######## branch_predictor_flat ########
===== src/rtl/branch_predictor_if.sv =====
// Fetch-side lookup and EX-side training signals of the branch predictor, plus its perf counters.
interface branch_predictor_if #(
   parameter int XLEN     = 32,
   parameter int GHR_BITS = 6,
   parameter int CNT_W    = 32
);
   logic [XLEN-1:0]     pred_pc;
   logic                pred_taken;
   logic [XLEN-1:0]     pred_target;
   logic [GHR_BITS-1:0] pred_ghr;

   logic                upd_valid;
   logic [XLEN-1:0]     upd_pc;
   logic                upd_is_br;
   logic                upd_is_jal;
   logic                upd_taken;
   logic [XLEN-1:0]     upd_target;
   logic [GHR_BITS-1:0] upd_ghr;
   logic                upd_mispredict;

   logic [CNT_W-1:0]    cnt_branches;
   logic [CNT_W-1:0]    cnt_mispredicts;

   modport master (
      output pred_pc, upd_valid, upd_pc, upd_is_br, upd_is_jal, upd_taken,
             upd_target, upd_ghr, upd_mispredict,
      input  pred_taken, pred_target, pred_ghr, cnt_branches, cnt_mispredicts
   );

   modport slave (
      input  pred_pc, upd_valid, upd_pc, upd_is_br, upd_is_jal, upd_taken,
             upd_target, upd_ghr, upd_mispredict,
      output pred_taken, pred_target, pred_ghr, cnt_branches, cnt_mispredicts
   );
endinterface


===== src/rtl/branch_predictor.sv =====
// Direct-mapped BTB plus 2-bit counter pattern table (bimodal or gshare) with a
// non-speculative global history, zero-latency lookup and EX-driven training.
module branch_predictor #(
   parameter int XLEN        = 32,
   parameter int MODE        = 2,
   parameter int PHT_ENTRIES = 64,
   parameter int GHR_BITS    = 6,
   parameter int BTB_ENTRIES = 16,
   parameter int CNT_W       = 32
) (
   input logic              clk,
   input logic              rst,
   branch_predictor_if.slave bp
);
   localparam int BTB_IW = $clog2(BTB_ENTRIES);
   localparam int PHT_IW = $clog2(PHT_ENTRIES);
   localparam int TAG_W  = XLEN - BTB_IW - 2;

   logic              btb_valid  [BTB_ENTRIES];
   logic [TAG_W-1:0]  btb_tag    [BTB_ENTRIES];
   logic [XLEN-1:0]   btb_target [BTB_ENTRIES];
   logic              btb_is_jal [BTB_ENTRIES];
   logic [1:0]        pht        [PHT_ENTRIES];
   logic [GHR_BITS-1:0] ghr;
   logic [CNT_W-1:0]  cnt_br;
   logic [CNT_W-1:0]  cnt_mp;

   function automatic logic [PHT_IW-1:0] pht_index(input logic [XLEN-1:0] pc,
                                                   input logic [GHR_BITS-1:0] hist);
      if (MODE == 2) return pc[PHT_IW+1:2] ^ PHT_IW'(hist);
      else           return pc[PHT_IW+1:2];
   endfunction

   // lookup
   logic [BTB_IW-1:0] lk_bidx;
   logic [TAG_W-1:0]  lk_tag;
   logic [PHT_IW-1:0] lk_pidx;
   logic              lk_hit;
   logic              lk_taken;

   assign lk_bidx  = bp.pred_pc[BTB_IW+1:2];
   assign lk_tag   = bp.pred_pc[XLEN-1:BTB_IW+2];
   assign lk_pidx  = pht_index(bp.pred_pc, ghr);
   assign lk_hit   = btb_valid[lk_bidx] && (btb_tag[lk_bidx] == lk_tag);
   assign lk_taken = (MODE != 0) && lk_hit && (btb_is_jal[lk_bidx] || pht[lk_pidx][1]);

   assign bp.pred_taken      = lk_taken;
   assign bp.pred_target     = lk_taken ? btb_target[lk_bidx] : bp.pred_pc + XLEN'(4);
   assign bp.pred_ghr        = ghr;
   assign bp.cnt_branches    = cnt_br;
   assign bp.cnt_mispredicts = cnt_mp;

   // update
   logic                upd_ctl;
   logic                btb_we;
   logic [BTB_IW-1:0]   u_bidx;
   logic [PHT_IW-1:0]   u_pidx;
   logic [1:0]          pht_nxt;
   logic [GHR_BITS-1:0] ghr_nxt;

   assign upd_ctl = bp.upd_valid && (bp.upd_is_br || bp.upd_is_jal);
   assign btb_we  = upd_ctl && bp.upd_taken;
   assign u_bidx  = bp.upd_pc[BTB_IW+1:2];
   assign u_pidx  = pht_index(bp.upd_pc, bp.upd_ghr);

   always_comb begin
      pht_nxt = pht[u_pidx];
      if (bp.upd_taken && (pht[u_pidx] != 2'd3))
         pht_nxt = pht[u_pidx] + 2'd1;
      else if (!bp.upd_taken && (pht[u_pidx] != 2'd0))
         pht_nxt = pht[u_pidx] - 2'd1;
   end

   if (GHR_BITS == 1) begin : g_ghr_one
      assign ghr_nxt = bp.upd_taken;
   end else begin : g_ghr_shift
      assign ghr_nxt = {ghr[GHR_BITS-2:0], bp.upd_taken};
   end

   always_ff @(posedge clk or negedge rst) begin
      if (!rst) begin
         for (int i = 0; i < BTB_ENTRIES; i++) btb_valid[i] <= 1'b0;
         for (int i = 0; i < PHT_ENTRIES; i++) pht[i] <= 2'b01;
         ghr    <= '0;
         cnt_br <= '0;
         cnt_mp <= '0;
      end else begin
         if (upd_ctl) begin
            cnt_br <= cnt_br + CNT_W'(1);
            if (bp.upd_is_br) begin
               pht[u_pidx] <= pht_nxt;
               ghr         <= ghr_nxt;
            end
         end
         if (btb_we) btb_valid[u_bidx] <= 1'b1;
         if (bp.upd_valid && bp.upd_mispredict) cnt_mp <= cnt_mp + CNT_W'(1);
      end
   end

   // payload is only observable behind a valid bit, so it needs no reset
   always_ff @(posedge clk) begin
      if (btb_we) begin
         btb_tag[u_bidx]    <= bp.upd_pc[XLEN-1:BTB_IW+2];
         btb_target[u_bidx] <= bp.upd_target;
         btb_is_jal[u_bidx] <= bp.upd_is_jal;
      end
   end

   logic unused_bits;
   assign unused_bits = ^{bp.pred_pc[1:0], bp.upd_pc[1:0], bp.upd_ghr};
endmodule


===== src/flat_wrapper.sv =====
// flat-port wrapper written by rule: the top's interface ports become plain ports
module branch_predictor_flat 
#(
   parameter int XLEN        = 32,
   parameter int MODE        = 2,
   parameter int PHT_ENTRIES = 64,
   parameter int GHR_BITS    = 6,
   parameter int BTB_ENTRIES = 16,
   parameter int CNT_W       = 32
)
  (clk, rst, bp_pred_pc, bp_upd_valid, bp_upd_pc, bp_upd_is_br, bp_upd_is_jal, bp_upd_taken, bp_upd_target, bp_upd_ghr, bp_upd_mispredict, bp_pred_taken, bp_pred_target, bp_pred_ghr, bp_cnt_branches, bp_cnt_mispredicts);
  branch_predictor_if #(.XLEN(XLEN), .GHR_BITS(GHR_BITS), .CNT_W(CNT_W)) bp_i ();
  input logic clk;
  input logic rst;
  input wire logic [$bits(bp_i.pred_pc)-1:0] bp_pred_pc;
  input wire logic [$bits(bp_i.upd_valid)-1:0] bp_upd_valid;
  input wire logic [$bits(bp_i.upd_pc)-1:0] bp_upd_pc;
  input wire logic [$bits(bp_i.upd_is_br)-1:0] bp_upd_is_br;
  input wire logic [$bits(bp_i.upd_is_jal)-1:0] bp_upd_is_jal;
  input wire logic [$bits(bp_i.upd_taken)-1:0] bp_upd_taken;
  input wire logic [$bits(bp_i.upd_target)-1:0] bp_upd_target;
  input wire logic [$bits(bp_i.upd_ghr)-1:0] bp_upd_ghr;
  input wire logic [$bits(bp_i.upd_mispredict)-1:0] bp_upd_mispredict;
  output wire logic [$bits(bp_i.pred_taken)-1:0] bp_pred_taken;
  output wire logic [$bits(bp_i.pred_target)-1:0] bp_pred_target;
  output wire logic [$bits(bp_i.pred_ghr)-1:0] bp_pred_ghr;
  output wire logic [$bits(bp_i.cnt_branches)-1:0] bp_cnt_branches;
  output wire logic [$bits(bp_i.cnt_mispredicts)-1:0] bp_cnt_mispredicts;
  assign bp_i.pred_pc = bp_pred_pc;
  assign bp_i.upd_valid = bp_upd_valid;
  assign bp_i.upd_pc = bp_upd_pc;
  assign bp_i.upd_is_br = bp_upd_is_br;
  assign bp_i.upd_is_jal = bp_upd_is_jal;
  assign bp_i.upd_taken = bp_upd_taken;
  assign bp_i.upd_target = bp_upd_target;
  assign bp_i.upd_ghr = bp_upd_ghr;
  assign bp_i.upd_mispredict = bp_upd_mispredict;
  assign bp_pred_taken = bp_i.pred_taken;
  assign bp_pred_target = bp_i.pred_target;
  assign bp_pred_ghr = bp_i.pred_ghr;
  assign bp_cnt_branches = bp_i.cnt_branches;
  assign bp_cnt_mispredicts = bp_i.cnt_mispredicts;
  branch_predictor #(.XLEN(XLEN), .MODE(MODE), .PHT_ENTRIES(PHT_ENTRIES), .GHR_BITS(GHR_BITS), .BTB_ENTRIES(BTB_ENTRIES), .CNT_W(CNT_W)) u_core (.clk(clk), .rst(rst), .bp(bp_i));
endmodule

===== config.mk =====
export PLATFORM = sky130hd
export DESIGN_NAME = branch_predictor_flat
export DESIGN_NICKNAME = d
export VERILOG_FILES = /design/src/rtl/branch_predictor_if.sv /design/src/rtl/branch_predictor.sv /design/src/flat_wrapper.sv
export SDC_FILE = /design/constraint.sdc
export NUM_CORES = 2
export LEC_CHECK = 0
export ABC_CLOCK_PERIOD_IN_PS = 6000
export CORE_MARGIN = 2
export CORE_UTILIZATION = 40
export CTS_CLUSTER_SIZE = 20
export DETAILED_ROUTE_END_ITERATION = 6
export PLACE_DENSITY = 0.63
export SETUP_SLACK_MARGIN = 0.05
export SKIP_LAST_GASP = 1
export SYNTH_ARGS = -nofsm -noshare
export SYNTH_HDL_FRONTEND = slang
export SYNTH_SLANG_ARGS = --single-unit

===== constraint.sdc =====
create_clock -name clk -period 6 [get_ports clk]
set_clock_uncertainty 0.15 [all_clocks]
set_input_delay 0.6 -clock clk [delete_from_list [all_inputs] [get_ports clk]]
set_output_delay 0.6 -clock clk [all_outputs]
set_load 0.05 [all_outputs]

######## lc3_mem_arbiter ########
--- src/rtl/lc3_arb_pkg.sv ---
// rtl/lc3_arb_pkg.sv - shared types and constants for the LC-3 two-port memory arbiter
package lc3_arb_pkg;

  typedef enum logic [1:0] {
    IDLE  = 2'd0,
    BUSY0 = 2'd1,
    BUSY1 = 2'd2
  } arb_state_t;

  // Read data returned to a requester whose access was abandoned by the timeout
  localparam logic [15:0] TIMEOUT_DATA = 16'hDEAD;

  localparam int PORT_CPU = 0;
  localparam int PORT_DMA = 1;

endpackage

--- src/rtl/lc3_arb_rr_pick.sv ---
// rtl/lc3_arb_rr_pick.sv - two-request round-robin picker
// A tie goes to the port that was not served last; a lone request always wins.
module lc3_arb_rr_pick (
  input  logic [1:0] req_i,
  input  logic       last_i,
  output logic       valid_o,
  output logic       pick_o
);

  assign valid_o = |req_i;
  assign pick_o  = (req_i == 2'b11) ? ~last_i : req_i[1];

endmodule

--- src/rtl/lc3_mem_arbiter.sv ---
// rtl/lc3_mem_arbiter.sv - round-robin arbiter sharing one LC-3 memory port between CPU and DMA
// Optional access timeout is enabled with the LC3_ARB_TIMEOUT_EN macro.
module lc3_mem_arbiter
  import lc3_arb_pkg::*;
#(
  parameter int AW      = 16,
  parameter int DW      = 16,
  parameter int TIMEOUT = 255
) (
  input  logic          clk,
  input  logic          rst,
  input  logic          hold,
  input  logic          req0_en,
  input  logic          req0_we,
  input  logic [AW-1:0] req0_addr,
  input  logic [DW-1:0] req0_din,
  output logic [DW-1:0] req0_dout,
  output logic          req0_rdy,
  input  logic          req1_en,
  input  logic          req1_we,
  input  logic [AW-1:0] req1_addr,
  input  logic [DW-1:0] req1_din,
  output logic [DW-1:0] req1_dout,
  output logic          req1_rdy,
  output logic          mem_en,
  output logic          mem_we,
  output logic [AW-1:0] mem_addr,
  output logic [DW-1:0] mem_din,
  input  logic [DW-1:0] mem_dout,
  input  logic          mem_rdy,
  output logic [1:0]    grant,
  output logic          err
);

  arb_state_t state_q, state_d;
  logic       last_q, last_d;
  logic       pick_valid, pick;
  logic       busy, tmo, done;
  logic [DW-1:0] rsp_data;

  lc3_arb_rr_pick u_pick (
    .req_i   ({req1_en, req0_en}),
    .last_i  (last_q),
    .valid_o (pick_valid),
    .pick_o  (pick)
  );

  assign busy = (state_q != IDLE);
  assign done = busy && (mem_rdy || tmo);

`ifdef LC3_ARB_TIMEOUT_EN
  localparam int CW = ($clog2(TIMEOUT + 1) > 8) ? $clog2(TIMEOUT + 1) : 8;

  logic [CW-1:0] cnt_q, cnt_d;

  // mem_rdy in the same cycle as the limit takes priority over the timeout
  assign tmo = busy && !mem_rdy && (cnt_q == CW'(TIMEOUT));

  always_comb begin
    cnt_d = cnt_q;
    if (!busy) begin
      cnt_d = '0;
    end else if (!done) begin
      cnt_d = cnt_q + CW'(1);
    end
  end

  always_ff @(posedge clk) begin
    if (rst) begin
      cnt_q <= '0;
    end else begin
      cnt_q <= cnt_d;
    end
  end
`else
  logic unused_timeout;
  assign unused_timeout = (TIMEOUT != 0);
  assign tmo            = 1'b0;
`endif

  always_comb begin
    state_d = state_q;
    last_d  = last_q;
    case (state_q)
      IDLE: begin
        if (!hold && pick_valid) begin
          state_d = pick ? BUSY1 : BUSY0;
        end
      end
      BUSY0: begin
        if (done) begin
          state_d = IDLE;
          last_d  = 1'b0;
        end
      end
      BUSY1: begin
        if (done) begin
          state_d = IDLE;
          last_d  = 1'b1;
        end
      end
      default: state_d = IDLE;
    endcase
  end

  always_ff @(posedge clk) begin
    if (rst) begin
      state_q <= IDLE;
      last_q  <= 1'b1;
    end else begin
      state_q <= state_d;
      last_q  <= last_d;
    end
  end

  assign grant[PORT_CPU] = (state_q == BUSY0);
  assign grant[PORT_DMA] = (state_q == BUSY1);

  assign rsp_data = tmo ? DW'(TIMEOUT_DATA) : mem_dout;

  // Every memory-side output is forced to zero while no port owns the bus
  always_comb begin
    mem_en   = 1'b0;
    mem_we   = 1'b0;
    mem_addr = '0;
    mem_din  = '0;
    if (grant[PORT_CPU]) begin
      mem_en   = 1'b1;
      mem_we   = req0_we;
      mem_addr = req0_addr;
      mem_din  = req0_din;
    end else if (grant[PORT_DMA]) begin
      mem_en   = 1'b1;
      mem_we   = req1_we;
      mem_addr = req1_addr;
      mem_din  = req1_din;
    end
  end

  always_comb begin
    req0_rdy  = 1'b0;
    req0_dout = '0;
    req1_rdy  = 1'b0;
    req1_dout = '0;
    if (grant[PORT_CPU]) begin
      req0_rdy  = mem_rdy || tmo;
      req0_dout = rsp_data;
    end
    if (grant[PORT_DMA]) begin
      req1_rdy  = mem_rdy || tmo;
      req1_dout = rsp_data;
    end
  end

  assign err = tmo;

endmodule

--- config.mk ---
export PLATFORM = sky130hd
export DESIGN_NAME = lc3_mem_arbiter
export DESIGN_NICKNAME = d
export VERILOG_FILES = /design/src/rtl/lc3_arb_pkg.sv /design/src/rtl/lc3_arb_rr_pick.sv /design/src/rtl/lc3_mem_arbiter.sv
export SDC_FILE = /design/constraint.sdc
export NUM_CORES = 1
export LEC_CHECK = 0
export ABC_AREA = 1
export ABC_CLOCK_PERIOD_IN_PS = 2820
export CAP_MARGIN = 10
export CORE_MARGIN = 5
export CORE_UTILIZATION = 25
export CTS_BUF_LIST = sky130_fd_sc_hd__clkbuf_8
export DETAILED_ROUTE_END_ITERATION = 8
export GPL_TIMING_DRIVEN = 0
export PLACE_DENSITY = 0.95
export SKIP_LAST_GASP = 1
export SLEW_MARGIN = 30
export SYNTH_ARGS = -nofsm -noshare
export SYNTH_HDL_FRONTEND = slang
export SYNTH_SLANG_ARGS = --single-unit
export TNS_END_PERCENT = 10
--- constraint.sdc ---
create_clock -name clk -period 2.82 [get_ports clk]
set_input_delay 0.423 -clock clk [delete_from_list [all_inputs] [get_ports clk]]
set_output_delay 0.423 -clock clk [all_outputs]
set_load 0.005 [all_outputs]
######## crc16_lfsr ########
### config.mk
export PLATFORM = sky130hd
export DESIGN_NAME = crc16_lfsr
export DESIGN_NICKNAME = d
export VERILOG_FILES = /design/src/rtl/crc16_pkg.sv /design/src/rtl/crc16_lfsr.sv
export SDC_FILE = /design/constraint.sdc
export NUM_CORES = 1
export LEC_CHECK = 0
export CAP_MARGIN = 20
export CORE_MARGIN = 2
export CORE_UTILIZATION = 30
export CTS_CLUSTER_DIAMETER = 150
export DETAILED_ROUTE_END_ITERATION = 8
export PLACE_DENSITY = 0.63
export SLEW_MARGIN = 10
export SYNTH_ARGS = -nofsm -noshare
export SYNTH_HDL_FRONTEND = slang
export SYNTH_SLANG_ARGS = --single-unit
### constraint.sdc
create_clock -name clk_i -period 1.45 [get_ports clk_i]
set_input_delay 0.2175 -clock clk_i [delete_from_list [all_inputs] [get_ports clk_i]]
set_output_delay 0.2175 -clock clk_i [all_outputs]
set_load 0.1 [all_outputs]
### src/rtl/crc16_pkg.sv
// Shared CRC16 (poly 0x8005, init 0, MSB first, no reflection) definitions
// for the serial generator and the frame checker.
package crc16_pkg;

    localparam int unsigned CRC_WIDTH     = 16;
    localparam logic [15:0] CRC_POLY      = 16'h8005;
    localparam logic [15:0] CRC_INIT      = 16'h0000;
    localparam int unsigned CRC_MIN_FRAME = 17;

    typedef enum logic [1:0] {
        IDLE,
        RX,
        DROP
    } state_e;

    // One serial LFSR step; the feedback bit is the incoming bit xor the register MSB.
    function automatic logic [CRC_WIDTH-1:0] crc16_step(input logic [CRC_WIDTH-1:0] crc,
                                                        input logic                 din);
        logic fb;
        fb = din ^ crc[CRC_WIDTH-1];
        return {crc[CRC_WIDTH-2:0], 1'b0} ^ (fb ? CRC_POLY : '0);
    endfunction

endpackage

### src/rtl/crc16_lfsr.sv
// 16-bit serial CRC register. clr_i reseeds to CRC_INIT; when combined with en_i
// the accepted bit is folded into the fresh seed rather than the stale value.
module crc16_lfsr
    import crc16_pkg::*;
(
    input  logic                 clk_i,
    input  logic                 rst_i,
    input  logic                 clr_i,
    input  logic                 en_i,
    input  logic                 data_i,
    output logic [CRC_WIDTH-1:0] crc_o,
    output logic [CRC_WIDTH-1:0] crc_next_o
);

    logic [CRC_WIDTH-1:0] crc_q;
    logic [CRC_WIDTH-1:0] base;

    always_comb begin
        base       = clr_i ? CRC_INIT : crc_q;
        crc_next_o = en_i ? crc16_step(base, data_i) : base;
    end

    always_ff @(posedge clk_i or posedge rst_i) begin
        if (rst_i) begin
            crc_q <= CRC_INIT;
        end else begin
            crc_q <= crc_next_o;
        end
    end

    assign crc_o = crc_q;

endmodule

######## nes_pad_poller ########
$ cat src/rtl/nes_pad_poller.sv
// Purpose: polls NUM_PADS serial NES/SNES pads over shared latch/clock lines and publishes per-pad button words.
// Latency: latch rises the cycle after IDLE sees poll_en; valid arrives (2*NUM_BITS+1)*CLK_DIV cycles later.
// Backpressure: none; valid/pressed are single-cycle strobes and buttons holds until the next frame completes.
module nes_pad_poller #(
    parameter int NUM_PADS  = 2,
    parameter int NUM_BITS  = 8,
    parameter int CLK_DIV   = 300,
    parameter int GAP_TICKS = 1000,
    parameter int INVERT    = 1
) (
    input  logic                         clk,
    input  logic                         reset,
    input  logic                         poll_en,
    input  logic [NUM_PADS-1:0]          nes_data,
    output logic                         nes_latch,
    output logic                         nes_clk,
    output logic [NUM_PADS*NUM_BITS-1:0] buttons,
    output logic                         valid,
    output logic [NUM_PADS*NUM_BITS-1:0] pressed,
    output logic                         busy
);

    localparam int CW = $clog2(CLK_DIV);
    localparam int BW = $clog2(NUM_BITS);
    // Phase counter covers both the 2-tick latch and the GAP_TICKS idle gap.
    localparam int PW = $clog2(GAP_TICKS + 2);

    localparam logic [CW-1:0] DIV_LAST = CW'(CLK_DIV - 1);
    localparam logic [BW-1:0] BIT_LAST = BW'(NUM_BITS - 1);
    localparam logic [PW-1:0] GAP_LAST = PW'(GAP_TICKS - 1);
    localparam logic [PW-1:0] LATCH_LAST = PW'(1);
    localparam logic INV = (INVERT != 0);

    typedef enum logic [2:0] {
        IDLE,
        LATCH,
        SAMPLE,
        PULSE,
        DONE,
        GAP
    } state_t;

    state_t state, nextState;

    logic [CW-1:0] divCnt;
    logic [PW-1:0] phaseCnt;
    logic [BW-1:0] bitIdx;
    logic          tickEnd;

    logic [NUM_PADS-1:0][NUM_BITS-1:0] shadow, shadowNext;

    assign tickEnd = (divCnt == DIV_LAST);

    // Next-state logic: protocol sequencing, advancing only on tick boundaries.
    always_comb begin
        nextState = state;
        unique case (state)
            IDLE:   if (poll_en) nextState = LATCH;
            LATCH:  if (tickEnd && phaseCnt == LATCH_LAST) nextState = SAMPLE;
            SAMPLE: if (tickEnd) nextState = (bitIdx == BIT_LAST) ? DONE : PULSE;
            PULSE:  if (tickEnd) nextState = SAMPLE;
            DONE:   nextState = GAP;
            GAP:    if (tickEnd && phaseCnt == GAP_LAST) nextState = poll_en ? LATCH : IDLE;
            default: nextState = IDLE;
        endcase
    end

    // Capture of the current bit from every pad, merged into the shadow word.
    always_comb begin
        shadowNext = shadow;
        if (state == SAMPLE && tickEnd) begin
            for (int p = 0; p < NUM_PADS; p++) begin
                shadowNext[p][bitIdx] = nes_data[p] ^ INV;
            end
        end
    end

    // State register plus tick, phase and bit counters; counters restart on every state change.
    always_ff @(posedge clk) begin
        if (reset) begin
            state    <= IDLE;
            divCnt   <= '0;
            phaseCnt <= '0;
            bitIdx   <= '0;
            shadow   <= '0;
        end else begin
            state  <= nextState;
            shadow <= shadowNext;
            if (nextState != state || state == IDLE || state == DONE || tickEnd) begin
                divCnt <= '0;
            end else begin
                divCnt <= divCnt + CW'(1);
            end
            if (nextState != state) begin
                phaseCnt <= '0;
            end else if (tickEnd) begin
                phaseCnt <= phaseCnt + PW'(1);
            end
            if (state == LATCH) begin
                bitIdx <= '0;
            end else if (state == PULSE && tickEnd) begin
                bitIdx <= bitIdx + BW'(1);
            end
        end
    end

    // Registered outputs decoded from the next state so pad lines change cleanly with the state.
    always_ff @(posedge clk) begin
        if (reset) begin
            nes_latch <= 1'b0;
            nes_clk   <= 1'b1;
            busy      <= 1'b0;
            valid     <= 1'b0;
            buttons   <= '0;
            pressed   <= '0;
        end else begin
            nes_latch <= (nextState == LATCH);
            nes_clk   <= (nextState != PULSE);
            busy      <= (nextState != IDLE);
            valid     <= (nextState == DONE);
            if (nextState == DONE) begin
                buttons <= shadowNext;
                pressed <= shadowNext & ~buttons;
            end else begin
                pressed <= '0;
            end
        end
    end

endmodule

$ cat config.mk
export PLATFORM = sky130hd
export DESIGN_NAME = nes_pad_poller
export DESIGN_NICKNAME = d
export VERILOG_FILES = /design/src/rtl/nes_pad_poller.sv
export SDC_FILE = /design/constraint.sdc
export NUM_CORES = 1
export LEC_CHECK = 0
export ABC_AREA = 1
export CAP_MARGIN = 0
export CELL_PAD_IN_SITES_DETAIL_PLACEMENT = 1
export CELL_PAD_IN_SITES_GLOBAL_PLACEMENT = 2
export CORE_MARGIN = 3
export CORE_UTILIZATION = 33
export DETAILED_ROUTE_END_ITERATION = 7
export GPL_TIMING_DRIVEN = 0
export PLACE_DENSITY = 0.83
export SYNTH_ARGS = -nofsm -noshare
export SYNTH_HDL_FRONTEND = slang
export SYNTH_SLANG_ARGS = --single-unit
$ cat constraint.sdc
create_clock -name clk -period 2.32 [get_ports clk]
set_clock_uncertainty 0.05 [all_clocks]
set_input_delay 0.464 -clock clk [delete_from_list [all_inputs] [get_ports clk]]
set_output_delay 0.464 -clock clk [all_outputs]
set_load 0.01 [all_outputs]
######## serial_add_sequencer ########
<file path="src/rtl/serial_add_sequencer.sv">
// rtl/serial_add_sequencer.sv - bit-serial add/sub sequencer around one full adder (option: SERIAL_SUBTRACT_EN)

module full_adder (
    input  logic i_a,
    input  logic i_b,
    input  logic i_c,
    output logic o_s,
    output logic o_co
);
    assign o_s  = i_a ^ i_b ^ i_c;
    assign o_co = (i_a & i_b) | (i_c & (i_a ^ i_b));
endmodule

module serial_add_sequencer #(
    parameter int WIDTH = 8
) (
    input  logic             clk,
    input  logic             rst,
    input  logic             start,
    input  logic [WIDTH-1:0] a,
    input  logic [WIDTH-1:0] b,
`ifdef SERIAL_SUBTRACT_EN
    input  logic             sub,
`endif
    output logic             busy,
    output logic             done,
    output logic [WIDTH-1:0] result,
    output logic             carry,
    output logic             zero
);
    localparam int CNT_W = $clog2(WIDTH + 1);

    typedef enum logic [1:0] {S_IDLE, S_RUN, S_DONE} state_t;

    state_t             r_state;
    logic [WIDTH-1:0]   r_a_sh;
    logic [WIDTH-1:0]   r_b_sh;
    logic [WIDTH-1:0]   r_res_sh;
    logic               r_c;
    logic               r_inv;
    logic [CNT_W-1:0]   r_cnt;
    logic               r_busy;
    logic               r_done;
    logic [WIDTH-1:0]   r_result;
    logic               r_carry;
    logic               r_zero;

    logic               w_sub;
    logic               w_s;
    logic               w_co;
    logic [WIDTH-1:0]   w_res_next;

`ifdef SERIAL_SUBTRACT_EN
    assign w_sub = sub;
`else
    assign w_sub = 1'b0;
`endif

    full_adder u_fa (
        .i_a  (r_a_sh[0]),
        .i_b  (r_b_sh[0] ^ r_inv),
        .i_c  (r_c),
        .o_s  (w_s),
        .o_co (w_co)
    );

    assign w_res_next = {w_s, r_res_sh[WIDTH-1:1]};

    // Outputs are captured on the last RUN edge so they are already valid in the DONE cycle.
    always_ff @(posedge clk) begin
        if (rst) begin
            r_state  <= S_IDLE;
            r_a_sh   <= '0;
            r_b_sh   <= '0;
            r_res_sh <= '0;
            r_c      <= 1'b0;
            r_inv    <= 1'b0;
            r_cnt    <= '0;
            r_busy   <= 1'b0;
            r_done   <= 1'b0;
            r_result <= '0;
            r_carry  <= 1'b0;
            r_zero   <= 1'b0;
        end else begin
            case (r_state)
                S_IDLE: begin
                    r_done <= 1'b0;
                    if (start) begin
                        r_a_sh  <= a;
                        r_b_sh  <= b;
                        r_inv   <= w_sub;
                        r_c     <= w_sub;
                        r_cnt   <= '0;
                        r_busy  <= 1'b1;
                        r_state <= S_RUN;
                    end
                end
                S_RUN: begin
                    r_res_sh <= w_res_next;
                    r_a_sh   <= r_a_sh >> 1;
                    r_b_sh   <= r_b_sh >> 1;
                    r_c      <= w_co;
                    r_cnt    <= r_cnt + CNT_W'(1);
                    if (r_cnt == CNT_W'(WIDTH - 1)) begin
                        r_result <= w_res_next;
                        r_carry  <= w_co;
                        r_zero   <= (w_res_next == '0);
                        r_done   <= 1'b1;
                        r_state  <= S_DONE;
                    end
                end
                S_DONE: begin
                    r_done  <= 1'b0;
                    r_busy  <= 1'b0;
                    r_state <= S_IDLE;
                end
                default: r_state <= S_IDLE;
            endcase
        end
    end

    assign busy   = r_busy;
    assign done   = r_done;
    assign result = r_result;
    assign carry  = r_carry;
    assign zero   = r_zero;
endmodule

</file>
<file path="config.mk">
export PLATFORM = sky130hd
export DESIGN_NAME = serial_add_sequencer
export DESIGN_NICKNAME = d
export VERILOG_FILES = /design/src/rtl/serial_add_sequencer.sv
export SDC_FILE = /design/constraint.sdc
export NUM_CORES = 1
export LEC_CHECK = 0
export CAP_MARGIN = 40
export CORE_UTILIZATION = 52
export CTS_BUF_LIST = sky130_fd_sc_hd__clkbuf_2
export DETAILED_ROUTE_END_ITERATION = 7
export PLACE_DENSITY = 0.82
export REMOVE_ABC_BUFFERS = 1
export SLEW_MARGIN = 20
export SYNTH_ARGS = -nofsm -noshare
export SYNTH_HDL_FRONTEND = slang
export SYNTH_SLANG_ARGS = --single-unit
</file>
<file path="constraint.sdc">
create_clock -name clk -period 2.2 [get_ports clk]
set_clock_uncertainty 0.15 [all_clocks]
set_input_delay 0.33 -clock clk [delete_from_list [all_inputs] [get_ports clk]]
set_output_delay 0.33 -clock clk [all_outputs]
set_load 0.05 [all_outputs]
</file>

==> notes/layouts.md <==
Pictures saved along the way, in no particular order.

Power grid.
picture 1
The bar under the picture is 100 um long. Pins as bars on the die edge.
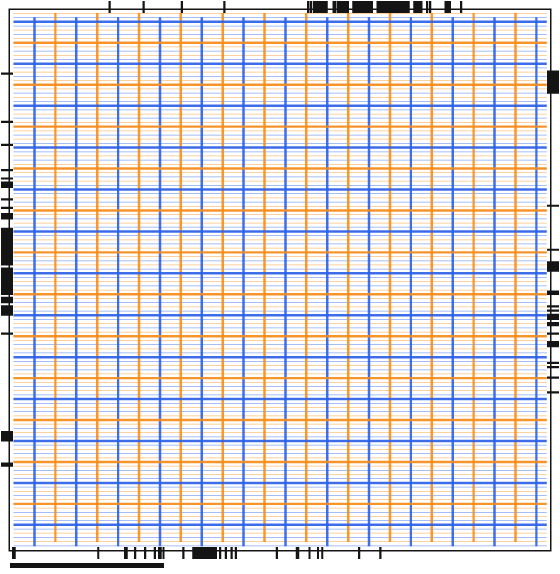
picture 2
The bar under the picture is 20 um long. Pins as bars on the die edge.
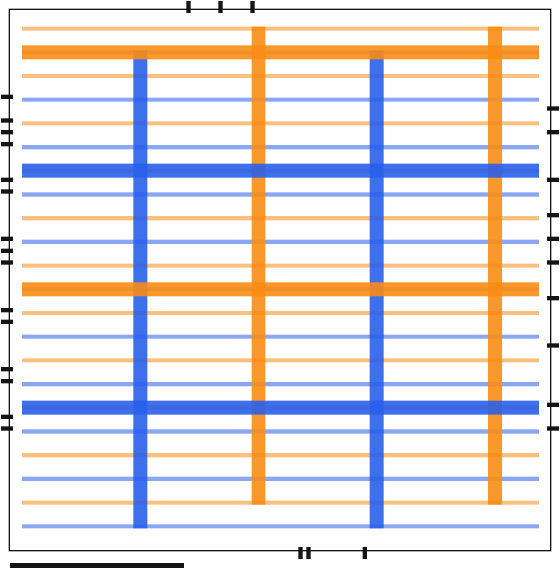
picture 3
The bar under the picture is 20 um long. Pins as bars on the die edge.
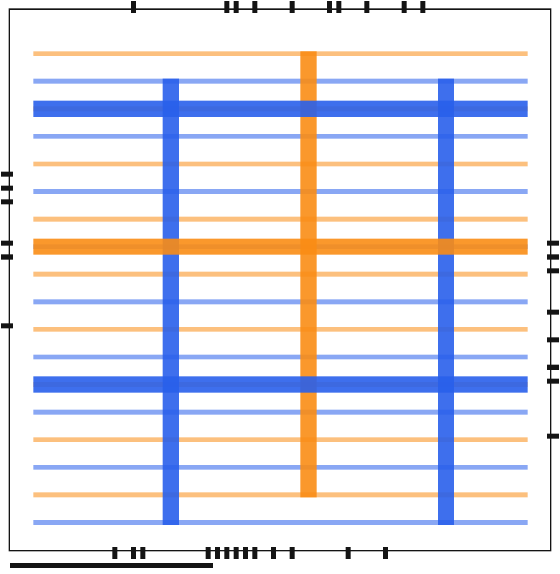
picture 4
The bar under the picture is 20 um long. Pins as bars on the die edge.
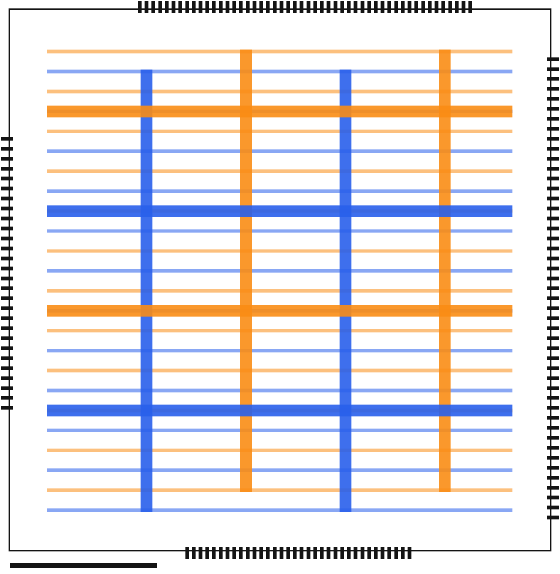
picture 5
The bar under the picture is 20 um long. Pins as bars on the die edge.
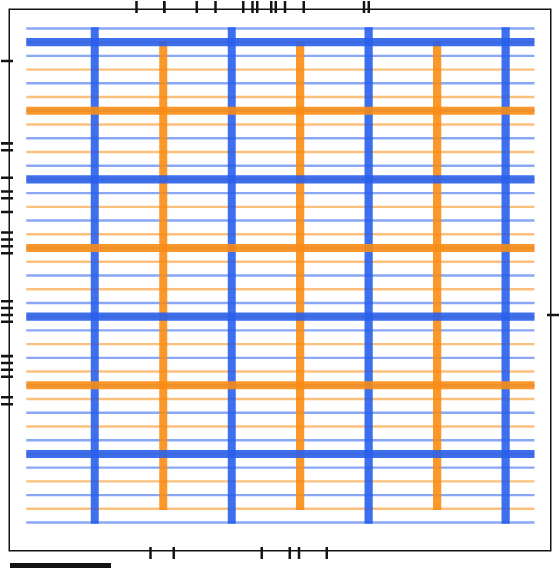
Of these, smallest die: picture 3
Of these, largest die: picture 1
- serial_add_sequencer = picture 2
- nes_pad_poller = picture 5
- crc16_lfsr = picture 3
- branch_predictor_flat = picture 1
- lc3_mem_arbiter = picture 4

Figure 1. Signal wires by layer (serial_add_sequencer).
The bar under the picture is 20 um long.
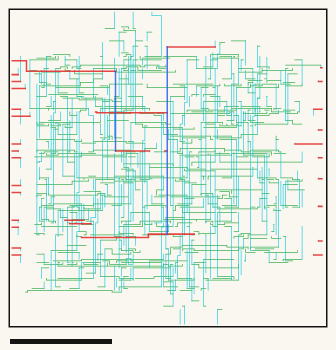
Key: green = metal 1 [wire length 1,600 um]; cyan = metal 2 [wire length 1,680 um]; blue = metal 4 [wire length 52.4 um]; red = metal 3 [wire length 120 um]
routed via count: 1,532
total track usage: 0.218
routed len/inst: 12.0 um

Figure 2. Placed cells, one colour a class (serial_add_sequencer).
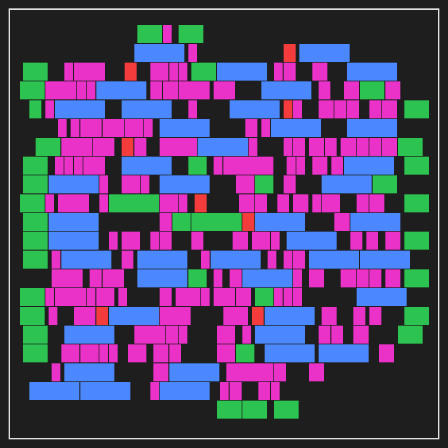
Key: green = other buffers and delay cells [cells 38]; red = clock drivers and dummy loads [cells 8]; blue = flops [cells 42]; magenta = combinational and other logic [cells 154]
# rows: 21
Seq area share: 0.376
core area: 3390 um^2
final core utilization: 0.659

==> results_dict.tcl, serial_add_sequencer <==
# collected from the flow reports
set metrics [dict create \
    worst_pin_slew_ns 0.596 \
    crit_path_start_kind "flip-flop" \
    ys_cells 213 \
    crit_slowest_cell "clkdlybuf4s50_1" \
    synth_cell_types 36 \
    setup.worst_path.class "reg -> out" \
    slew_headroom 0.603 \
    path_delay_family "buffers and inverters" \
    drt_iter0_drc 51 \
    via_per_inst 5.32 \
    r2r_slack_ns 0.42 \
    num_antenna_cells 0 \
    postCtsSetupRepairBufs 0 \
    path_depth 1 \
    status "finished clean" \
    fp_util 0.552 \
    clock-sinks 42 \
    crit_end "done" \
    rsz0062_at_grt "no" \
    logic_area_um2 913 \
    lay_top_cells "dfxtp_1, nand2_1, clkdlybuf4s50_1, nor2_1, a21oi_1" \
    grt-busiest-layer "met2" \
    insertion_delay_ns 0.40 \
    wl_met3_um 119 \
    overflow 0 \
    met2_length_um 1680 \
    io_pins 31 \
    setup_ws_ns 0.142 \
    postCtsHoldBufs 0 \
    yosys_warnings 0 \
]
-- serial_add_sequencer: cell families after synthesis --
family | synth area share
AND/OR/NAND/NOR | 0.211
AND-OR/OR-AND | 0.260
flip-flops | 0.450
buffers and inverters | 0.0622
adder cells (fa/ha/maj) | 0.0174
-- serial_add_sequencer: synth_stat cells, drive strengths merged --
cell type	instances	area, um^2
nand2b	10	62.6
nor4	2	12.5
a211oi	15	153
buf	14	101
fa	1	20.0
nand3	2	10.0
a21oi	23	141
nor3	1	5.00
nand4b	1	8.76
clkbuf	3	11.3
o31ai	1	7.51
o21bai	1	18.8
ha	1	12.5
or2	1	6.26
a22oi	4	30.0
and2b	1	7.51
o21ba	1	10.0
o21ai	19	95.1
a31oi	1	6.26
o211a	1	10.0
inv	1	3.75
nor2	21	78.8
nor2b	10	62.6
nand2	33	126
or3	1	6.26
a311oi	1	15.0
nor3b	1	7.51
dfxtp	42	841
-- serial_add_sequencer: power by group --
| group | internal (mW) | switching, mW |
|---|---|---|
| clock | 0.0782 | 0.236 |
| sequential | 0.794 | 0.0246 |
| combinational | 0.0934 | 0.103 |
Figure 3. Placed cells, one colour a class (lc3_mem_arbiter).
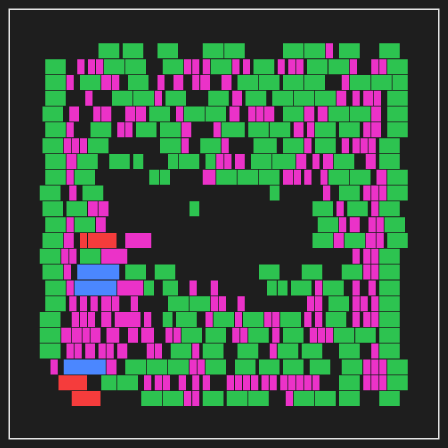
Key: blue = flops [cells 3]; magenta = combinational and other logic [cells 199]; red = clock drivers and dummy loads [cells 4]; green = other buffers and delay cells [cells 174]
final core utilization: 0.678
# rows: 23

Figure 4. Routing congestion (lc3_mem_arbiter).
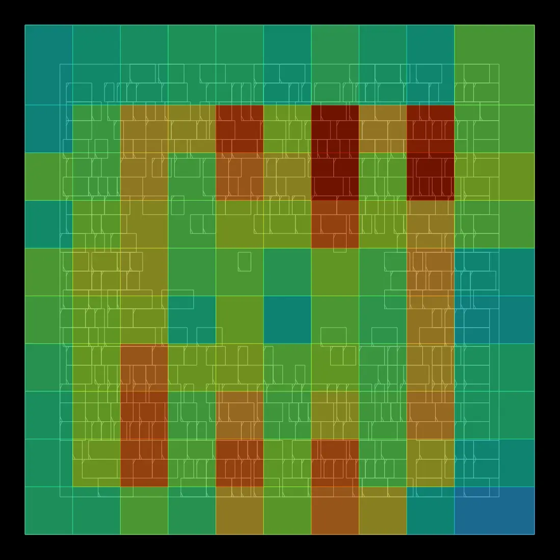
GR Layer Usage met2: 0.370
routed len/inst: 12.7 um
grt met3 use: 0.0479
GRT met1 Usage: 0.197
GRT Max-Usage Layer: met2

==> results_dict.tcl, lc3_mem_arbiter <==
# collected from the flow reports
set metrics [dict create \
    syn_inst 219 \
    status "finished clean" \
    num_antenna_cells 0 \
    r2r_slack_ns 1.57 \
    max_freq_mhz 427 \
    setup.worst_path.class "reg -> out" \
    seq_share 0.0223 \
    fin_cells 430 \
    drc 0 \
    route.vias.total 1845 \
    simple_gate_share 0.607 \
    area_leaders "nand2_1, nand3_1, inv_1" \
    num_tap_cells 50 \
    hold_viol 0 \
    overflow 0 \
    leakage_nw 1.46 \
    power_density_nw_per_um2 547 \
    design_area_um2 2690 \
    ff2ff_path_depth 7 \
    min_path_type "reg -> reg" \
    worstReg2RegStart "state_q[1]$_SDFFE_PP0P_" \
    cts_tree "yes" \
    drive_gt1_frac 0.0632 \
]
[lc3_mem_arbiter: critical path, cell delays in order, from the launching register on]
cell and delay, ns:
dfxtp_1 0.37, inv_1 0.08, ha_1 0.19, buf_4 0.16, inv_4 0.09, buf_6 0.14, nand3_1 0.08, nand2_1 0.08
clkdlybuf4s50_1 0.51
[lc3_mem_arbiter: layer usage]
metal / vias to the layer above / track usage / part of all wire
li1: 967 / - / -
met1: 775 / 0.197 / 0.35
met2: 94 / 0.370 / 0.52
met3: 9 / 0.0479 / 0.11
met4: 0 / 0.0563 / 0.015
met5: - / 0 / 0
[lc3_mem_arbiter: state kept, by name, summed over array words and instances (netlist names)]
signal	count
state_q	2
last_q	1
[lc3_mem_arbiter: synthesized netlist by cell type]
| cell | n |
|---|---|
| nand2_1 | 108 |
| inv_1 | 38 |
| nand3_1 | 38 |
| buf_2 | 11 |
| ha_1 | 4 |
| buf_4 | 3 |
| buf_6 | 3 |
| dfxtp_1 | 3 |
| a21oi_1 | 2 |
| nand2_2 | 2 |
| nor2_1 | 2 |
| o21ai_1 | 2 |
| conb_1 | 1 |
| inv_2 | 1 |
| inv_4 | 1 |
Figure 5. Routing congestion (crc16_lfsr).
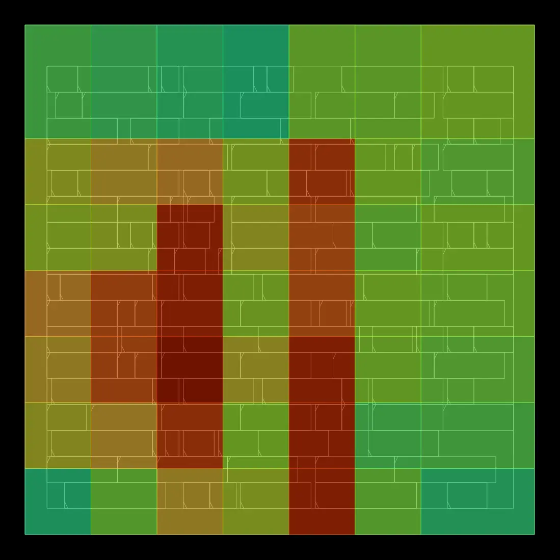
GRT met1 Usage: 0.279
final core utilization: 0.910
GR Layer Usage met2: 0.444
grt met3 use: 0.0932

==> results_dict.tcl, crc16_lfsr <==
# collected from the flow reports
set metrics [dict create \
    comb_power_mw 0.533 \
    dp.final_hpwl_um 1800 \
    wire_per_inst_um 21.6 \
    synth-edff-count 0 \
    synth_cell_types 19 \
    num_rows 17 \
    cts_made_buffers 3 \
    leakage_nw 0.792 \
    status "finished with violations" \
    p_int_mw 0.822 \
    setup_ws_ns -0.481 \
    yosys_warnings 0 \
    overflow 0 \
    min_path_type "in -> async" \
    holdWs_ns 0.203 \
    synth_dominant_cell_count "dfrtp_1" \
    violations "negative setup slack" \
    fin_nets 136 \
    hold_viol 0 \
    clock-sinks 16 \
    ant_nets 0 \
    setup_viol 15 \
    yosysTopAreaCell "dfrtp_1" \
    r2r_slack_ns 0.12 \
    placed_cells 136 \
]
==> crc16_lfsr: final timing paths <==
path,startpoint,endpoint,cells after the start
max,crc_o[15]$_DFF_PP0_,crc_next_o[15],4
min,rst_i,crc_o[5]$_DFF_PP0_,3
max reg2reg,crc_o[1]$_DFF_PP0_,crc_o[2]$_DFF_PP0_,3
min reg2reg,crc_o[7]$_DFF_PP0_,crc_o[7]$_DFF_PP0_,2
max in group asynchronous,rst_i,crc_o[12]$_DFF_PP0_,3
min in group clk_i,clr_i,crc_o[0]$_DFF_PP0_,2
==> crc16_lfsr: area by class of cell <==
class | instances | area [um^2] | share of cell area
clock buffers | 4 | 36.3 | 0.0177
well taps | 28 | 35.0 | 0.0171
repair buffers | 63 | 888 | 0.433
multi-input cells | 43 | 617 | 0.301
inverters | 4 | 15.0 | 0.00732
flip-flops and latches | 16 | 460 | 0.224
==> crc16_lfsr: kinds of logic after synthesis <==
kind of cell / after synthesis / share of synthesized area
DFF: 16 / 0.550
muxes: 13 / 0.179
and+or+nand+nor: 21 / 0.119
xor gates and xnor gates: 1 / 0.0120
buffers and inverters: 8 / 0.0532
AOI/OAI and AO/OA: 8 / 0.0876
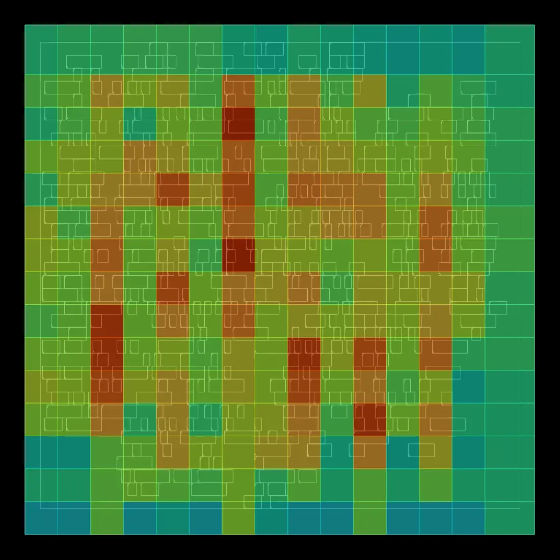
Figure 6: nes_pad_poller, routing congestion.
final core utilization: 0.419
routed len/inst: 14.4 um
grt met3 use: 0.0409
GRT met1 Usage: 0.194

==> results_dict.tcl, nes_pad_poller <==
# collected from the flow reports
set metrics [dict create \
    status "finished clean" \
    postCtsSetupRepairBufs 0 \
    dr.pass1.iters 4 \
    io_pins 41 \
    grt_pass1_vias 3202 \
    core_area_um2 9860 \
    top_area_frac 0.458 \
    p_clk_frac 0.423 \
    crit_path_start_kind "flip-flop" \
    hold_viol 0 \
    setup_viol 0 \
    path_depth 8 \
    insertion_delay_ns 0.35 \
    cts_made_buffers 9 \
    place_area_um2 3930 \
    ff_type "dfxtp_1" \
    fillerInstances 1160 \
    crit_end "buttons[6]$_SDFFE_PP0N_" \
    power_density_nw_per_um2 602 \
    dieArea_um2 11500 \
    crit_buf_inv 1 \
    antenna_found_initial 0 \
    crit_fanout 10 \
    bufAreaShareNonClock 0.104 \
    min_path_type "reg -> reg" \
    top_cells_by_count "dfxtp_1, nand2_1, nor2_1" \
    ys_cells 404 \
    drc 0 \
    syn_inst 404 \
    max_freq_mhz 480 \
    rsz0062_at_grt "no" \
    area_growth_syn_to_layout_pct 22.8 \
    signal_buffers 48 \
    inv_count 47 \
    overflow 0 \
    worst_pin_slew_ns 0.634 \
    crit_required_ns 2.55 \
    ff2ff_path_depth 8 \
    path_cells "ha_2 -> nand2_2 -> nor2_4 -> nand3_2 -> nor2_4 -> clkbuf_1 -> o21ai_0 -> a21oi_1" \
    yosys_warnings 0 \
    min_period_ns 2.08 \
    cp_common_cell "nor2_4" \
]
==> nes_pad_poller: placed cells by master, fill, tap and decap left out, types with 8 or more instances in the layout <==
cell,synthesis,routed
nor3_1,15,15
inv_1,42,42
nor4_1,8,8
nand2_2,9,9
nand2_1,47,47
nor2_1,45,45
clkbuf_1,8,9
nor2_2,19,19
xor2_1,11,11
clkbuf_8,0,9
clkdlybuf4s50_1,0,40
dfxtp_1,77,77
o21ai_0,26,26
a21oi_1,19,19
nand3_1,13,13
==> nes_pad_poller: registers in the layout, summed over array words and instances (netlist names), 3 cells and up <==
name and cells:
shadow 16, bitIdx 3, buttons 16, phaseCnt 10, divCnt 9, state 3
pressed 16
==> nes_pad_poller: cells by family after synthesis <==
| kind of cell | Yosys count | share of synthesized area |
|---|---|---|
| xor+xnor | 13 | 0.0338 |
| simple gates | 197 | 0.339 |
| fa+ha+maj | 5 | 0.0186 |
| flops | 77 | 0.458 |
| mux | 2 | 0.00595 |
| compound gates | 55 | 0.0836 |
| buf+inv | 55 | 0.0613 |
Figure 7. Routing congestion (branch_predictor_flat).
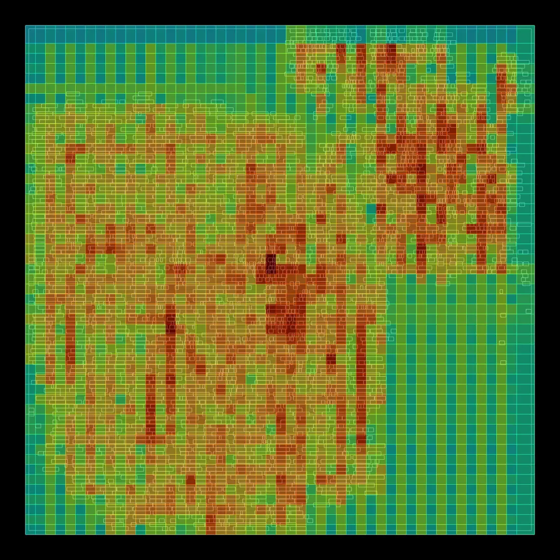
GRT Max-Usage Layer: met2
final core utilization: 0.476
total track usage: 0.203
GR Layer Usage met2: 0.336
routed len/inst: 27.7 um

==> results_dict.tcl, branch_predictor_flat <==
# collected from the flow reports
set metrics [dict create \
    status "finished clean" \
    power_density_nw_per_um2 330 \
    syn_avg_cell_area_um2 19.2 \
    peakVddDrop_mv 0.246 \
    min-delay-start "u_core.btb_valid[13]$_DFFE_PN0P_" \
    simple_gate_share 0.0418 \
    largest_registers "u_core.btb_target (512), u_core.btb_tag (416), u_core.pht (128)" \
    setup.worst_path.start "bp_pred_pc[5]" \
    area_growth_syn_to_layout_pct 18.5 \
    maxSlewViolCount 0 \
    worstReg2RegStart "u_core.pht[65]$_DFFE_PN0P_" \
    gp_congestion 0.895 \
    drt_iter0_drc 2784 \
    path_delay_family "buffers and inverters" \
    insertion_delay_ns 0.73 \
    warnings 36 \
    cts_made_buffers 117 \
    fin_crit_sh 0.876 \
    finalWirelength_um 125000 \
    path_cells "buf_2 -> clkinv_2 -> mux4_2 -> xnor2_1 -> o2111ai_1 -> a2111oi_4 -> o2111ai_4 -> buf_12 -> mux2_4 -> buf_12" \
    max_freq_mhz 190 \
    crit_fanout 33 \
    drive_gt1_frac 0.305 \
    area_leaders "edfxtp_1, mux4_2, dfrtp_1" \
    portBuffers 209 \
    grt_pass1_wl_um 182000 \
    synth_cell_types 75 \
    die_y_um 350 \
    placed_cells 4288 \
    top_cells_by_count "edfxtp_1, mux4_2, mux2_2" \
    setup_viol 0 \
    async_flop_share 0.185 \
    mux_area_frac 0.190 \
]
## branch_predictor_flat: layer usage
layer,global-route usage,vias up,share of wire,wire (um)
met1,0.279,13700,0.41,51600
met4,0.0532,14,0.023,2820
met5,0,-,0.00068,85
met3,0.0368,208,0.074,9230
li1,-,10700,-,-
met2,0.336,1067,0.49,61200
## branch_predictor_flat: layout by cell type, fill, tap and decap left out, drive strengths merged, types with 49 or more instances in the layout
cell / n
clkbuf: 143
dfrtp: 150
mux2i: 49
buf: 133
nor2: 54
dfstp: 64
edfxtp: 944
mux2: 182
clkinv: 54
a22oi: 53
clkdlybuf4s50: 171
mux4: 284
xnor2: 90
nand2: 134
## branch_predictor_flat: report_power, final
group	total (mW)	internal (mW)	switching, mW
sequential	9.24	9.04	0.198
clock	7.47	4.36	3.11
combinational	2.06	0.839	1.22
## branch_predictor_flat: final cells by class
type,count,area [um^2],share of cell area
Antenna cell,2,5.00,0.0000880
Multi-Input combinational cell,1189,13600,0.239
Sequential cell,1158,33800,0.594
Tap cell,1612,2020,0.0355
Clock inverter,78,902,0.0159
Clock buffer,142,3080,0.0542
Inverter,24,91.3,0.00161
Timing Repair Buffer,306,3400,0.0597

######## wfg_record_spi ########
**src/rtl/wfg_record_spi.sv**
```systemverilog
// -----------------------------------------------------------------------------
// wfg_record_spi
//
// SPI slave receiver: capture-side counterpart of the waveform generator's SPI
// driver. sclk / cs / sdi are oversampled on clk and deserialised into
// 8/16/24/32-bit words in any CPOL/CPHA mode, MSB- or LSB-first. Each word is
// emitted on an AXI-stream master port; the last word of a chip-select frame
// carries tlast.
//
// Ports:
//   clk, rst_n                 system clock, asynchronous active-low reset
//   wfg_record_spi_sclk_i      SPI clock (asynchronous)
//   wfg_record_spi_cs_ni       chip select (asynchronous, polarity cfg_sspol_q_i)
//   wfg_record_spi_sdi_i       serial data in (asynchronous)
//   wfg_axis_tvalid_o/_tready_i/_tlast_o/_tdata_o
//                              AXIS master, tdata right-aligned, zero-extended
//   ctrl_en_q_i                receiver enable; low also clears sticky flags
//   cfg_cpha_q_i, cfg_cpol_q_i SPI mode
//   cfg_lsbfirst_q_i           1 = LSB received first
//   cfg_dff_q_i                word size: 0=8, 1=16, 2=24, 3=32 bits
//   cfg_sspol_q_i              0 = CS active low, 1 = CS active high
//   status_ovf_o               sticky: word dropped, output slice full
//   status_partial_o           sticky: CS ended mid-word
// -----------------------------------------------------------------------------
module wfg_record_spi #(
    parameter int AXIS_DATA_WIDTH = 32
) (
    input  logic                       clk,
    input  logic                       rst_n,
    input  logic                       wfg_record_spi_sclk_i,
    input  logic                       wfg_record_spi_cs_ni,
    input  logic                       wfg_record_spi_sdi_i,
    output logic                       wfg_axis_tvalid_o,
    input  logic                       wfg_axis_tready_i,
    output logic                       wfg_axis_tlast_o,
    output logic [AXIS_DATA_WIDTH-1:0] wfg_axis_tdata_o,
    input  logic                       ctrl_en_q_i,
    input  logic                       cfg_cpha_q_i,
    input  logic                       cfg_cpol_q_i,
    input  logic                       cfg_lsbfirst_q_i,
    input  logic [1:0]                 cfg_dff_q_i,
    input  logic                       cfg_sspol_q_i,
    output logic                       status_ovf_o,
    output logic                       status_partial_o
);

    typedef enum logic [1:0] {
        ST_IDLE  = 2'd0,
        ST_SHIFT = 2'd1,
        ST_FLUSH = 2'd2
    } state_t;

    // ------------------------------------------------------------------
    // Synchronisers and edge-detect stage. Preset to the idle pin levels
    // so that leaving reset does not look like a CS or sclk transition.
    // ------------------------------------------------------------------
    logic [1:0] sclk_sync_q, cs_sync_q, sdi_sync_q;
    logic       sclk_prev_q, cs_prev_q;

    always_ff @(posedge clk or negedge rst_n) begin
        if (!rst_n) begin
            sclk_sync_q <= 2'b00;
            cs_sync_q   <= 2'b11;
            sdi_sync_q  <= 2'b00;
            sclk_prev_q <= 1'b0;
            cs_prev_q   <= 1'b1;
        end else begin
            sclk_sync_q <= {sclk_sync_q[0], wfg_record_spi_sclk_i};
            cs_sync_q   <= {cs_sync_q[0], wfg_record_spi_cs_ni};
            sdi_sync_q  <= {sdi_sync_q[0], wfg_record_spi_sdi_i};
            sclk_prev_q <= sclk_sync_q[1];
            cs_prev_q   <= cs_sync_q[1];
        end
    end

    // ------------------------------------------------------------------
    // Frame-latched configuration and datapath registers
    // ------------------------------------------------------------------
    state_t                     state_q, state_d;
    logic                       cpol_q, cpha_q, lsb_q, sspol_q;
    logic [1:0]                 dff_q;
    logic [4:0]                 bitcnt_q;
    logic [AXIS_DATA_WIDTH-1:0] shreg_q, shreg_d;
    logic                       stg_vld_q;
    logic [AXIS_DATA_WIDTH-1:0] stg_data_q;
    logic                       tvalid_q, tlast_q;
    logic [AXIS_DATA_WIDTH-1:0] tdata_q;
    logic                       ovf_q, partial_q;

    // Polarity used to interpret CS: live config while idle, the value
    // latched at frame start afterwards. Both the current and previous
    // samples use the same polarity, so a config change never fakes an edge.
    logic sspol_eff, cs_act, cs_act_prev, cs_rise, cs_fall;
    logic sclk_s, sdi_s, lead_edge, trail_edge, sample_edge, last_bit;

    always_comb begin
        sspol_eff   = (state_q == ST_IDLE) ? cfg_sspol_q_i : sspol_q;
        cs_act      = cs_sync_q[1] ^ ~sspol_eff;
        cs_act_prev = cs_prev_q ^ ~sspol_eff;
        cs_rise     = cs_act & ~cs_act_prev;
        cs_fall     = ~cs_act & cs_act_prev;
        sclk_s      = sclk_sync_q[1];
        sdi_s       = sdi_sync_q[1];
        lead_edge   = (sclk_prev_q == cpol_q) && (sclk_s != cpol_q);
        trail_edge  = (sclk_prev_q != cpol_q) && (sclk_s == cpol_q);
        sample_edge = cpha_q ? trail_edge : lead_edge;
        // 8*(dff+1)-1 == dff*8 + 7
        last_bit    = (bitcnt_q == {dff_q, 3'b111});
    end

    // ------------------------------------------------------------------
    // FSM: state register
    // ------------------------------------------------------------------
    always_ff @(posedge clk or negedge rst_n) begin
        if (!rst_n) begin
            state_q <= ST_IDLE;
        end else begin
            state_q <= state_d;
        end
    end

    // FSM: next-state logic
    always_comb begin
        state_d = state_q;
        case (state_q)
            ST_IDLE: begin
                if (ctrl_en_q_i && cs_rise) begin
                    state_d = ST_SHIFT;
                end
            end
            ST_SHIFT: begin
                if (!ctrl_en_q_i) begin
                    state_d = ST_IDLE;
                end else if (cs_fall) begin
                    state_d = ST_FLUSH;
                end
            end
            ST_FLUSH: state_d = ST_IDLE;
            default:  state_d = ST_IDLE;
        endcase
    end

    // FSM: output (control strobe) logic
    logic start, abort, flush, shift_en, word_done;

    always_comb begin
        start     = 1'b0;
        abort     = 1'b0;
        flush     = 1'b0;
        shift_en  = 1'b0;
        word_done = 1'b0;
        case (state_q)
            ST_IDLE:  start = ctrl_en_q_i & cs_rise;
            ST_SHIFT: begin
                abort     = ~ctrl_en_q_i;
                shift_en  = ctrl_en_q_i & ~cs_fall & cs_act & sample_edge;
                word_done = ctrl_en_q_i & ~cs_fall & cs_act & sample_edge & last_bit;
            end
            ST_FLUSH: flush = 1'b1;
            default:  ;
        endcase
    end

    // Shift register next value for the current sample
    always_comb begin
        if (lsb_q) begin
            shreg_d = shreg_q | (AXIS_DATA_WIDTH'(sdi_s) << bitcnt_q);
        end else begin
            shreg_d = {shreg_q[AXIS_DATA_WIDTH-2:0], sdi_s};
        end
    end

    // The staged word leaves on the next completion (tlast=0) or at flush
    // (tlast=1); the output slice accepts it only if it is empty or draining.
    logic push, push_last, load, drop;

    always_comb begin
        push      = stg_vld_q & (word_done | flush);
        push_last = flush;
        load      = push & (~tvalid_q | wfg_axis_tready_i);
        drop      = push & tvalid_q & ~wfg_axis_tready_i;
    end

    always_ff @(posedge clk or negedge rst_n) begin
        if (!rst_n) begin
            cpol_q     <= 1'b0;
            cpha_q     <= 1'b0;
            lsb_q      <= 1'b0;
            sspol_q    <= 1'b0;
            dff_q      <= 2'd0;
            bitcnt_q   <= 5'd0;
            shreg_q    <= '0;
            stg_vld_q  <= 1'b0;
            stg_data_q <= '0;
            tvalid_q   <= 1'b0;
            tlast_q    <= 1'b0;
            tdata_q    <= '0;
            ovf_q      <= 1'b0;
            partial_q  <= 1'b0;
        end else begin
            // Frame start: latch mode, clear the deserialiser
            if (start) begin
                cpol_q   <= cfg_cpol_q_i;
                cpha_q   <= cfg_cpha_q_i;
                lsb_q    <= cfg_lsbfirst_q_i;
                dff_q    <= cfg_dff_q_i;
                sspol_q  <= cfg_sspol_q_i;
                bitcnt_q <= 5'd0;
                shreg_q  <= '0;
            end else if (shift_en) begin
                // Clearing on completion keeps the next word zero-extended
                if (word_done) begin
                    bitcnt_q <= 5'd0;
                    shreg_q  <= '0;
                end else begin
                    bitcnt_q <= bitcnt_q + 5'd1;
                    shreg_q  <= shreg_d;
                end
            end

            // Staging register
            if (abort) begin
                stg_vld_q <= 1'b0;
            end else if (word_done) begin
                stg_vld_q  <= 1'b1;
                stg_data_q <= shreg_d;
            end else if (flush) begin
                stg_vld_q <= 1'b0;
            end

            // Output register slice
            if (load) begin
                tvalid_q <= 1'b1;
                tdata_q  <= stg_data_q;
                tlast_q  <= push_last;
            end else if (tvalid_q && wfg_axis_tready_i) begin
                tvalid_q <= 1'b0;
            end

            // Sticky status
            if (!ctrl_en_q_i) begin
                ovf_q     <= 1'b0;
                partial_q <= 1'b0;
            end else begin
                if (drop) begin
                    ovf_q <= 1'b1;
                end
                if (flush && (bitcnt_q != 5'd0)) begin
                    partial_q <= 1'b1;
                end
            end
        end
    end

    assign wfg_axis_tvalid_o = tvalid_q;
    assign wfg_axis_tlast_o  = tlast_q;
    assign wfg_axis_tdata_o  = tdata_q;
    assign status_ovf_o      = ovf_q;
    assign status_partial_o  = partial_q;

endmodule

```
**config.mk**
```make
export PLATFORM = sky130hd
export DESIGN_NAME = wfg_record_spi
export DESIGN_NICKNAME = d
export VERILOG_FILES = /design/src/rtl/wfg_record_spi.sv
export SDC_FILE = /design/constraint.sdc
export NUM_CORES = 1
export LEC_CHECK = 0
export CAP_MARGIN = 20
export CORE_ASPECT_RATIO = 1.2
export CORE_MARGIN = 1
export CORE_UTILIZATION = 63
export CTS_CLUSTER_SIZE = 16
export DETAILED_ROUTE_END_ITERATION = 10
export GPL_ROUTABILITY_DRIVEN = 0
export PLACE_DENSITY_LB_ADDON = 0.25
export SLEW_MARGIN = 40
export SYNTH_ARGS = -nofsm -noshare
export SYNTH_HDL_FRONTEND = slang
export SYNTH_SLANG_ARGS = --single-unit
export TNS_END_PERCENT = 20
```
**constraint.sdc**
```tcl
create_clock -name clk -period 3.18 [get_ports clk]
set_input_delay 0.636 -clock clk [delete_from_list [all_inputs] [get_ports clk]]
set_output_delay 0.636 -clock clk [all_outputs]
set_load 0.01 [all_outputs]
```
######## fetch_stage ########
==> src/rtl/fetch_stage.sv <==
// fetch_stage: instruction fetch with one-entry skid buffer, branch drop and HLT stop.
// Define FETCH_PERF_EN to add the fetch_bubbles idle-cycle counter output.
module fetch_stage (
  input  logic        clk,
  input  logic        rst_n,
  input  logic        stall,
  input  logic        branch_taken,
  input  logic [15:0] branch_target,
  output logic        imem_req,
  output logic [15:0] imem_addr,
  input  logic [15:0] imem_rdata,
  input  logic        imem_valid,
  output logic [15:0] if_id_instr,
  output logic [15:0] if_id_pc2,
  output logic        if_id_valid,
  output logic [3:0]  opcode,
  output logic        halted
`ifdef FETCH_PERF_EN
  ,
  output logic [15:0] fetch_bubbles
`endif
);
  typedef enum logic [1:0] {RUN, SKID, DROP, HALT} state_t;
  state_t      r_state, w_state;
  logic        r_live, r_valid, w_valid, w_vld;
  logic [15:0] r_faddr, w_faddr, r_tgt, w_tgt, r_sk_instr, w_sk_instr;
  logic [15:0] r_sk_pc2, w_sk_pc2, r_instr, w_instr, r_pc2, w_pc2, w_next_pc;
  // r_live keeps the request low until the first clock after reset release
  assign imem_req    = r_live && (r_state == RUN || r_state == DROP);
  assign w_vld       = imem_valid && imem_req;
  assign w_next_pc   = r_faddr + 16'd2;
  assign imem_addr   = r_faddr;
  assign if_id_instr = r_instr;
  assign if_id_pc2   = r_pc2;
  assign if_id_valid = r_valid;
  assign opcode      = r_instr[15:12];
  assign halted      = r_state == HALT;
  always_comb begin
    w_state    = r_state;
    w_faddr    = r_faddr;
    w_tgt      = r_tgt;
    w_sk_instr = r_sk_instr;
    w_sk_pc2   = r_sk_pc2;
    w_instr    = r_instr;
    w_pc2      = r_pc2;
    w_valid    = r_valid;
    case (r_state)
      RUN: begin
        if (branch_taken) begin
          w_instr = '0;
          w_valid = 1'b0;
          w_tgt   = branch_target;
          w_faddr = w_vld ? branch_target : r_faddr;
          w_state = w_vld ? RUN : DROP;
        end else if (w_vld) begin
          w_faddr = w_next_pc;
          if (stall) begin
            w_sk_instr = imem_rdata;
            w_sk_pc2   = w_next_pc;
            w_state    = SKID;
          end else begin
            w_instr = imem_rdata;
            w_pc2   = w_next_pc;
            w_valid = 1'b1;
            w_state = imem_rdata[15:12] == 4'hF ? HALT : RUN;
          end
        end
      end
      SKID: begin
        if (branch_taken) begin
          w_instr = '0;
          w_valid = 1'b0;
          w_faddr = branch_target;
          w_state = RUN;
        end else if (!stall) begin
          w_instr = r_sk_instr;
          w_pc2   = r_sk_pc2;
          w_valid = 1'b1;
          w_state = r_sk_instr[15:12] == 4'hF ? HALT : RUN;
        end
      end
      // the outstanding word is thrown away; the newest target wins
      DROP: begin
        w_tgt = branch_taken ? branch_target : r_tgt;
        if (w_vld) begin
          w_faddr = w_tgt;
          w_state = RUN;
        end
      end
      default: ;
    endcase
  end
  always_ff @(posedge clk or negedge rst_n) begin
    if (!rst_n) begin
      r_state    <= RUN;
      r_live     <= 1'b0;
      r_faddr    <= '0;
      r_tgt      <= '0;
      r_sk_instr <= '0;
      r_sk_pc2   <= '0;
      r_instr    <= '0;
      r_pc2      <= '0;
      r_valid    <= 1'b0;
    end else begin
      r_state    <= w_state;
      r_live     <= 1'b1;
      r_faddr    <= w_faddr;
      r_tgt      <= w_tgt;
      r_sk_instr <= w_sk_instr;
      r_sk_pc2   <= w_sk_pc2;
      r_instr    <= w_instr;
      r_pc2      <= w_pc2;
      r_valid    <= w_valid;
    end
  end
`ifdef FETCH_PERF_EN
  logic [15:0] r_bubbles;
  assign fetch_bubbles = r_bubbles;
  always_ff @(posedge clk or negedge rst_n) begin
    if (!rst_n) r_bubbles <= '0;
    else if (!r_valid && r_state != HALT && r_bubbles != 16'hFFFF) r_bubbles <= r_bubbles + 16'd1;
  end
`endif
endmodule

==> config.mk <==
export PLATFORM = sky130hd
export DESIGN_NAME = fetch_stage
export DESIGN_NICKNAME = d
export VERILOG_FILES = /design/src/rtl/fetch_stage.sv
export SDC_FILE = /design/constraint.sdc
export NUM_CORES = 1
export LEC_CHECK = 0
export ABC_AREA = 1
export CAP_MARGIN = 20
export CORE_AREA = 5 5 116 118
export DETAILED_ROUTE_END_ITERATION = 6
export DIE_AREA = 0 0 121 123
export PLACE_DENSITY_LB_ADDON = 0.2
export SYNTH_ARGS = -nofsm -noshare
export SYNTH_HDL_FRONTEND = slang
export SYNTH_SLANG_ARGS = --single-unit
==> constraint.sdc <==
create_clock -name clk -period 2.1 [get_ports clk]
set_input_delay 0.63 -clock clk [delete_from_list [all_inputs] [get_ports clk]]
set_output_delay 0.63 -clock clk [all_outputs]
set_load 0.03 [all_outputs]
######## spi_wb_multichan_ctrl_flat ########
**src/rtl/spi_wb_multichan_pkg.sv**
```systemverilog
// Shared types and register layout for the multi-channel ADC serial-config controller.
package spi_wb_multichan_pkg;

  typedef enum logic [1:0] {StIdle, StLead, StShift, StTrail} eng_state_e;

  // Word indices (byte offset >> 2)
  localparam int unsigned WordCtrl   = 0;
  localparam int unsigned WordStatus = 1;
  localparam int unsigned WordCh0    = 2;

  // Field positions, value-bit numbering
  localparam int unsigned CtrlDivLsb = 16;
  localparam int unsigned StatOvfLsb = 8;
  localparam int unsigned StatActBit = 16;
  localparam int unsigned ChAddrLsb  = 16;
  localparam int unsigned ChStartBit = 31;

  function automatic int unsigned frame_w(input int unsigned pw, input int unsigned aw,
                                          input int unsigned dw);
    return pw + aw + dw;
  endfunction

endpackage

```
**src/rtl/spi_wb_multichan_ctrl_if.sv**
```systemverilog
// Wishbone slave bus bundle; bit 0 of each vector is the value MSB.
interface spi_wb_multichan_ctrl_if;
  logic        wb_cyc_i;
  logic        wb_stb_i;
  logic        wb_we_i;
  logic [0:3]  wb_sel_i;
  logic [0:31] wb_adr_i;
  logic [0:31] wb_data_i;
  logic [0:31] wb_data_o;
  logic        wb_ack_o;

  modport master (
    output wb_cyc_i, wb_stb_i, wb_we_i, wb_sel_i, wb_adr_i, wb_data_i,
    input  wb_data_o, wb_ack_o
  );

  modport slave (
    input  wb_cyc_i, wb_stb_i, wb_we_i, wb_sel_i, wb_adr_i, wb_data_i,
    output wb_data_o, wb_ack_o
  );
endinterface

```
**src/rtl/spi_wb_serialiser.sv**
```systemverilog
// Shared 3-wire frame engine: divider, LEAD/SHIFT/TRAIL sequencer and shift register.
// SPI_READBACK_EN adds a sample strobe for the last DataW shifted bits.
module spi_wb_serialiser
  import spi_wb_multichan_pkg::*;
#(
  parameter int unsigned FrameW = 32
`ifdef SPI_READBACK_EN
  ,
  parameter int unsigned DataW  = 16
`endif
) (
  input  logic              clk_i,
  input  logic              rst_ni,
  input  logic              start_i,
  input  logic [FrameW-1:0] frame_i,
  input  logic [7:0]        div_i,
  output logic              active_o,
  output logic              sclk_o,
  output logic              sdata_o,
  output logic              strobe_n_o
`ifdef SPI_READBACK_EN
  ,
  output logic              sample_o
`endif
);

  localparam int unsigned BitW = $clog2(FrameW);

  eng_state_e        state_q, state_d;
  logic [7:0]        hcnt_q, hcnt_d;
  logic [7:0]        div_q, div_d;
  logic              phase_q, phase_d;
  logic [BitW-1:0]   bitcnt_q, bitcnt_d;
  logic [FrameW-1:0] frame_q, frame_d;
  logic              half_end, bit_end;

  assign half_end = (hcnt_q == div_q);
  assign bit_end  = half_end & phase_q;

  always_comb begin
    state_d  = state_q;
    hcnt_d   = hcnt_q;
    div_d    = div_q;
    phase_d  = phase_q;
    bitcnt_d = bitcnt_q;
    frame_d  = frame_q;
    if (state_q != StIdle) begin
      if (half_end) begin
        hcnt_d  = '0;
        phase_d = ~phase_q;
      end else begin
        hcnt_d = hcnt_q + 8'd1;
      end
    end
    case (state_q)
      StIdle: begin
        // Divider is latched here so a mid-frame DIV write cannot disturb timing
        if (start_i) begin
          state_d  = StLead;
          frame_d  = frame_i;
          div_d    = div_i;
          hcnt_d   = '0;
          phase_d  = 1'b0;
          bitcnt_d = '0;
        end
      end
      StLead:  if (bit_end) state_d = StShift;
      StShift: begin
        if (bit_end) begin
          frame_d  = frame_q << 1;
          bitcnt_d = bitcnt_q + 1'b1;
          if (bitcnt_q == BitW'(FrameW - 1)) state_d = StTrail;
        end
      end
      StTrail: if (bit_end) state_d = StIdle;
      default: state_d = StIdle;
    endcase
  end

  always_ff @(posedge clk_i or negedge rst_ni) begin
    if (!rst_ni) begin
      state_q  <= StIdle;
      hcnt_q   <= '0;
      div_q    <= '0;
      phase_q  <= 1'b0;
      bitcnt_q <= '0;
      frame_q  <= '0;
    end else begin
      state_q  <= state_d;
      hcnt_q   <= hcnt_d;
      div_q    <= div_d;
      phase_q  <= phase_d;
      bitcnt_q <= bitcnt_d;
      frame_q  <= frame_d;
    end
  end

  assign active_o   = (state_q != StIdle);
  assign sclk_o     = active_o & phase_q;
  assign sdata_o    = (state_q == StShift) & frame_q[FrameW-1];
  assign strobe_n_o = (state_q != StShift);
`ifdef SPI_READBACK_EN
  assign sample_o   = (state_q == StShift) & bit_end & (bitcnt_q >= BitW'(FrameW - DataW));
`endif

endmodule

```
**src/rtl/spi_wb_multichan_ctrl.sv**
```systemverilog
// Wishbone slave driving N_CHAN ADC config ports through one round-robin shared serialiser.
// Optional SPI_READBACK_EN: adds spi_sdo_i; CHk reads return captured serial data.
module spi_wb_multichan_ctrl
  import spi_wb_multichan_pkg::*;
#(
  parameter logic [31:0] C_BASEADDR  = 32'h0000_0000,
  parameter logic [31:0] C_HIGHADDR  = 32'h0000_FFFF,
  parameter int unsigned N_CHAN      = 2,
  parameter int unsigned ADDR_W      = 4,
  parameter int unsigned DATA_W      = 16,
  parameter int unsigned PREFIX_W    = 12,
  parameter int unsigned PREFIX      = 1,
  parameter int unsigned DIV_RST     = 7,
  parameter int unsigned RST_STRETCH = 255
) (
  input  logic                  wb_clk_i,
  input  logic                  wb_rst_n_i,
  spi_wb_multichan_ctrl_if.slave wb,
  output logic [N_CHAN-1:0]     spi_clk_o,
  output logic [N_CHAN-1:0]     spi_data_o,
  output logic [N_CHAN-1:0]     spi_strobe_n_o,
  output logic [N_CHAN-1:0]     adc_reset_o,
  output logic [N_CHAN-1:0]     mmcm_reset_o
`ifdef SPI_READBACK_EN
  ,
  input  logic [N_CHAN-1:0]     spi_sdo_i
`endif
);

  localparam int unsigned FRAME_W = frame_w(PREFIX_W, ADDR_W, DATA_W);
  localparam int unsigned CW      = (N_CHAN > 1) ? $clog2(N_CHAN) : 1;

  logic [31:0] adr, off, wdat, bmask, rd;
  logic [3:0]  sel;
  logic [29:0] word;
  logic        req, wr, unused_bits;

  logic                ack_q, ack_d;
  logic [7:0]          div_q, div_d;
  logic [N_CHAN-1:0]   pending_q, pending_d, ovf_q, ovf_d, adc_rst_q, adc_rst_d, busy;
  logic [CW-1:0]       ptr_q, ptr_d, gnt_q, gnt_d, gnt_idx, cand;
  logic [DATA_W-1:0]   data_q [N_CHAN];
  logic [DATA_W-1:0]   data_d [N_CHAN];
  logic [ADDR_W-1:0]   addr_q [N_CHAN];
  logic [ADDR_W-1:0]   addr_d [N_CHAN];
  logic [7:0]          cnt_q  [N_CHAN];
  logic [7:0]          cnt_d  [N_CHAN];
  logic                gnt_any, start;
  logic [FRAME_W-1:0]  frame;
  logic                eng_active, eng_sclk, eng_sdata, eng_strobe_n;

  // Reversed-index bus vectors land in value order on plain assignment
  assign adr  = wb.wb_adr_i;
  assign wdat = wb.wb_data_i;
  assign sel  = wb.wb_sel_i;
  assign off  = adr - C_BASEADDR;
  assign word = off[31:2];
  assign req  = wb.wb_cyc_i & wb.wb_stb_i & (off <= (C_HIGHADDR - C_BASEADDR));
  assign ack_d = req & ~ack_q;
  assign wr    = ack_q & wb.wb_we_i;
  assign bmask = {{8{sel[3]}}, {8{sel[2]}}, {8{sel[1]}}, {8{sel[0]}}};
  assign unused_bits = ^{wdat, off[1:0]};

  always_comb begin
    for (int k = 0; k < N_CHAN; k++) begin
      busy[k] = pending_q[k] | (eng_active & (gnt_q == CW'(k)));
    end
  end

  // Scan downwards so the lowest offset from the pointer wins
  always_comb begin
    gnt_any = 1'b0;
    gnt_idx = '0;
    cand    = '0;
    for (int i = N_CHAN - 1; i >= 0; i--) begin
      cand = CW'((32'(ptr_q) + i) % N_CHAN);
      if (pending_q[cand]) begin
        gnt_any = 1'b1;
        gnt_idx = cand;
      end
    end
  end

  assign start = gnt_any & ~eng_active;
  assign frame = {PREFIX_W'(PREFIX), addr_q[gnt_idx], data_q[gnt_idx]};

  always_comb begin
    div_d     = div_q;
    pending_d = pending_q;
    ovf_d     = ovf_q;
    ptr_d     = ptr_q;
    gnt_d     = gnt_q;
    data_d    = data_q;
    addr_d    = addr_q;
    adc_rst_d = '0;
    for (int k = 0; k < N_CHAN; k++) begin
      cnt_d[k] = (cnt_q[k] != 8'd0) ? cnt_q[k] - 8'd1 : 8'd0;
    end
    if (start) begin
      gnt_d              = gnt_idx;
      ptr_d              = CW'((32'(gnt_idx) + 1) % N_CHAN);
      pending_d[gnt_idx] = 1'b0;
    end
    if (wr && word == 30'(WordCtrl)) begin
      if (sel[0]) begin
        for (int k = 0; k < N_CHAN; k++) begin
          if (wdat[k]) begin
            adc_rst_d[k] = 1'b1;
            cnt_d[k]     = 8'(RST_STRETCH);
          end
        end
      end
      if (sel[2]) div_d = wdat[CtrlDivLsb +: 8];
    end
    if (wr && word == 30'(WordStatus) && sel[1]) begin
      ovf_d = ovf_q & ~wdat[StatOvfLsb +: N_CHAN];
    end
    for (int k = 0; k < N_CHAN; k++) begin
      if (wr && word == 30'(WordCh0 + k)) begin
        if (busy[k]) begin
          ovf_d[k] = 1'b1;
        end else begin
          data_d[k] = (data_q[k] & ~bmask[DATA_W-1:0]) | (wdat[DATA_W-1:0] & bmask[DATA_W-1:0]);
          addr_d[k] = (addr_q[k] & ~bmask[ChAddrLsb +: ADDR_W]) |
                      (wdat[ChAddrLsb +: ADDR_W] & bmask[ChAddrLsb +: ADDR_W]);
          if (sel[3] && wdat[ChStartBit]) pending_d[k] = 1'b1;
        end
      end
    end
  end

  always_ff @(posedge wb_clk_i or negedge wb_rst_n_i) begin
    if (!wb_rst_n_i) begin
      ack_q     <= 1'b0;
      div_q     <= 8'(DIV_RST);
      pending_q <= '0;
      ovf_q     <= '0;
      ptr_q     <= '0;
      gnt_q     <= '0;
      adc_rst_q <= '1;
      for (int k = 0; k < N_CHAN; k++) begin
        data_q[k] <= '0;
        addr_q[k] <= '0;
        cnt_q[k]  <= 8'(RST_STRETCH);
      end
    end else begin
      ack_q     <= ack_d;
      div_q     <= div_d;
      pending_q <= pending_d;
      ovf_q     <= ovf_d;
      ptr_q     <= ptr_d;
      gnt_q     <= gnt_d;
      adc_rst_q <= adc_rst_d;
      data_q    <= data_d;
      addr_q    <= addr_d;
      cnt_q     <= cnt_d;
    end
  end

`ifdef SPI_READBACK_EN
  logic              eng_sample;
  logic [DATA_W-1:0] rdata_q [N_CHAN];

  always_ff @(posedge wb_clk_i or negedge wb_rst_n_i) begin
    if (!wb_rst_n_i) begin
      for (int k = 0; k < N_CHAN; k++) rdata_q[k] <= '0;
    end else if (eng_sample) begin
      rdata_q[gnt_q] <= DATA_W'({rdata_q[gnt_q], spi_sdo_i[gnt_q]});
    end
  end
`endif

  always_comb begin
    rd = '0;
    if (ack_q) begin
      if (word == 30'(WordCtrl)) rd[CtrlDivLsb +: 8] = div_q;
      if (word == 30'(WordStatus)) begin
        rd[N_CHAN-1:0]           = busy;
        rd[StatOvfLsb +: N_CHAN] = ovf_q;
        rd[StatActBit]           = eng_active;
      end
      for (int k = 0; k < N_CHAN; k++) begin
        if (word == 30'(WordCh0 + k)) begin
`ifdef SPI_READBACK_EN
          rd[DATA_W-1:0] = rdata_q[k];
`else
          rd[DATA_W-1:0] = data_q[k];
`endif
          rd[ChAddrLsb +: ADDR_W] = addr_q[k];
          rd[ChStartBit]          = busy[k];
        end
      end
    end
  end

  assign wb.wb_data_o = rd;
  assign wb.wb_ack_o  = ack_q;
  assign adc_reset_o  = adc_rst_q;

  always_comb begin
    for (int k = 0; k < N_CHAN; k++) begin
      spi_clk_o[k]      = eng_active & (gnt_q == CW'(k)) & eng_sclk;
      spi_data_o[k]     = eng_active & (gnt_q == CW'(k)) & eng_sdata;
      spi_strobe_n_o[k] = ~(eng_active & (gnt_q == CW'(k))) | eng_strobe_n;
      mmcm_reset_o[k]   = (cnt_q[k] != 8'd0);
    end
  end

  spi_wb_serialiser #(
    .FrameW (FRAME_W)
`ifdef SPI_READBACK_EN
    ,
    .DataW  (DATA_W)
`endif
  ) u_ser (
    .clk_i      (wb_clk_i),
    .rst_ni     (wb_rst_n_i),
    .start_i    (start),
    .frame_i    (frame),
    .div_i      (div_q),
    .active_o   (eng_active),
    .sclk_o     (eng_sclk),
    .sdata_o    (eng_sdata),
    .strobe_n_o (eng_strobe_n)
`ifdef SPI_READBACK_EN
    ,
    .sample_o   (eng_sample)
`endif
  );

endmodule

```
**src/flat_wrapper.sv**
```systemverilog
// flat-port wrapper written by rule: the top's interface ports become plain ports
module spi_wb_multichan_ctrl_flat import spi_wb_multichan_pkg::*;
#(
  parameter logic [31:0] C_BASEADDR  = 32'h0000_0000,
  parameter logic [31:0] C_HIGHADDR  = 32'h0000_FFFF,
  parameter int unsigned N_CHAN      = 2,
  parameter int unsigned ADDR_W      = 4,
  parameter int unsigned DATA_W      = 16,
  parameter int unsigned PREFIX_W    = 12,
  parameter int unsigned PREFIX      = 1,
  parameter int unsigned DIV_RST     = 7,
  parameter int unsigned RST_STRETCH = 255
)
  (wb_clk_i, wb_rst_n_i, spi_clk_o, spi_data_o, spi_strobe_n_o, adc_reset_o, mmcm_reset_o, wb_wb_cyc_i, wb_wb_stb_i, wb_wb_we_i, wb_wb_sel_i, wb_wb_adr_i, wb_wb_data_i, wb_wb_data_o, wb_wb_ack_o);
  spi_wb_multichan_ctrl_if wb_i ();
  input  logic wb_clk_i;
  input  logic wb_rst_n_i;
  output logic [N_CHAN-1:0] spi_clk_o;
  output logic [N_CHAN-1:0] spi_data_o;
  output logic [N_CHAN-1:0] spi_strobe_n_o;
  output logic [N_CHAN-1:0] adc_reset_o;
  output logic [N_CHAN-1:0] mmcm_reset_o;
  input wire logic [$bits(wb_i.wb_cyc_i)-1:0] wb_wb_cyc_i;
  input wire logic [$bits(wb_i.wb_stb_i)-1:0] wb_wb_stb_i;
  input wire logic [$bits(wb_i.wb_we_i)-1:0] wb_wb_we_i;
  input wire logic [$bits(wb_i.wb_sel_i)-1:0] wb_wb_sel_i;
  input wire logic [$bits(wb_i.wb_adr_i)-1:0] wb_wb_adr_i;
  input wire logic [$bits(wb_i.wb_data_i)-1:0] wb_wb_data_i;
  output wire logic [$bits(wb_i.wb_data_o)-1:0] wb_wb_data_o;
  output wire logic [$bits(wb_i.wb_ack_o)-1:0] wb_wb_ack_o;
  assign wb_i.wb_cyc_i = wb_wb_cyc_i;
  assign wb_i.wb_stb_i = wb_wb_stb_i;
  assign wb_i.wb_we_i = wb_wb_we_i;
  assign wb_i.wb_sel_i = wb_wb_sel_i;
  assign wb_i.wb_adr_i = wb_wb_adr_i;
  assign wb_i.wb_data_i = wb_wb_data_i;
  assign wb_wb_data_o = wb_i.wb_data_o;
  assign wb_wb_ack_o = wb_i.wb_ack_o;
  spi_wb_multichan_ctrl #(.C_BASEADDR(C_BASEADDR), .C_HIGHADDR(C_HIGHADDR), .N_CHAN(N_CHAN), .ADDR_W(ADDR_W), .DATA_W(DATA_W), .PREFIX_W(PREFIX_W), .PREFIX(PREFIX), .DIV_RST(DIV_RST), .RST_STRETCH(RST_STRETCH)) u_core (.wb_clk_i(wb_clk_i), .wb_rst_n_i(wb_rst_n_i), .wb(wb_i), .spi_clk_o(spi_clk_o), .spi_data_o(spi_data_o), .spi_strobe_n_o(spi_strobe_n_o), .adc_reset_o(adc_reset_o), .mmcm_reset_o(mmcm_reset_o));
endmodule
```
**config.mk**
```make
export PLATFORM = sky130hd
export DESIGN_NAME = spi_wb_multichan_ctrl_flat
export DESIGN_NICKNAME = d
export VERILOG_FILES = /design/src/rtl/spi_wb_multichan_pkg.sv /design/src/rtl/spi_wb_multichan_ctrl_if.sv /design/src/rtl/spi_wb_serialiser.sv /design/src/rtl/spi_wb_multichan_ctrl.sv /design/src/flat_wrapper.sv
export SDC_FILE = /design/constraint.sdc
export NUM_CORES = 1
export LEC_CHECK = 0
export CORE_ASPECT_RATIO = 1.1
export CORE_MARGIN = 5
export CORE_UTILIZATION = 42
export DETAILED_ROUTE_END_ITERATION = 7
export PLACE_DENSITY = 0.66
export SLEW_MARGIN = 20
export SYNTH_ARGS = -nofsm -noshare
export SYNTH_HDL_FRONTEND = slang
export SYNTH_SLANG_ARGS = --single-unit
export TNS_END_PERCENT = 100
```
**constraint.sdc**
```tcl
create_clock -name wb_clk_i -period 4 [get_ports wb_clk_i]
set_clock_uncertainty 0.1 [all_clocks]
set_input_delay 0.8 -clock wb_clk_i [delete_from_list [all_inputs] [get_ports wb_clk_i]]
set_output_delay 0.8 -clock wb_clk_i [all_outputs]
set_load 0.02 [all_outputs]
```

==> gallery <==
Placed cells, one colour a class.
panel A
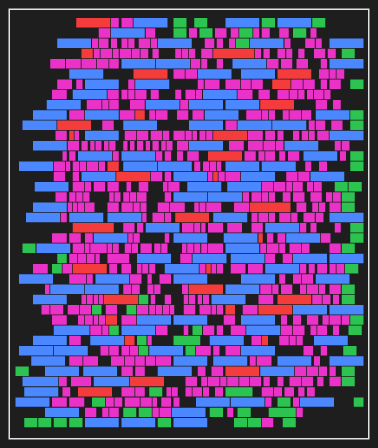
panel B
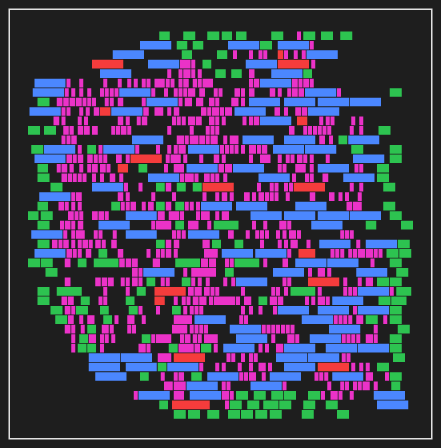
panel C
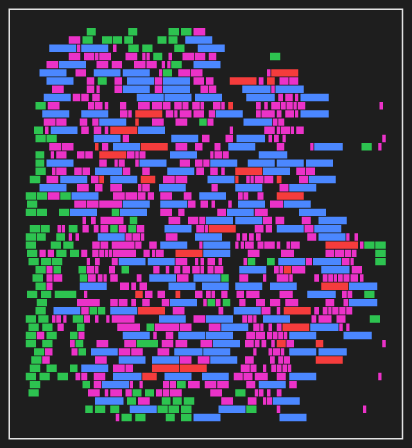
| picture | from |
|---|---|
| panel C | spi_wb_multichan_ctrl_flat |
| panel A | wfg_record_spi |
| panel B | fetch_stage |
Of these, highest utilization: panel A
Of these, fewest cells: panel A

Key to panel C:
Key: green = other buffers and delay cells [cells 124]; magenta = combinational and other logic [cells 450]; red = clock drivers and dummy loads [cells 32]; blue = flops [cells 129]

Figure 8. Routing congestion (wfg_record_spi).
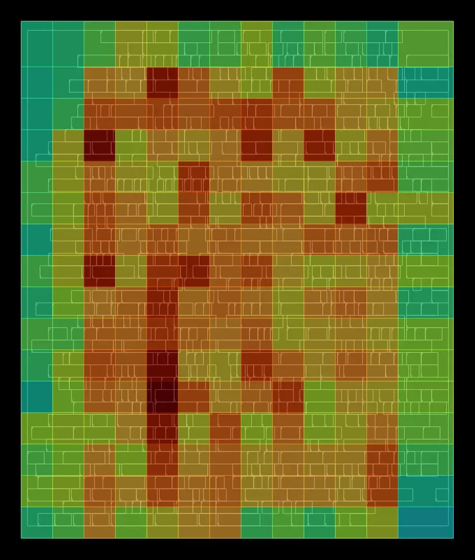
grt met3 use: 0.0700
GR Layer Usage met2: 0.497
final core utilization: 0.757
GRT met1 Usage: 0.444

Figure 9. Power grid (wfg_record_spi).
The bar under the picture is 20 um long. Pins as bars on the die edge.
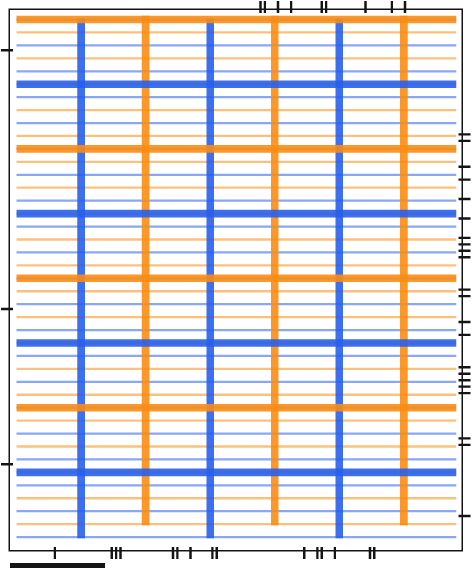
Key: orange = VDD; blue = VSS
41 met1 rails follow the rows. 8 straps on met5. The core has 40 rows. 49 signal pins sit on the boundary.
worst vdd ir: 0.530 mV
Die Ht: 114 um
core area: 10,100 um^2

==> results_dict.tcl, wfg_record_spi <==
# collected from the flow reports
set metrics [dict create \
    num_tap_cells 126 \
    power.group.top "the clock network" \
    crit_slowest_cell "a21boi_2" \
    synth-adder-area-share 0.00383 \
    antenna_found_initial 0 \
    maxSlewViolCount 0 \
    fillerInstances 647 \
    num_rows 40 \
    seq_area_frac_synth 0.468 \
    grt-busiest-layer "met2" \
    power_density_nw_per_um2 558 \
    n_sequential_cell 122 \
    leakage_nw 3.34 \
    cts_made_buffers 17 \
    maxCapViolCount 0 \
    ys_cells 660 \
    warnings 27 \
    hold_viol 0 \
    route.vias.total 5574 \
    die_x_um 94.9 \
    clock-sinks 122 \
    top_area_frac 0.456 \
    yosys.area_share.aoi 0.177 \
    worstReg2RegStart "cs_prev_q$_DFF_PN1_" \
    area_growth_syn_to_layout_pct 16.6 \
    simple_gate_share 0.223 \
    num_antenna_cells 0 \
    comb_power_share 0.141 \
    syn_avg_cell_area_um2 9.89 \
    clock_buffers 22 \
    cts_tree "yes" \
    reg2reg_to "shreg_q[2]$_DFFE_PN0P_" \
    holdWs_ns 0.157 \
    status "finished clean" \
]
[wfg_record_spi: through the flow]
stage | worst slack (ns) | cells | utilization | power [mW] | instance area (um^2)
floorplan | 1.22 | 660 | - | 2.12 | 6530
global placement | 0.452 | 777 | 0.697 | 2.26 | 7010
detailed placement | 0.391 | 777 | 0.697 | 2.28 | 7020
CTS | 0.794 | 809 | 0.757 | 4.24 | 7610
global route | 0.696 | 809 | 0.757 | 4.39 | 7610
finish | 0.751 | 809 | 0.757 | 4.25 | 7610
[wfg_record_spi: sequential cells by signal, indices dropped and copies added, names as in the netlist]
register,cells
bitcnt_q,5
cpha_q,1
cpol_q,1
cs_prev_q,1
cs_sync_q,2
dff_q,2
lsb_q,1
sclk_prev_q,1
sclk_sync_q,2
sdi_sync_q,2
shreg_q,32
sspol_q,1
state_q,2
status_ovf_o,1
status_partial_o,1
stg_data_q,32
stg_vld_q,1
wfg_axis_tdata_o,32
wfg_axis_tlast_o,1
wfg_axis_tvalid_o,1
[wfg_record_spi: worst max-delay path, delay by kind of cell]
family / cells / cell delay, ns
buf+inv: 2 / 0.82
simple gates: 1 / 0.21
compound gates: 3 / 1.12
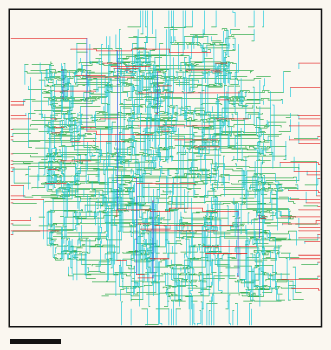
Figure 10: fetch_stage, signal wires by layer.
The bar under the picture is 20 um long.
Key: red = metal 3 [wire length 944 um]; blue = metal 4 [wire length 226 um]; cyan = metal 2 [wire length 6,620 um]; green = metal 1 [wire length 6,390 um]
total track usage: 0.199
routed len/inst: 14.2 um
routed via count: 5,059

==> results_dict.tcl, fetch_stage <==
# collected from the flow reports
set metrics [dict create \
    design_area_um2 6910 \
    total_power_mw 11.6 \
    area_growth_syn_to_layout_pct 29.0 \
    mostFrequentLayoutCell "nand2_1" \
    crit_buf_inv 1 \
    ctsResizeCount 16 \
    synth_dominant_cell_count "nand2_1" \
    final-clk-cell-share 0.0447 \
    inv_count 46 \
    lay_top_cells "nand2_1, dfrtp_1, clkdlybuf4s50_1, nor2_1, inv_1" \
    io_pins 92 \
    ff_type "dfrtp_1" \
    status "finished clean" \
    dp.final_hpwl_um 10400 \
    dp_slack_ns -0.141 \
    setup_ws_ns 0.0282 \
    hold_viol 0 \
    seq_share 0.362 \
    max_freq_mhz 483 \
    yosysTopAreaCell "dfrtp_1" \
    n_sequential_cell 100 \
    fin_skew_ns 0.0121 \
    finalWirelength_um 14200 \
    grt_max_degree 37 \
    portBuffers 91 \
    crit_slowest_cell "clkdlybuf4s50_1" \
    sh_comb_area 0.350 \
    clock_buffers 10 \
    num_tap_cells 172 \
    ys_cells 716 \
]
fetch_stage: path summary, 6_finish.rpt:
| path | slack (ns) | to | start | cells after the start |
|---|---|---|---|---|
| min in group clk | 0.47 | r_sk_instr[3]$_DFFE_PN0P_ | r_sk_instr[3]$_DFFE_PN0P_ | 2 |
| max in group asynchronous | 1.33 | imem_addr[8]$_DFFE_PN0P_ | rst_n | 2 |
| max | 0.03 | if_id_instr[15] | if_id_instr[15]$_DFFE_PN0P_ | 1 |
| max reg2reg | 0.21 | if_id_pc2[8]$_DFFE_PN0P_ | r_state[0]$_DFFE_PN0P_ | 9 |
| min reg2reg | 0.47 | r_sk_instr[3]$_DFFE_PN0P_ | r_sk_instr[3]$_DFFE_PN0P_ | 2 |
| min | 0.20 | if_id_instr[11]$_DFFE_PN0P_ | rst_n | 1 |
fetch_stage: cells by family (layout without fill, tap and decap cells):
group	count (synthesis)	after routing	share of synthesized area
AND/OR/NAND/NOR	394	394	0.301
AND-OR/OR-AND	125	125	0.130
flip-flops	100	100	0.467
buffers and inverters	86	195	0.0809
adder cells (fa/ha/maj)	5	5	0.0117
XOR/XNOR	5	5	0.00818
other	1	1	0.000700
Figure 11. Signal wires by layer (spi_wb_multichan_ctrl_flat).
The bar under the picture is 50 um long.
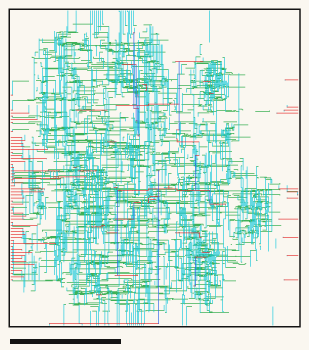
Key: cyan = metal 2 [wire length 7,930 um]; blue = metal 4 [wire length 257 um]; green = metal 1 [wire length 6,860 um]; red = metal 3 [wire length 678 um]
routed len/inst: 16.8 um
total track usage: 0.180
Routed WL: 15,700 um

==> results_dict.tcl, spi_wb_multichan_ctrl_flat <==
# collected from the flow reports
set metrics [dict create \
    status "finished clean" \
    wl_met1_um 6860 \
    insertion_delay_ns 0.41 \
    fin_nets 805 \
    drive_gt1_frac 0.205 \
    maxSlewViolCount 0 \
    critPathMaxStageDelay_ns 0.55 \
    path_delay_family "simple AND/OR/NAND/NOR gates" \
    power_density_nw_per_um2 339 \
    synth_cell_types 47 \
    rsz0062_at_grt "no" \
    grt_max_degree 61 \
    highest_layer "met4" \
    cts_made_buffers 17 \
    use_met3 0.0425 \
    ys_cells 608 \
    path_cells "clkdlybuf4s50_1 -> or4_1 -> nor3_1 -> nand4_1 -> buf_4 -> nor2_1 -> dlygate4sd2_1" \
    fin_crit_sh 0.948 \
    min-delay-start "u_core.u_ser.frame_q[2]$_DFFE_PN0P_" \
    route.vias.total 5144 \
    dieArea_um2 18400 \
    use_met2 0.307 \
    leakage_nw 3.78 \
    die_y_um 142 \
    worst_pin_slew_ns 1.03 \
    maxCapViolCount 0 \
    core_area_um2 15600 \
    max_freq_mhz 264 \
    synth-edff-count 0 \
    cts_root_buf "clkbuf_16" \
    grt_use_met1 0.224 \
    syn_avg_cell_area_um2 10.9 \
    dr.pass1.iters 4 \
    die_x_um 130 \
    grt-busiest-layer "met2" \
    drt_iter0_drc 256 \
    grt_pass1_wl_um 26700 \
    path_depth 7 \
    crit_buf_inv 3 \
    setup_viol 0 \
    drc 0 \
    mostFrequentLayoutCell "dfrtp_1" \
]
[spi_wb_multichan_ctrl_flat: power breakdown]
group	internal [mW]	switching, mW
Combinational	0.0678	0.0624
Sequential	1.31	0.000000127
Clock	0.882	0.557
Total	2.26	0.620
[spi_wb_multichan_ctrl_flat: stage by stage]
step,setup TNS (ns),instance area (um^2)
2_1_floorplan,0,6660
3_3_place_gp,-1.25,7960
3_5_place_dp,-1.83,7960
4_1_cts,0,8480
5_1_grt,0,8480
6_report,0,8480
[spi_wb_multichan_ctrl_flat: what timing repair did]
action,CTS,global route
setup endpoints to repair,25,0
gates resized,25,0
hold buffers,0,0
[spi_wb_multichan_ctrl_flat: cells by family after synthesis]
kind of cell             Yosys count  share of synthesized area
multiplexers                      81                      0.136
AND-OR/OR-AND                    128                      0.138
buffers and inverters             55                     0.0356
flip-flops                       129                      0.490
XOR/XNOR                          18                     0.0237
other                              1                   0.000565
adder cells (fa/ha/maj)           10                     0.0188
AND/OR/NAND/NOR                  186                      0.157
[spi_wb_multichan_ctrl_flat: final cells by class]
type	instances	area, um^2
tap	200	250
inverter	20	75.1
fill	1399	7140
clock buffer	22	464
multi-input combinational	430	3170
sequential	129	3250
clock inverter	10	88.8
timing repair buffer	124	1170

######## alu_sweep_sequencer ########
Figure 12. Power grid (alu_sweep_sequencer).
The bar under the picture is 20 um long. Pins as bars on the die edge.
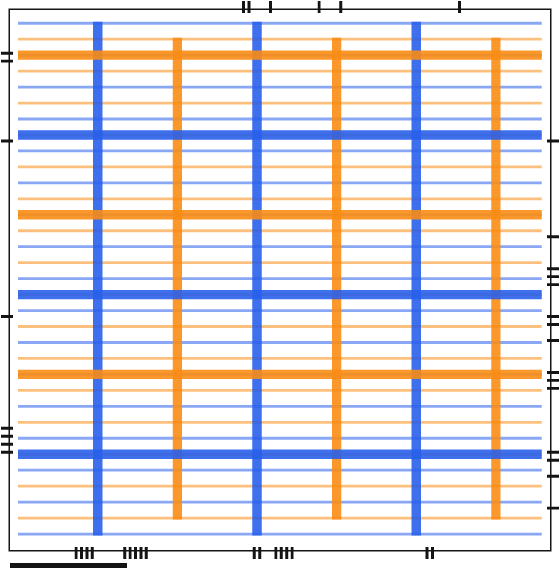

--- src/rtl/alu_sweep_sequencer.sv ---
// Sweeps a 4-bit ALU through all eight sel codes for one latched operand pair,
// buffers the results and streams them out over valid/ready.
// Optional self-check of the captured results: define ALU_SELFCHECK_EN.
module alu_sweep_sequencer #(
    parameter int unsigned DW     = 4,
    parameter int unsigned RW     = 8,
    parameter int unsigned SETTLE = 1
) (
    input  logic          clk,
    input  logic          rst_n,
    input  logic          start,
    input  logic [DW-1:0] op_a,
    input  logic [DW-1:0] op_b,
    output logic          busy,
    output logic [DW-1:0] alu_a,
    output logic [DW-1:0] alu_b,
    output logic [2:0]    alu_sel,
    input  logic [RW-1:0] alu_result,
    output logic          out_valid,
    input  logic          out_ready,
    output logic [2:0]    out_sel,
    output logic [RW-1:0] out_data,
    output logic          out_last,
    output logic          done
`ifdef ALU_SELFCHECK_EN
    ,
    output logic          mismatch,
    output logic [3:0]    err_cnt
`endif
);

    localparam int unsigned CW    = $clog2(SETTLE + 1);
    localparam int unsigned NBEAT = 8;

    typedef enum logic [1:0] {
        IDLE  = 2'd0,
        SWEEP = 2'd1,
        DRAIN = 2'd2
    } state_e;

    state_e        state_q, state_d;
    logic [CW-1:0] cnt_q, cnt_d;
    logic [DW-1:0] alu_a_q, alu_a_d;
    logic [DW-1:0] alu_b_q, alu_b_d;
    logic [2:0]    alu_sel_q, alu_sel_d;
    logic [2:0]    rd_ptr_q, rd_ptr_d;
    logic [RW-1:0] cap_q [NBEAT];
    logic [RW-1:0] cap_d [NBEAT];
    logic          busy_q, busy_d;
    logic          out_valid_q, out_valid_d;
    logic [2:0]    out_sel_q, out_sel_d;
    logic [RW-1:0] out_data_q, out_data_d;
    logic          out_last_q, out_last_d;
    logic          done_q, done_d;

`ifdef ALU_SELFCHECK_EN
    logic          mismatch_q, mismatch_d;
    logic [3:0]    err_cnt_q, err_cnt_d;
    logic [RW-1:0] exp_c;

    // Golden ALU behaviour, operands zero-extended to the result width
    function automatic logic [RW-1:0] alu_expected(input logic [DW-1:0] a,
                                                   input logic [DW-1:0] b,
                                                   input logic [2:0]    sel);
        logic [RW-1:0] ax;
        logic [RW-1:0] bx;
        logic [DW-1:0] na;
        ax = RW'(a);
        bx = RW'(b);
        na = ~a;
        case (sel)
            3'd0:    alu_expected = ax + bx;
            3'd1:    alu_expected = ax - bx;
            3'd2:    alu_expected = ax << 1;
            3'd3:    alu_expected = ax & bx;
            3'd4:    alu_expected = ax | bx;
            3'd5:    alu_expected = RW'(na);
            3'd6:    alu_expected = ax ^ bx;
            default: alu_expected = bx >> 1;
        endcase
    endfunction

    assign exp_c = alu_expected(alu_a_q, alu_b_q, alu_sel_q);
`endif

    // Next-state and registered-output logic
    always_comb begin
        state_d     = state_q;
        cnt_d       = cnt_q;
        alu_a_d     = alu_a_q;
        alu_b_d     = alu_b_q;
        alu_sel_d   = alu_sel_q;
        rd_ptr_d    = rd_ptr_q;
        cap_d       = cap_q;
        out_valid_d = out_valid_q;
        out_sel_d   = out_sel_q;
        out_data_d  = out_data_q;
        out_last_d  = out_last_q;
        done_d      = 1'b0;
`ifdef ALU_SELFCHECK_EN
        mismatch_d  = mismatch_q;
        err_cnt_d   = err_cnt_q;
`endif

        case (state_q)
            IDLE: begin
                if (start) begin
                    alu_a_d   = op_a;
                    alu_b_d   = op_b;
                    alu_sel_d = 3'd0;
                    cnt_d     = '0;
                    state_d   = SWEEP;
`ifdef ALU_SELFCHECK_EN
                    mismatch_d = 1'b0;
                    err_cnt_d  = 4'd0;
`endif
                end
            end

            SWEEP: begin
                cnt_d = cnt_q + CW'(1);
                if (cnt_d == CW'(SETTLE)) begin
                    cap_d[alu_sel_q] = alu_result;
`ifdef ALU_SELFCHECK_EN
                    if (alu_result != exp_c) begin
                        mismatch_d = 1'b1;
                        if (err_cnt_q != 4'hF) begin
                            err_cnt_d = err_cnt_q + 4'd1;
                        end
                    end
`endif
                    if (alu_sel_q == 3'd7) begin
                        state_d  = DRAIN;
                        rd_ptr_d = 3'd0;
                    end else begin
                        alu_sel_d = alu_sel_q + 3'd1;
                        cnt_d     = '0;
                    end
                end
            end

            DRAIN: begin
                // First DRAIN cycle loads beat 0 into the output register
                if (!out_valid_q) begin
                    out_valid_d = 1'b1;
                    out_sel_d   = rd_ptr_q;
                    out_data_d  = cap_q[rd_ptr_q];
                    out_last_d  = (rd_ptr_q == 3'd7);
                end else if (out_ready) begin
                    if (rd_ptr_q == 3'd7) begin
                        state_d     = IDLE;
                        out_valid_d = 1'b0;
                        out_last_d  = 1'b0;
                        done_d      = 1'b1;
                    end else begin
                        rd_ptr_d   = rd_ptr_q + 3'd1;
                        out_sel_d  = rd_ptr_d;
                        out_data_d = cap_q[rd_ptr_d];
                        out_last_d = (rd_ptr_d == 3'd7);
                    end
                end
            end

            default: state_d = IDLE;
        endcase

        busy_d = (state_d != IDLE);
    end

    always_ff @(posedge clk or negedge rst_n) begin
        if (!rst_n) begin
            state_q     <= IDLE;
            cnt_q       <= '0;
            alu_a_q     <= '0;
            alu_b_q     <= '0;
            alu_sel_q   <= '0;
            rd_ptr_q    <= '0;
            for (int i = 0; i < int'(NBEAT); i++) begin
                cap_q[i] <= '0;
            end
            busy_q      <= 1'b0;
            out_valid_q <= 1'b0;
            out_sel_q   <= '0;
            out_data_q  <= '0;
            out_last_q  <= 1'b0;
            done_q      <= 1'b0;
`ifdef ALU_SELFCHECK_EN
            mismatch_q  <= 1'b0;
            err_cnt_q   <= '0;
`endif
        end else begin
            state_q     <= state_d;
            cnt_q       <= cnt_d;
            alu_a_q     <= alu_a_d;
            alu_b_q     <= alu_b_d;
            alu_sel_q   <= alu_sel_d;
            rd_ptr_q    <= rd_ptr_d;
            cap_q       <= cap_d;
            busy_q      <= busy_d;
            out_valid_q <= out_valid_d;
            out_sel_q   <= out_sel_d;
            out_data_q  <= out_data_d;
            out_last_q  <= out_last_d;
            done_q      <= done_d;
`ifdef ALU_SELFCHECK_EN
            mismatch_q  <= mismatch_d;
            err_cnt_q   <= err_cnt_d;
`endif
        end
    end

    assign busy      = busy_q;
    assign alu_a     = alu_a_q;
    assign alu_b     = alu_b_q;
    assign alu_sel   = alu_sel_q;
    assign out_valid = out_valid_q;
    assign out_sel   = out_sel_q;
    assign out_data  = out_data_q;
    assign out_last  = out_last_q;
    assign done      = done_q;
`ifdef ALU_SELFCHECK_EN
    assign mismatch  = mismatch_q;
    assign err_cnt   = err_cnt_q;
`endif

endmodule

--- config.mk ---
export PLATFORM = sky130hd
export DESIGN_NAME = alu_sweep_sequencer
export DESIGN_NICKNAME = d
export VERILOG_FILES = /design/src/rtl/alu_sweep_sequencer.sv
export SDC_FILE = /design/constraint.sdc
export NUM_CORES = 1
export LEC_CHECK = 0
export CAP_MARGIN = 20
export CORE_UTILIZATION = 59
export CTS_BUF_LIST = sky130_fd_sc_hd__clkbuf_4
export CTS_CLUSTER_DIAMETER = 40
export CTS_CLUSTER_SIZE = 24
export DETAILED_ROUTE_END_ITERATION = 12
export PLACE_DENSITY_LB_ADDON = 0.3
export SKIP_LAST_GASP = 1
export SLEW_MARGIN = 20
export SYNTH_ARGS = -nofsm -noshare
export SYNTH_HDL_FRONTEND = slang
export SYNTH_SLANG_ARGS = --single-unit
--- constraint.sdc ---
create_clock -name clk -period 2.8 [get_ports clk]
set_input_delay 0.84 -clock clk [delete_from_list [all_inputs] [get_ports clk]]
set_output_delay 0.84 -clock clk [all_outputs]
set_load 0.01 [all_outputs]
######## led_scan_driver ########
`src/rtl/led_scan_driver.sv`:
```
// Multiplexed LED-cube scan engine: shifts one BCM bit plane per pass into parallel serial
// chains, latches it, then drives the row for a binary-weighted window scaled by brightness.
module led_scan_driver #(
    parameter int unsigned NUM_CHANNELS     = 12,
    parameter int unsigned NUM_ROWS         = 16,
    parameter int unsigned BITS_PER_CHANNEL = 16,
    parameter int unsigned BCM_BITS         = 4,
    parameter int unsigned SCLK_HALF        = 2,
    parameter int unsigned UNIT_CYCLES      = 16,
    parameter int unsigned BLANK_CYCLES     = 8
) (
    input  logic                                                     clk,
    input  logic                                                     reset,
    input  logic                                                     enable,
    input  logic [7:0]                                               brightness,
    output logic [$clog2(NUM_ROWS)+$clog2(BITS_PER_CHANNEL)-1:0]     rd_addr,
    input  logic [NUM_CHANNELS*BCM_BITS-1:0]                         rd_data,
    output logic                                                     serial_clk,
    output logic                                                     latch_enable,
    output logic                                                     output_enable_n,
    output logic [NUM_CHANNELS-1:0]                                  serial_data_out,
    output logic [NUM_ROWS-1:0]                                      row_select_n,
    output logic                                                     frame_done,
    output logic                                                     busy
);

    localparam int unsigned RowW   = $clog2(NUM_ROWS);
    localparam int unsigned ColW   = $clog2(BITS_PER_CHANNEL);
    localparam int unsigned PlaneW = (BCM_BITS > 1) ? $clog2(BCM_BITS) : 1;
    localparam int unsigned PhW    = $clog2(2 * SCLK_HALF);
    localparam int unsigned MaxWin = UNIT_CYCLES << (BCM_BITS - 1);
    localparam int unsigned CntMax = (MaxWin > BLANK_CYCLES) ? MaxWin : BLANK_CYCLES;
    localparam int unsigned CntW   = $clog2(CntMax + 1);

    localparam logic [PhW-1:0]    PhLoad    = PhW'(1);
    localparam logic [PhW-1:0]    PhHigh    = PhW'(SCLK_HALF);
    localparam logic [PhW-1:0]    PhLast    = PhW'(2 * SCLK_HALF - 1);
    localparam logic [ColW-1:0]   ColLast   = ColW'(BITS_PER_CHANNEL - 1);
    localparam logic [RowW-1:0]   RowLast   = RowW'(NUM_ROWS - 1);
    localparam logic [PlaneW-1:0] PlaneLast = PlaneW'(BCM_BITS - 1);
    localparam logic [CntW-1:0]   BlankLast = CntW'(BLANK_CYCLES - 1);
    localparam logic [CntW-1:0]   LatchLast = CntW'(1);

    typedef enum logic [2:0] {StIdle, StShift, StBlank, StLatch, StDisplay} state_e;

    state_e                          state_q, state_d;
    logic [RowW-1:0]                 row_q, row_d;
    logic [PlaneW-1:0]               plane_q, plane_d;
    logic [ColW-1:0]                 col_q, col_d;
    logic [PhW-1:0]                  ph_q, ph_d;
    logic [CntW-1:0]                 cnt_q, cnt_d;
    logic [CntW-1:0]                 on_q, on_d;
    logic [NUM_CHANNELS-1:0]         sdo_q, sdo_d;
    logic                            frame_done_q, frame_done_d;

    logic [NUM_CHANNELS-1:0][BCM_BITS-1:0] chan_vals;
    logic [NUM_CHANNELS-1:0]               fresh;
    logic [CntW-1:0]                       win;
    logic [CntW-1:0]                       on_next;

    assign chan_vals = rd_data;
    assign win       = CntW'(UNIT_CYCLES) << plane_q;
    // On-time = floor(W * brightness / 256)
    assign on_next   = CntW'(({8'd0, win} * {{CntW{1'b0}}, brightness}) >> 8);

    always_comb begin
        fresh = '0;
        for (int k = 0; k < NUM_CHANNELS; k++) begin
            fresh[k] = chan_vals[k][plane_q];
        end
    end

    always_ff @(posedge clk) begin
        if (reset) begin
            state_q      <= StIdle;
            row_q        <= '0;
            plane_q      <= '0;
            col_q        <= '0;
            ph_q         <= '0;
            cnt_q        <= '0;
            on_q         <= '0;
            sdo_q        <= '0;
            frame_done_q <= 1'b0;
        end else begin
            state_q      <= state_d;
            row_q        <= row_d;
            plane_q      <= plane_d;
            col_q        <= col_d;
            ph_q         <= ph_d;
            cnt_q        <= cnt_d;
            on_q         <= on_d;
            sdo_q        <= sdo_d;
            frame_done_q <= frame_done_d;
        end
    end

    always_comb begin
        state_d      = state_q;
        row_d        = row_q;
        plane_d      = plane_q;
        col_d        = col_q;
        ph_d         = ph_q;
        cnt_d        = cnt_q;
        on_d         = on_q;
        sdo_d        = sdo_q;
        frame_done_d = 1'b0;
        unique case (state_q)
            StIdle: begin
                if (enable) begin
                    state_d = StShift;
                    row_d   = '0;
                    plane_d = '0;
                    col_d   = ColLast;
                    ph_d    = '0;
                end
            end
            StShift: begin
                ph_d = ph_q + 1'b1;
                if (ph_q == PhLoad) begin
                    sdo_d = fresh;
                end
                if (ph_q == PhLast) begin
                    ph_d = '0;
                    if (col_q == '0) begin
                        state_d = StBlank;
                        cnt_d   = '0;
                    end else begin
                        col_d = col_q - 1'b1;
                    end
                end
            end
            StBlank: begin
                cnt_d = cnt_q + 1'b1;
                if (cnt_q == BlankLast) begin
                    state_d = StLatch;
                    cnt_d   = '0;
                end
            end
            StLatch: begin
                cnt_d = cnt_q + 1'b1;
                if (cnt_q == LatchLast) begin
                    state_d = StDisplay;
                    cnt_d   = '0;
                    on_d    = on_next;
                end
            end
            StDisplay: begin
                cnt_d = cnt_q + 1'b1;
                if (cnt_q == win - 1'b1) begin
                    state_d = StShift;
                    cnt_d   = '0;
                    col_d   = ColLast;
                    if (plane_q == PlaneLast) begin
                        plane_d = '0;
                        if (row_q == RowLast) begin
                            // Frame end is the only point where enable is honoured
                            row_d        = '0;
                            frame_done_d = 1'b1;
                            if (!enable) begin
                                state_d = StIdle;
                            end
                        end else begin
                            row_d = row_q + 1'b1;
                        end
                    end else begin
                        plane_d = plane_q + 1'b1;
                    end
                end
            end
            default: state_d = StIdle;
        endcase
    end

    always_comb begin
        serial_clk      = (state_q == StShift) && (ph_q >= PhHigh);
        latch_enable    = (state_q == StLatch);
        output_enable_n = !((state_q == StDisplay) && (cnt_q < on_q));
        row_select_n    = '1;
        if (state_q == StDisplay) begin
            row_select_n[row_q] = 1'b0;
        end
        // Fresh plane bits appear in the second low-phase clk, then the register holds them
        serial_data_out = ((state_q == StShift) && (ph_q == PhLoad)) ? fresh : sdo_q;
        rd_addr         = {row_q, col_q};
        frame_done      = frame_done_q;
        busy            = (state_q != StIdle);
    end

endmodule

```
`config.mk`:
```
export PLATFORM = sky130hd
export DESIGN_NAME = led_scan_driver
export DESIGN_NICKNAME = d
export VERILOG_FILES = /design/src/rtl/led_scan_driver.sv
export SDC_FILE = /design/constraint.sdc
export NUM_CORES = 1
export LEC_CHECK = 0
export CORE_MARGIN = 4
export CORE_UTILIZATION = 46
export DETAILED_ROUTE_END_ITERATION = 8
export GPL_TIMING_DRIVEN = 0
export PLACE_DENSITY_LB_ADDON = 0.05
export SLEW_MARGIN = 5
export SYNTH_ARGS = -nofsm -noshare
export SYNTH_HDL_FRONTEND = slang
export SYNTH_SLANG_ARGS = --single-unit
```
`constraint.sdc`:
```
create_clock -name clk -period 4.7 [get_ports clk]
set_input_delay 0.94 -clock clk [delete_from_list [all_inputs] [get_ports clk]]
set_output_delay 0.94 -clock clk [all_outputs]
set_load 0.02 [all_outputs]
```
Figure 13. Clock distribution (led_scan_driver).
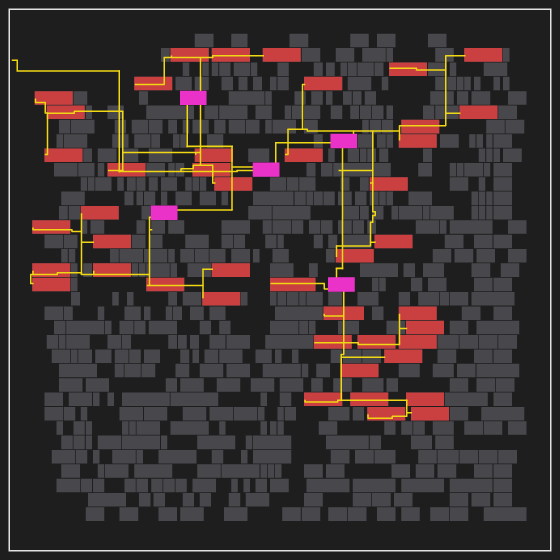
Key: red = flip-flops [count 44]; yellow = clock wires [length 599 um]; magenta = clock drivers [count 5]
There are 6 routed clock nets.
clock share of power: 0.343
Clock Power: 0.297 mW
final clock skew: 0.00555 ns
clk latency late pin: 0.31 ns

==> results_dict.tcl, led_scan_driver <==
# collected from the flow reports
set metrics [dict create \
    clock_buffers 5 \
    status "finished clean" \
    ctsResizeCount 14 \
    maxCapViolCount 0 \
    yosysTopAreaCell "dfxtp_1" \
    signal_buffers 116 \
    crit_end "on_q[6]$_SDFFE_PP0P_" \
    simple_gate_share 0.248 \
    min-delay-start "on_q[3]$_SDFFE_PP0P_" \
    crit_buf_inv 3 \
    warnings 36 \
    synth-xor-area-share 0.0257 \
    ys_chip_area_um2 4090 \
    power_density_nw_per_um2 160 \
    netSwitchingFraction 0.265 \
    fillerInstances 791 \
    hold_depth 2 \
    worstPathArrival_ns 4.63 \
    reg2reg_to "on_q[6]$_SDFFE_PP0P_" \
    path_delay_family "adder cells" \
    yosys_warnings 0 \
    synth_cell_types 70 \
    area_growth_syn_to_layout_pct 32.6 \
    setup.worst_path.start "brightness[4]" \
    syn_avg_cell_area_um2 8.90 \
    slew_headroom 0.473 \
    cts_root_buf "clkbuf_8" \
    crit_required_ns 4.87 \
]
-- led_scan_driver: stage by stage --
| stage | cell area, um^2 | hold WS (ns) | std cells | util | total power [mW] |
|---|---|---|---|---|---|
| after floorplan | 4090 | 0.432 | 460 | - | 0.485 |
| after global placement | 5220 | 0.444 | 667 | 0.601 | 0.574 |
| after detailed placement | 5220 | 0.451 | 667 | 0.601 | 0.578 |
| after CTS | 5380 | 0.461 | 675 | 0.620 | 0.872 |
| after global routing | 5430 | 0.491 | 674 | 0.625 | 0.908 |
| final | 5430 | 0.461 | 674 | 0.625 | 0.867 |
-- led_scan_driver: metal layers --
layer  GRT usage  wire length, um  vias up
li1            -                -     1841
met1       0.285             4830     1751
met2       0.366             4990      103
met3      0.0369              687       12
met4      0.0454              120        0
met5           0                0        -
-- led_scan_driver: Yosys cell counts (all sizes together), types with 6 or more instances --
cell type / n
dfxtp: 44
nor2b: 7
mux2: 13
inv: 43
xnor2: 8
nand3: 10
buf: 7
or3: 6
nor3: 14
ha: 51
nand2: 42
and3: 6
nor2: 24
a21o: 7
clkbuf: 11
and2: 35
mux4: 12
nand4: 7
a21oi: 18
fa: 12
o21ai: 9
Figure 14. Clock distribution (alu_sweep_sequencer).
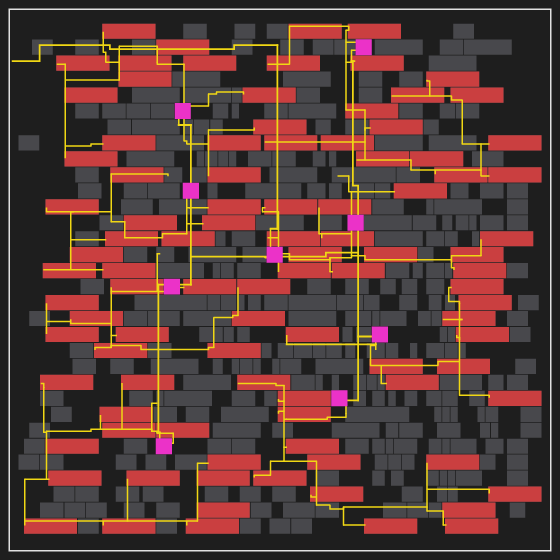
Key: yellow = clock wires [length 1,060 um]; magenta = clock drivers [count 9]; red = flip-flops [count 96]
Position of the flops: widely spread. There are 10 routed clock nets.
clk latency late pin: 0.45 ns
clock share of power: 0.128

Figure 15. Signal wires by layer (alu_sweep_sequencer).
The bar under the picture is 20 um long.
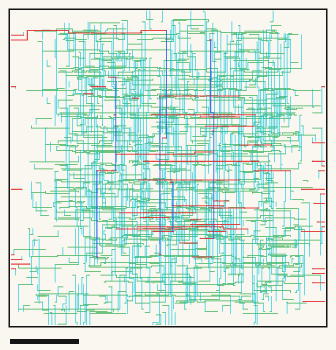
Key: red = metal 3 [wire length 484 um]; blue = metal 4 [wire length 203 um]; cyan = metal 2 [wire length 4,950 um]; green = metal 1 [wire length 4,300 um]
routed len/inst: 20.5 um
routed via count: 3,048
Routed WL: 9940 um
total track usage: 0.265

## Picture notes: Figure 12
Key: orange = VDD; blue = VSS
6 straps on met5. 33 met1 rails follow the rows. The core has 32 rows.
die width: 92.0 um
Die Ht: 92.0 um
core area: 7770 um^2

==> results_dict.tcl, alu_sweep_sequencer <==
# collected from the flow reports
set metrics [dict create \
    status "finished clean" \
    seq_area_frac_synth 0.502 \
    syn_avg_cell_area_um2 14.5 \
    met2_length_um 4950 \
    gp_congestion 0.802 \
    fin_skew_ns 0.0195 \
    syn-num-nets 355 \
    grt-busiest-layer "met2" \
    synth-edff-count 0 \
    via_per_inst 6.27 \
    peakVddDrop_mv 0.584 \
    fin_nets 404 \
    min_period_ns 2.50 \
    grt_use_met1 0.351 \
    rsz0062_at_grt "no" \
    fp_util 0.615 \
    htreeDepth 3 \
    postCtsSetupRepairBufs 0 \
    synth.cell_area_um2 4780 \
    lay_top_cells "dfrtp_1, mux2_2, clkdlybuf4s50_1, mux4_2, nand2_1" \
    path_delay_family "flip-flops" \
    crit_fanout 11 \
    area_leaders "dfrtp_1, mux2_2, mux4_2" \
    cts_tree "yes" \
]
==> alu_sweep_sequencer: per-stage QoR <==
stage	setup slack (ns)	total power, mW	instance area (um^2)
6_report	0.301	6.53	5500
5_1_grt	0.237	6.93	5500
4_1_cts	0.292	6.57	5500
3_5_place_dp	0.381	5.74	5340
3_3_place_gp	0.398	5.58	5340
2_1_floorplan	0.342	4.76	4780
==> alu_sweep_sequencer: final cells by class <==
cell class,instances,share of cell area
clock inverters,7,0.0173
multi-input cells,212,0.409
repair buffers,57,0.100
well taps,102,0.0232
clock buffers,9,0.0123
inverters,3,0.00205
flip-flops and latches,96,0.436
==> alu_sweep_sequencer: worst max path at each step <==
stage                                        from                 endpoint  depth (start not counted)
after floorplan           rd_ptr_q[0]$_DFFE_PN0P_  out_data[0]$_DFFE_PN0P_                          9
after global placement                  out_ready  rd_ptr_q[2]$_DFFE_PN0P_                          5
after detailed placement                out_ready  rd_ptr_q[2]$_DFFE_PN0P_                          5
after CTS                   out_valid$_DFFE_PN0P_                out_valid                          1
after global routing        out_valid$_DFFE_PN0P_                out_valid                          1
final                       out_valid$_DFFE_PN0P_                out_valid                          1

## Gallery

Placed cells, one colour a class.
shot_01.png
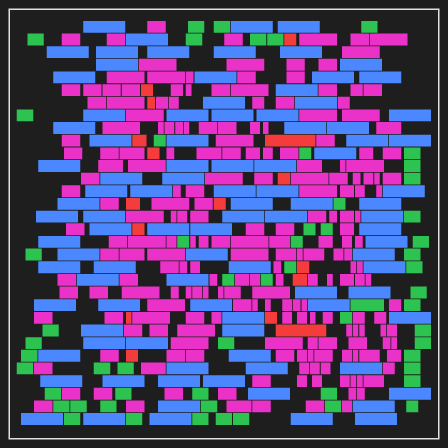
shot_02.png
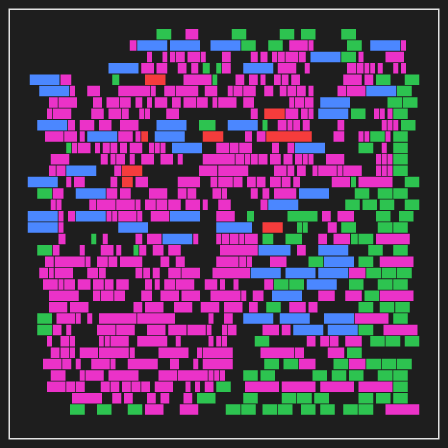
- led_scan_driver = shot_02.png
- alu_sweep_sequencer = shot_01.png
Of these, most cells: shot_02.png
Of these, most sequential cells: shot_01.png



==> gallery <==
Power grid.
image #1
The bar under the picture is 20 um long. Pins as bars on the die edge.
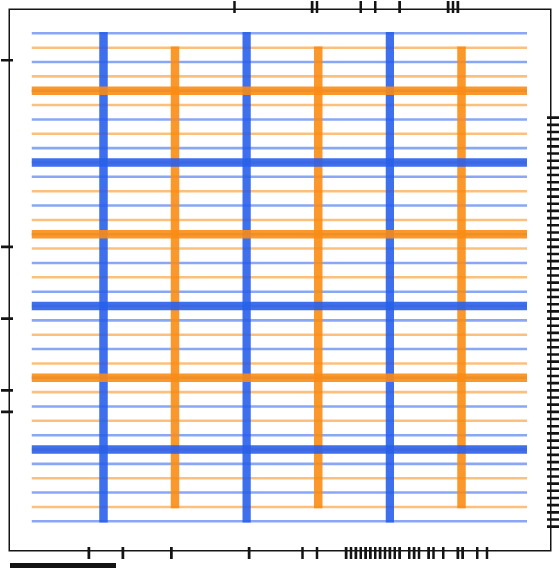
image #2
The bar under the picture is 50 um long. Pins as bars on the die edge.
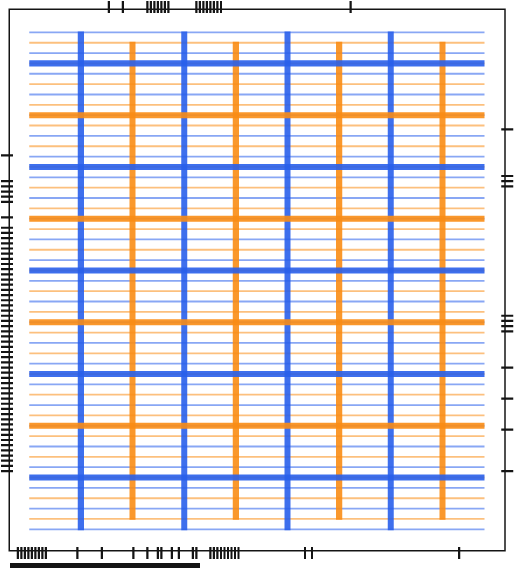
image #3
The bar under the picture is 20 um long. Pins as bars on the die edge.
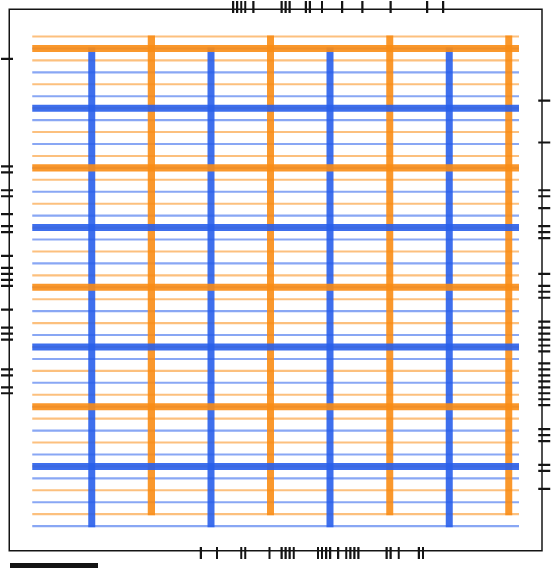
- smallest die: image #1
fetch_stage is image #3.
spi_wb_multichan_ctrl_flat is image #2.
led_scan_driver is image #1.

Key to image #3:
Key: blue = VSS; orange = VDD
92 signal pins sit on the boundary. 8 straps on met4. 42 met1 rails follow the rows. The core has 41 rows. 8 straps on met5.


## Gallery

Signal wires by layer.
Plate I
The bar under the picture is 20 um long.
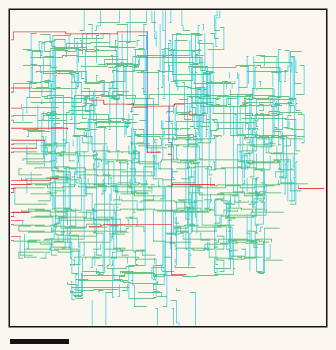
Plate II
The bar under the picture is 20 um long.
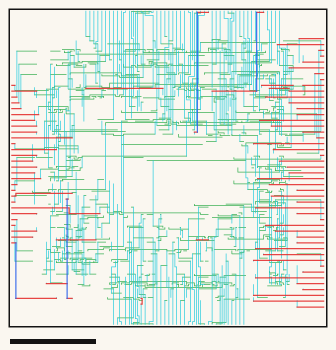
Plate III
The bar under the picture is 20 um long.
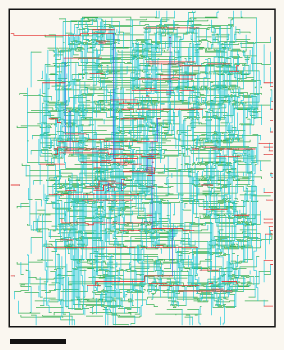
Plate IV
The bar under the picture is 20 um long.
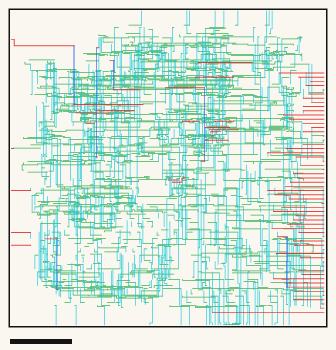
Plate V
The bar under the picture is 20 um long.
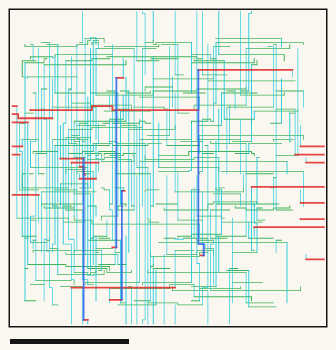
Plate VI
The bar under the picture is 100 um long.
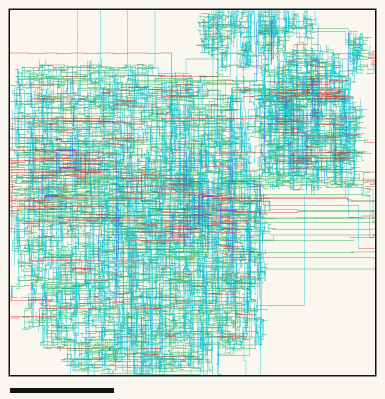
- largest die: Plate VI
- smallest die: Plate V
Plate I is nes_pad_poller.
Plate IV is led_scan_driver.
Plate V is crc16_lfsr.
Plate VI is branch_predictor_flat.
Plate III is wfg_record_spi.
Plate II is lc3_mem_arbiter.

No activity file was given, so power comes from the tool's default toggle rates.
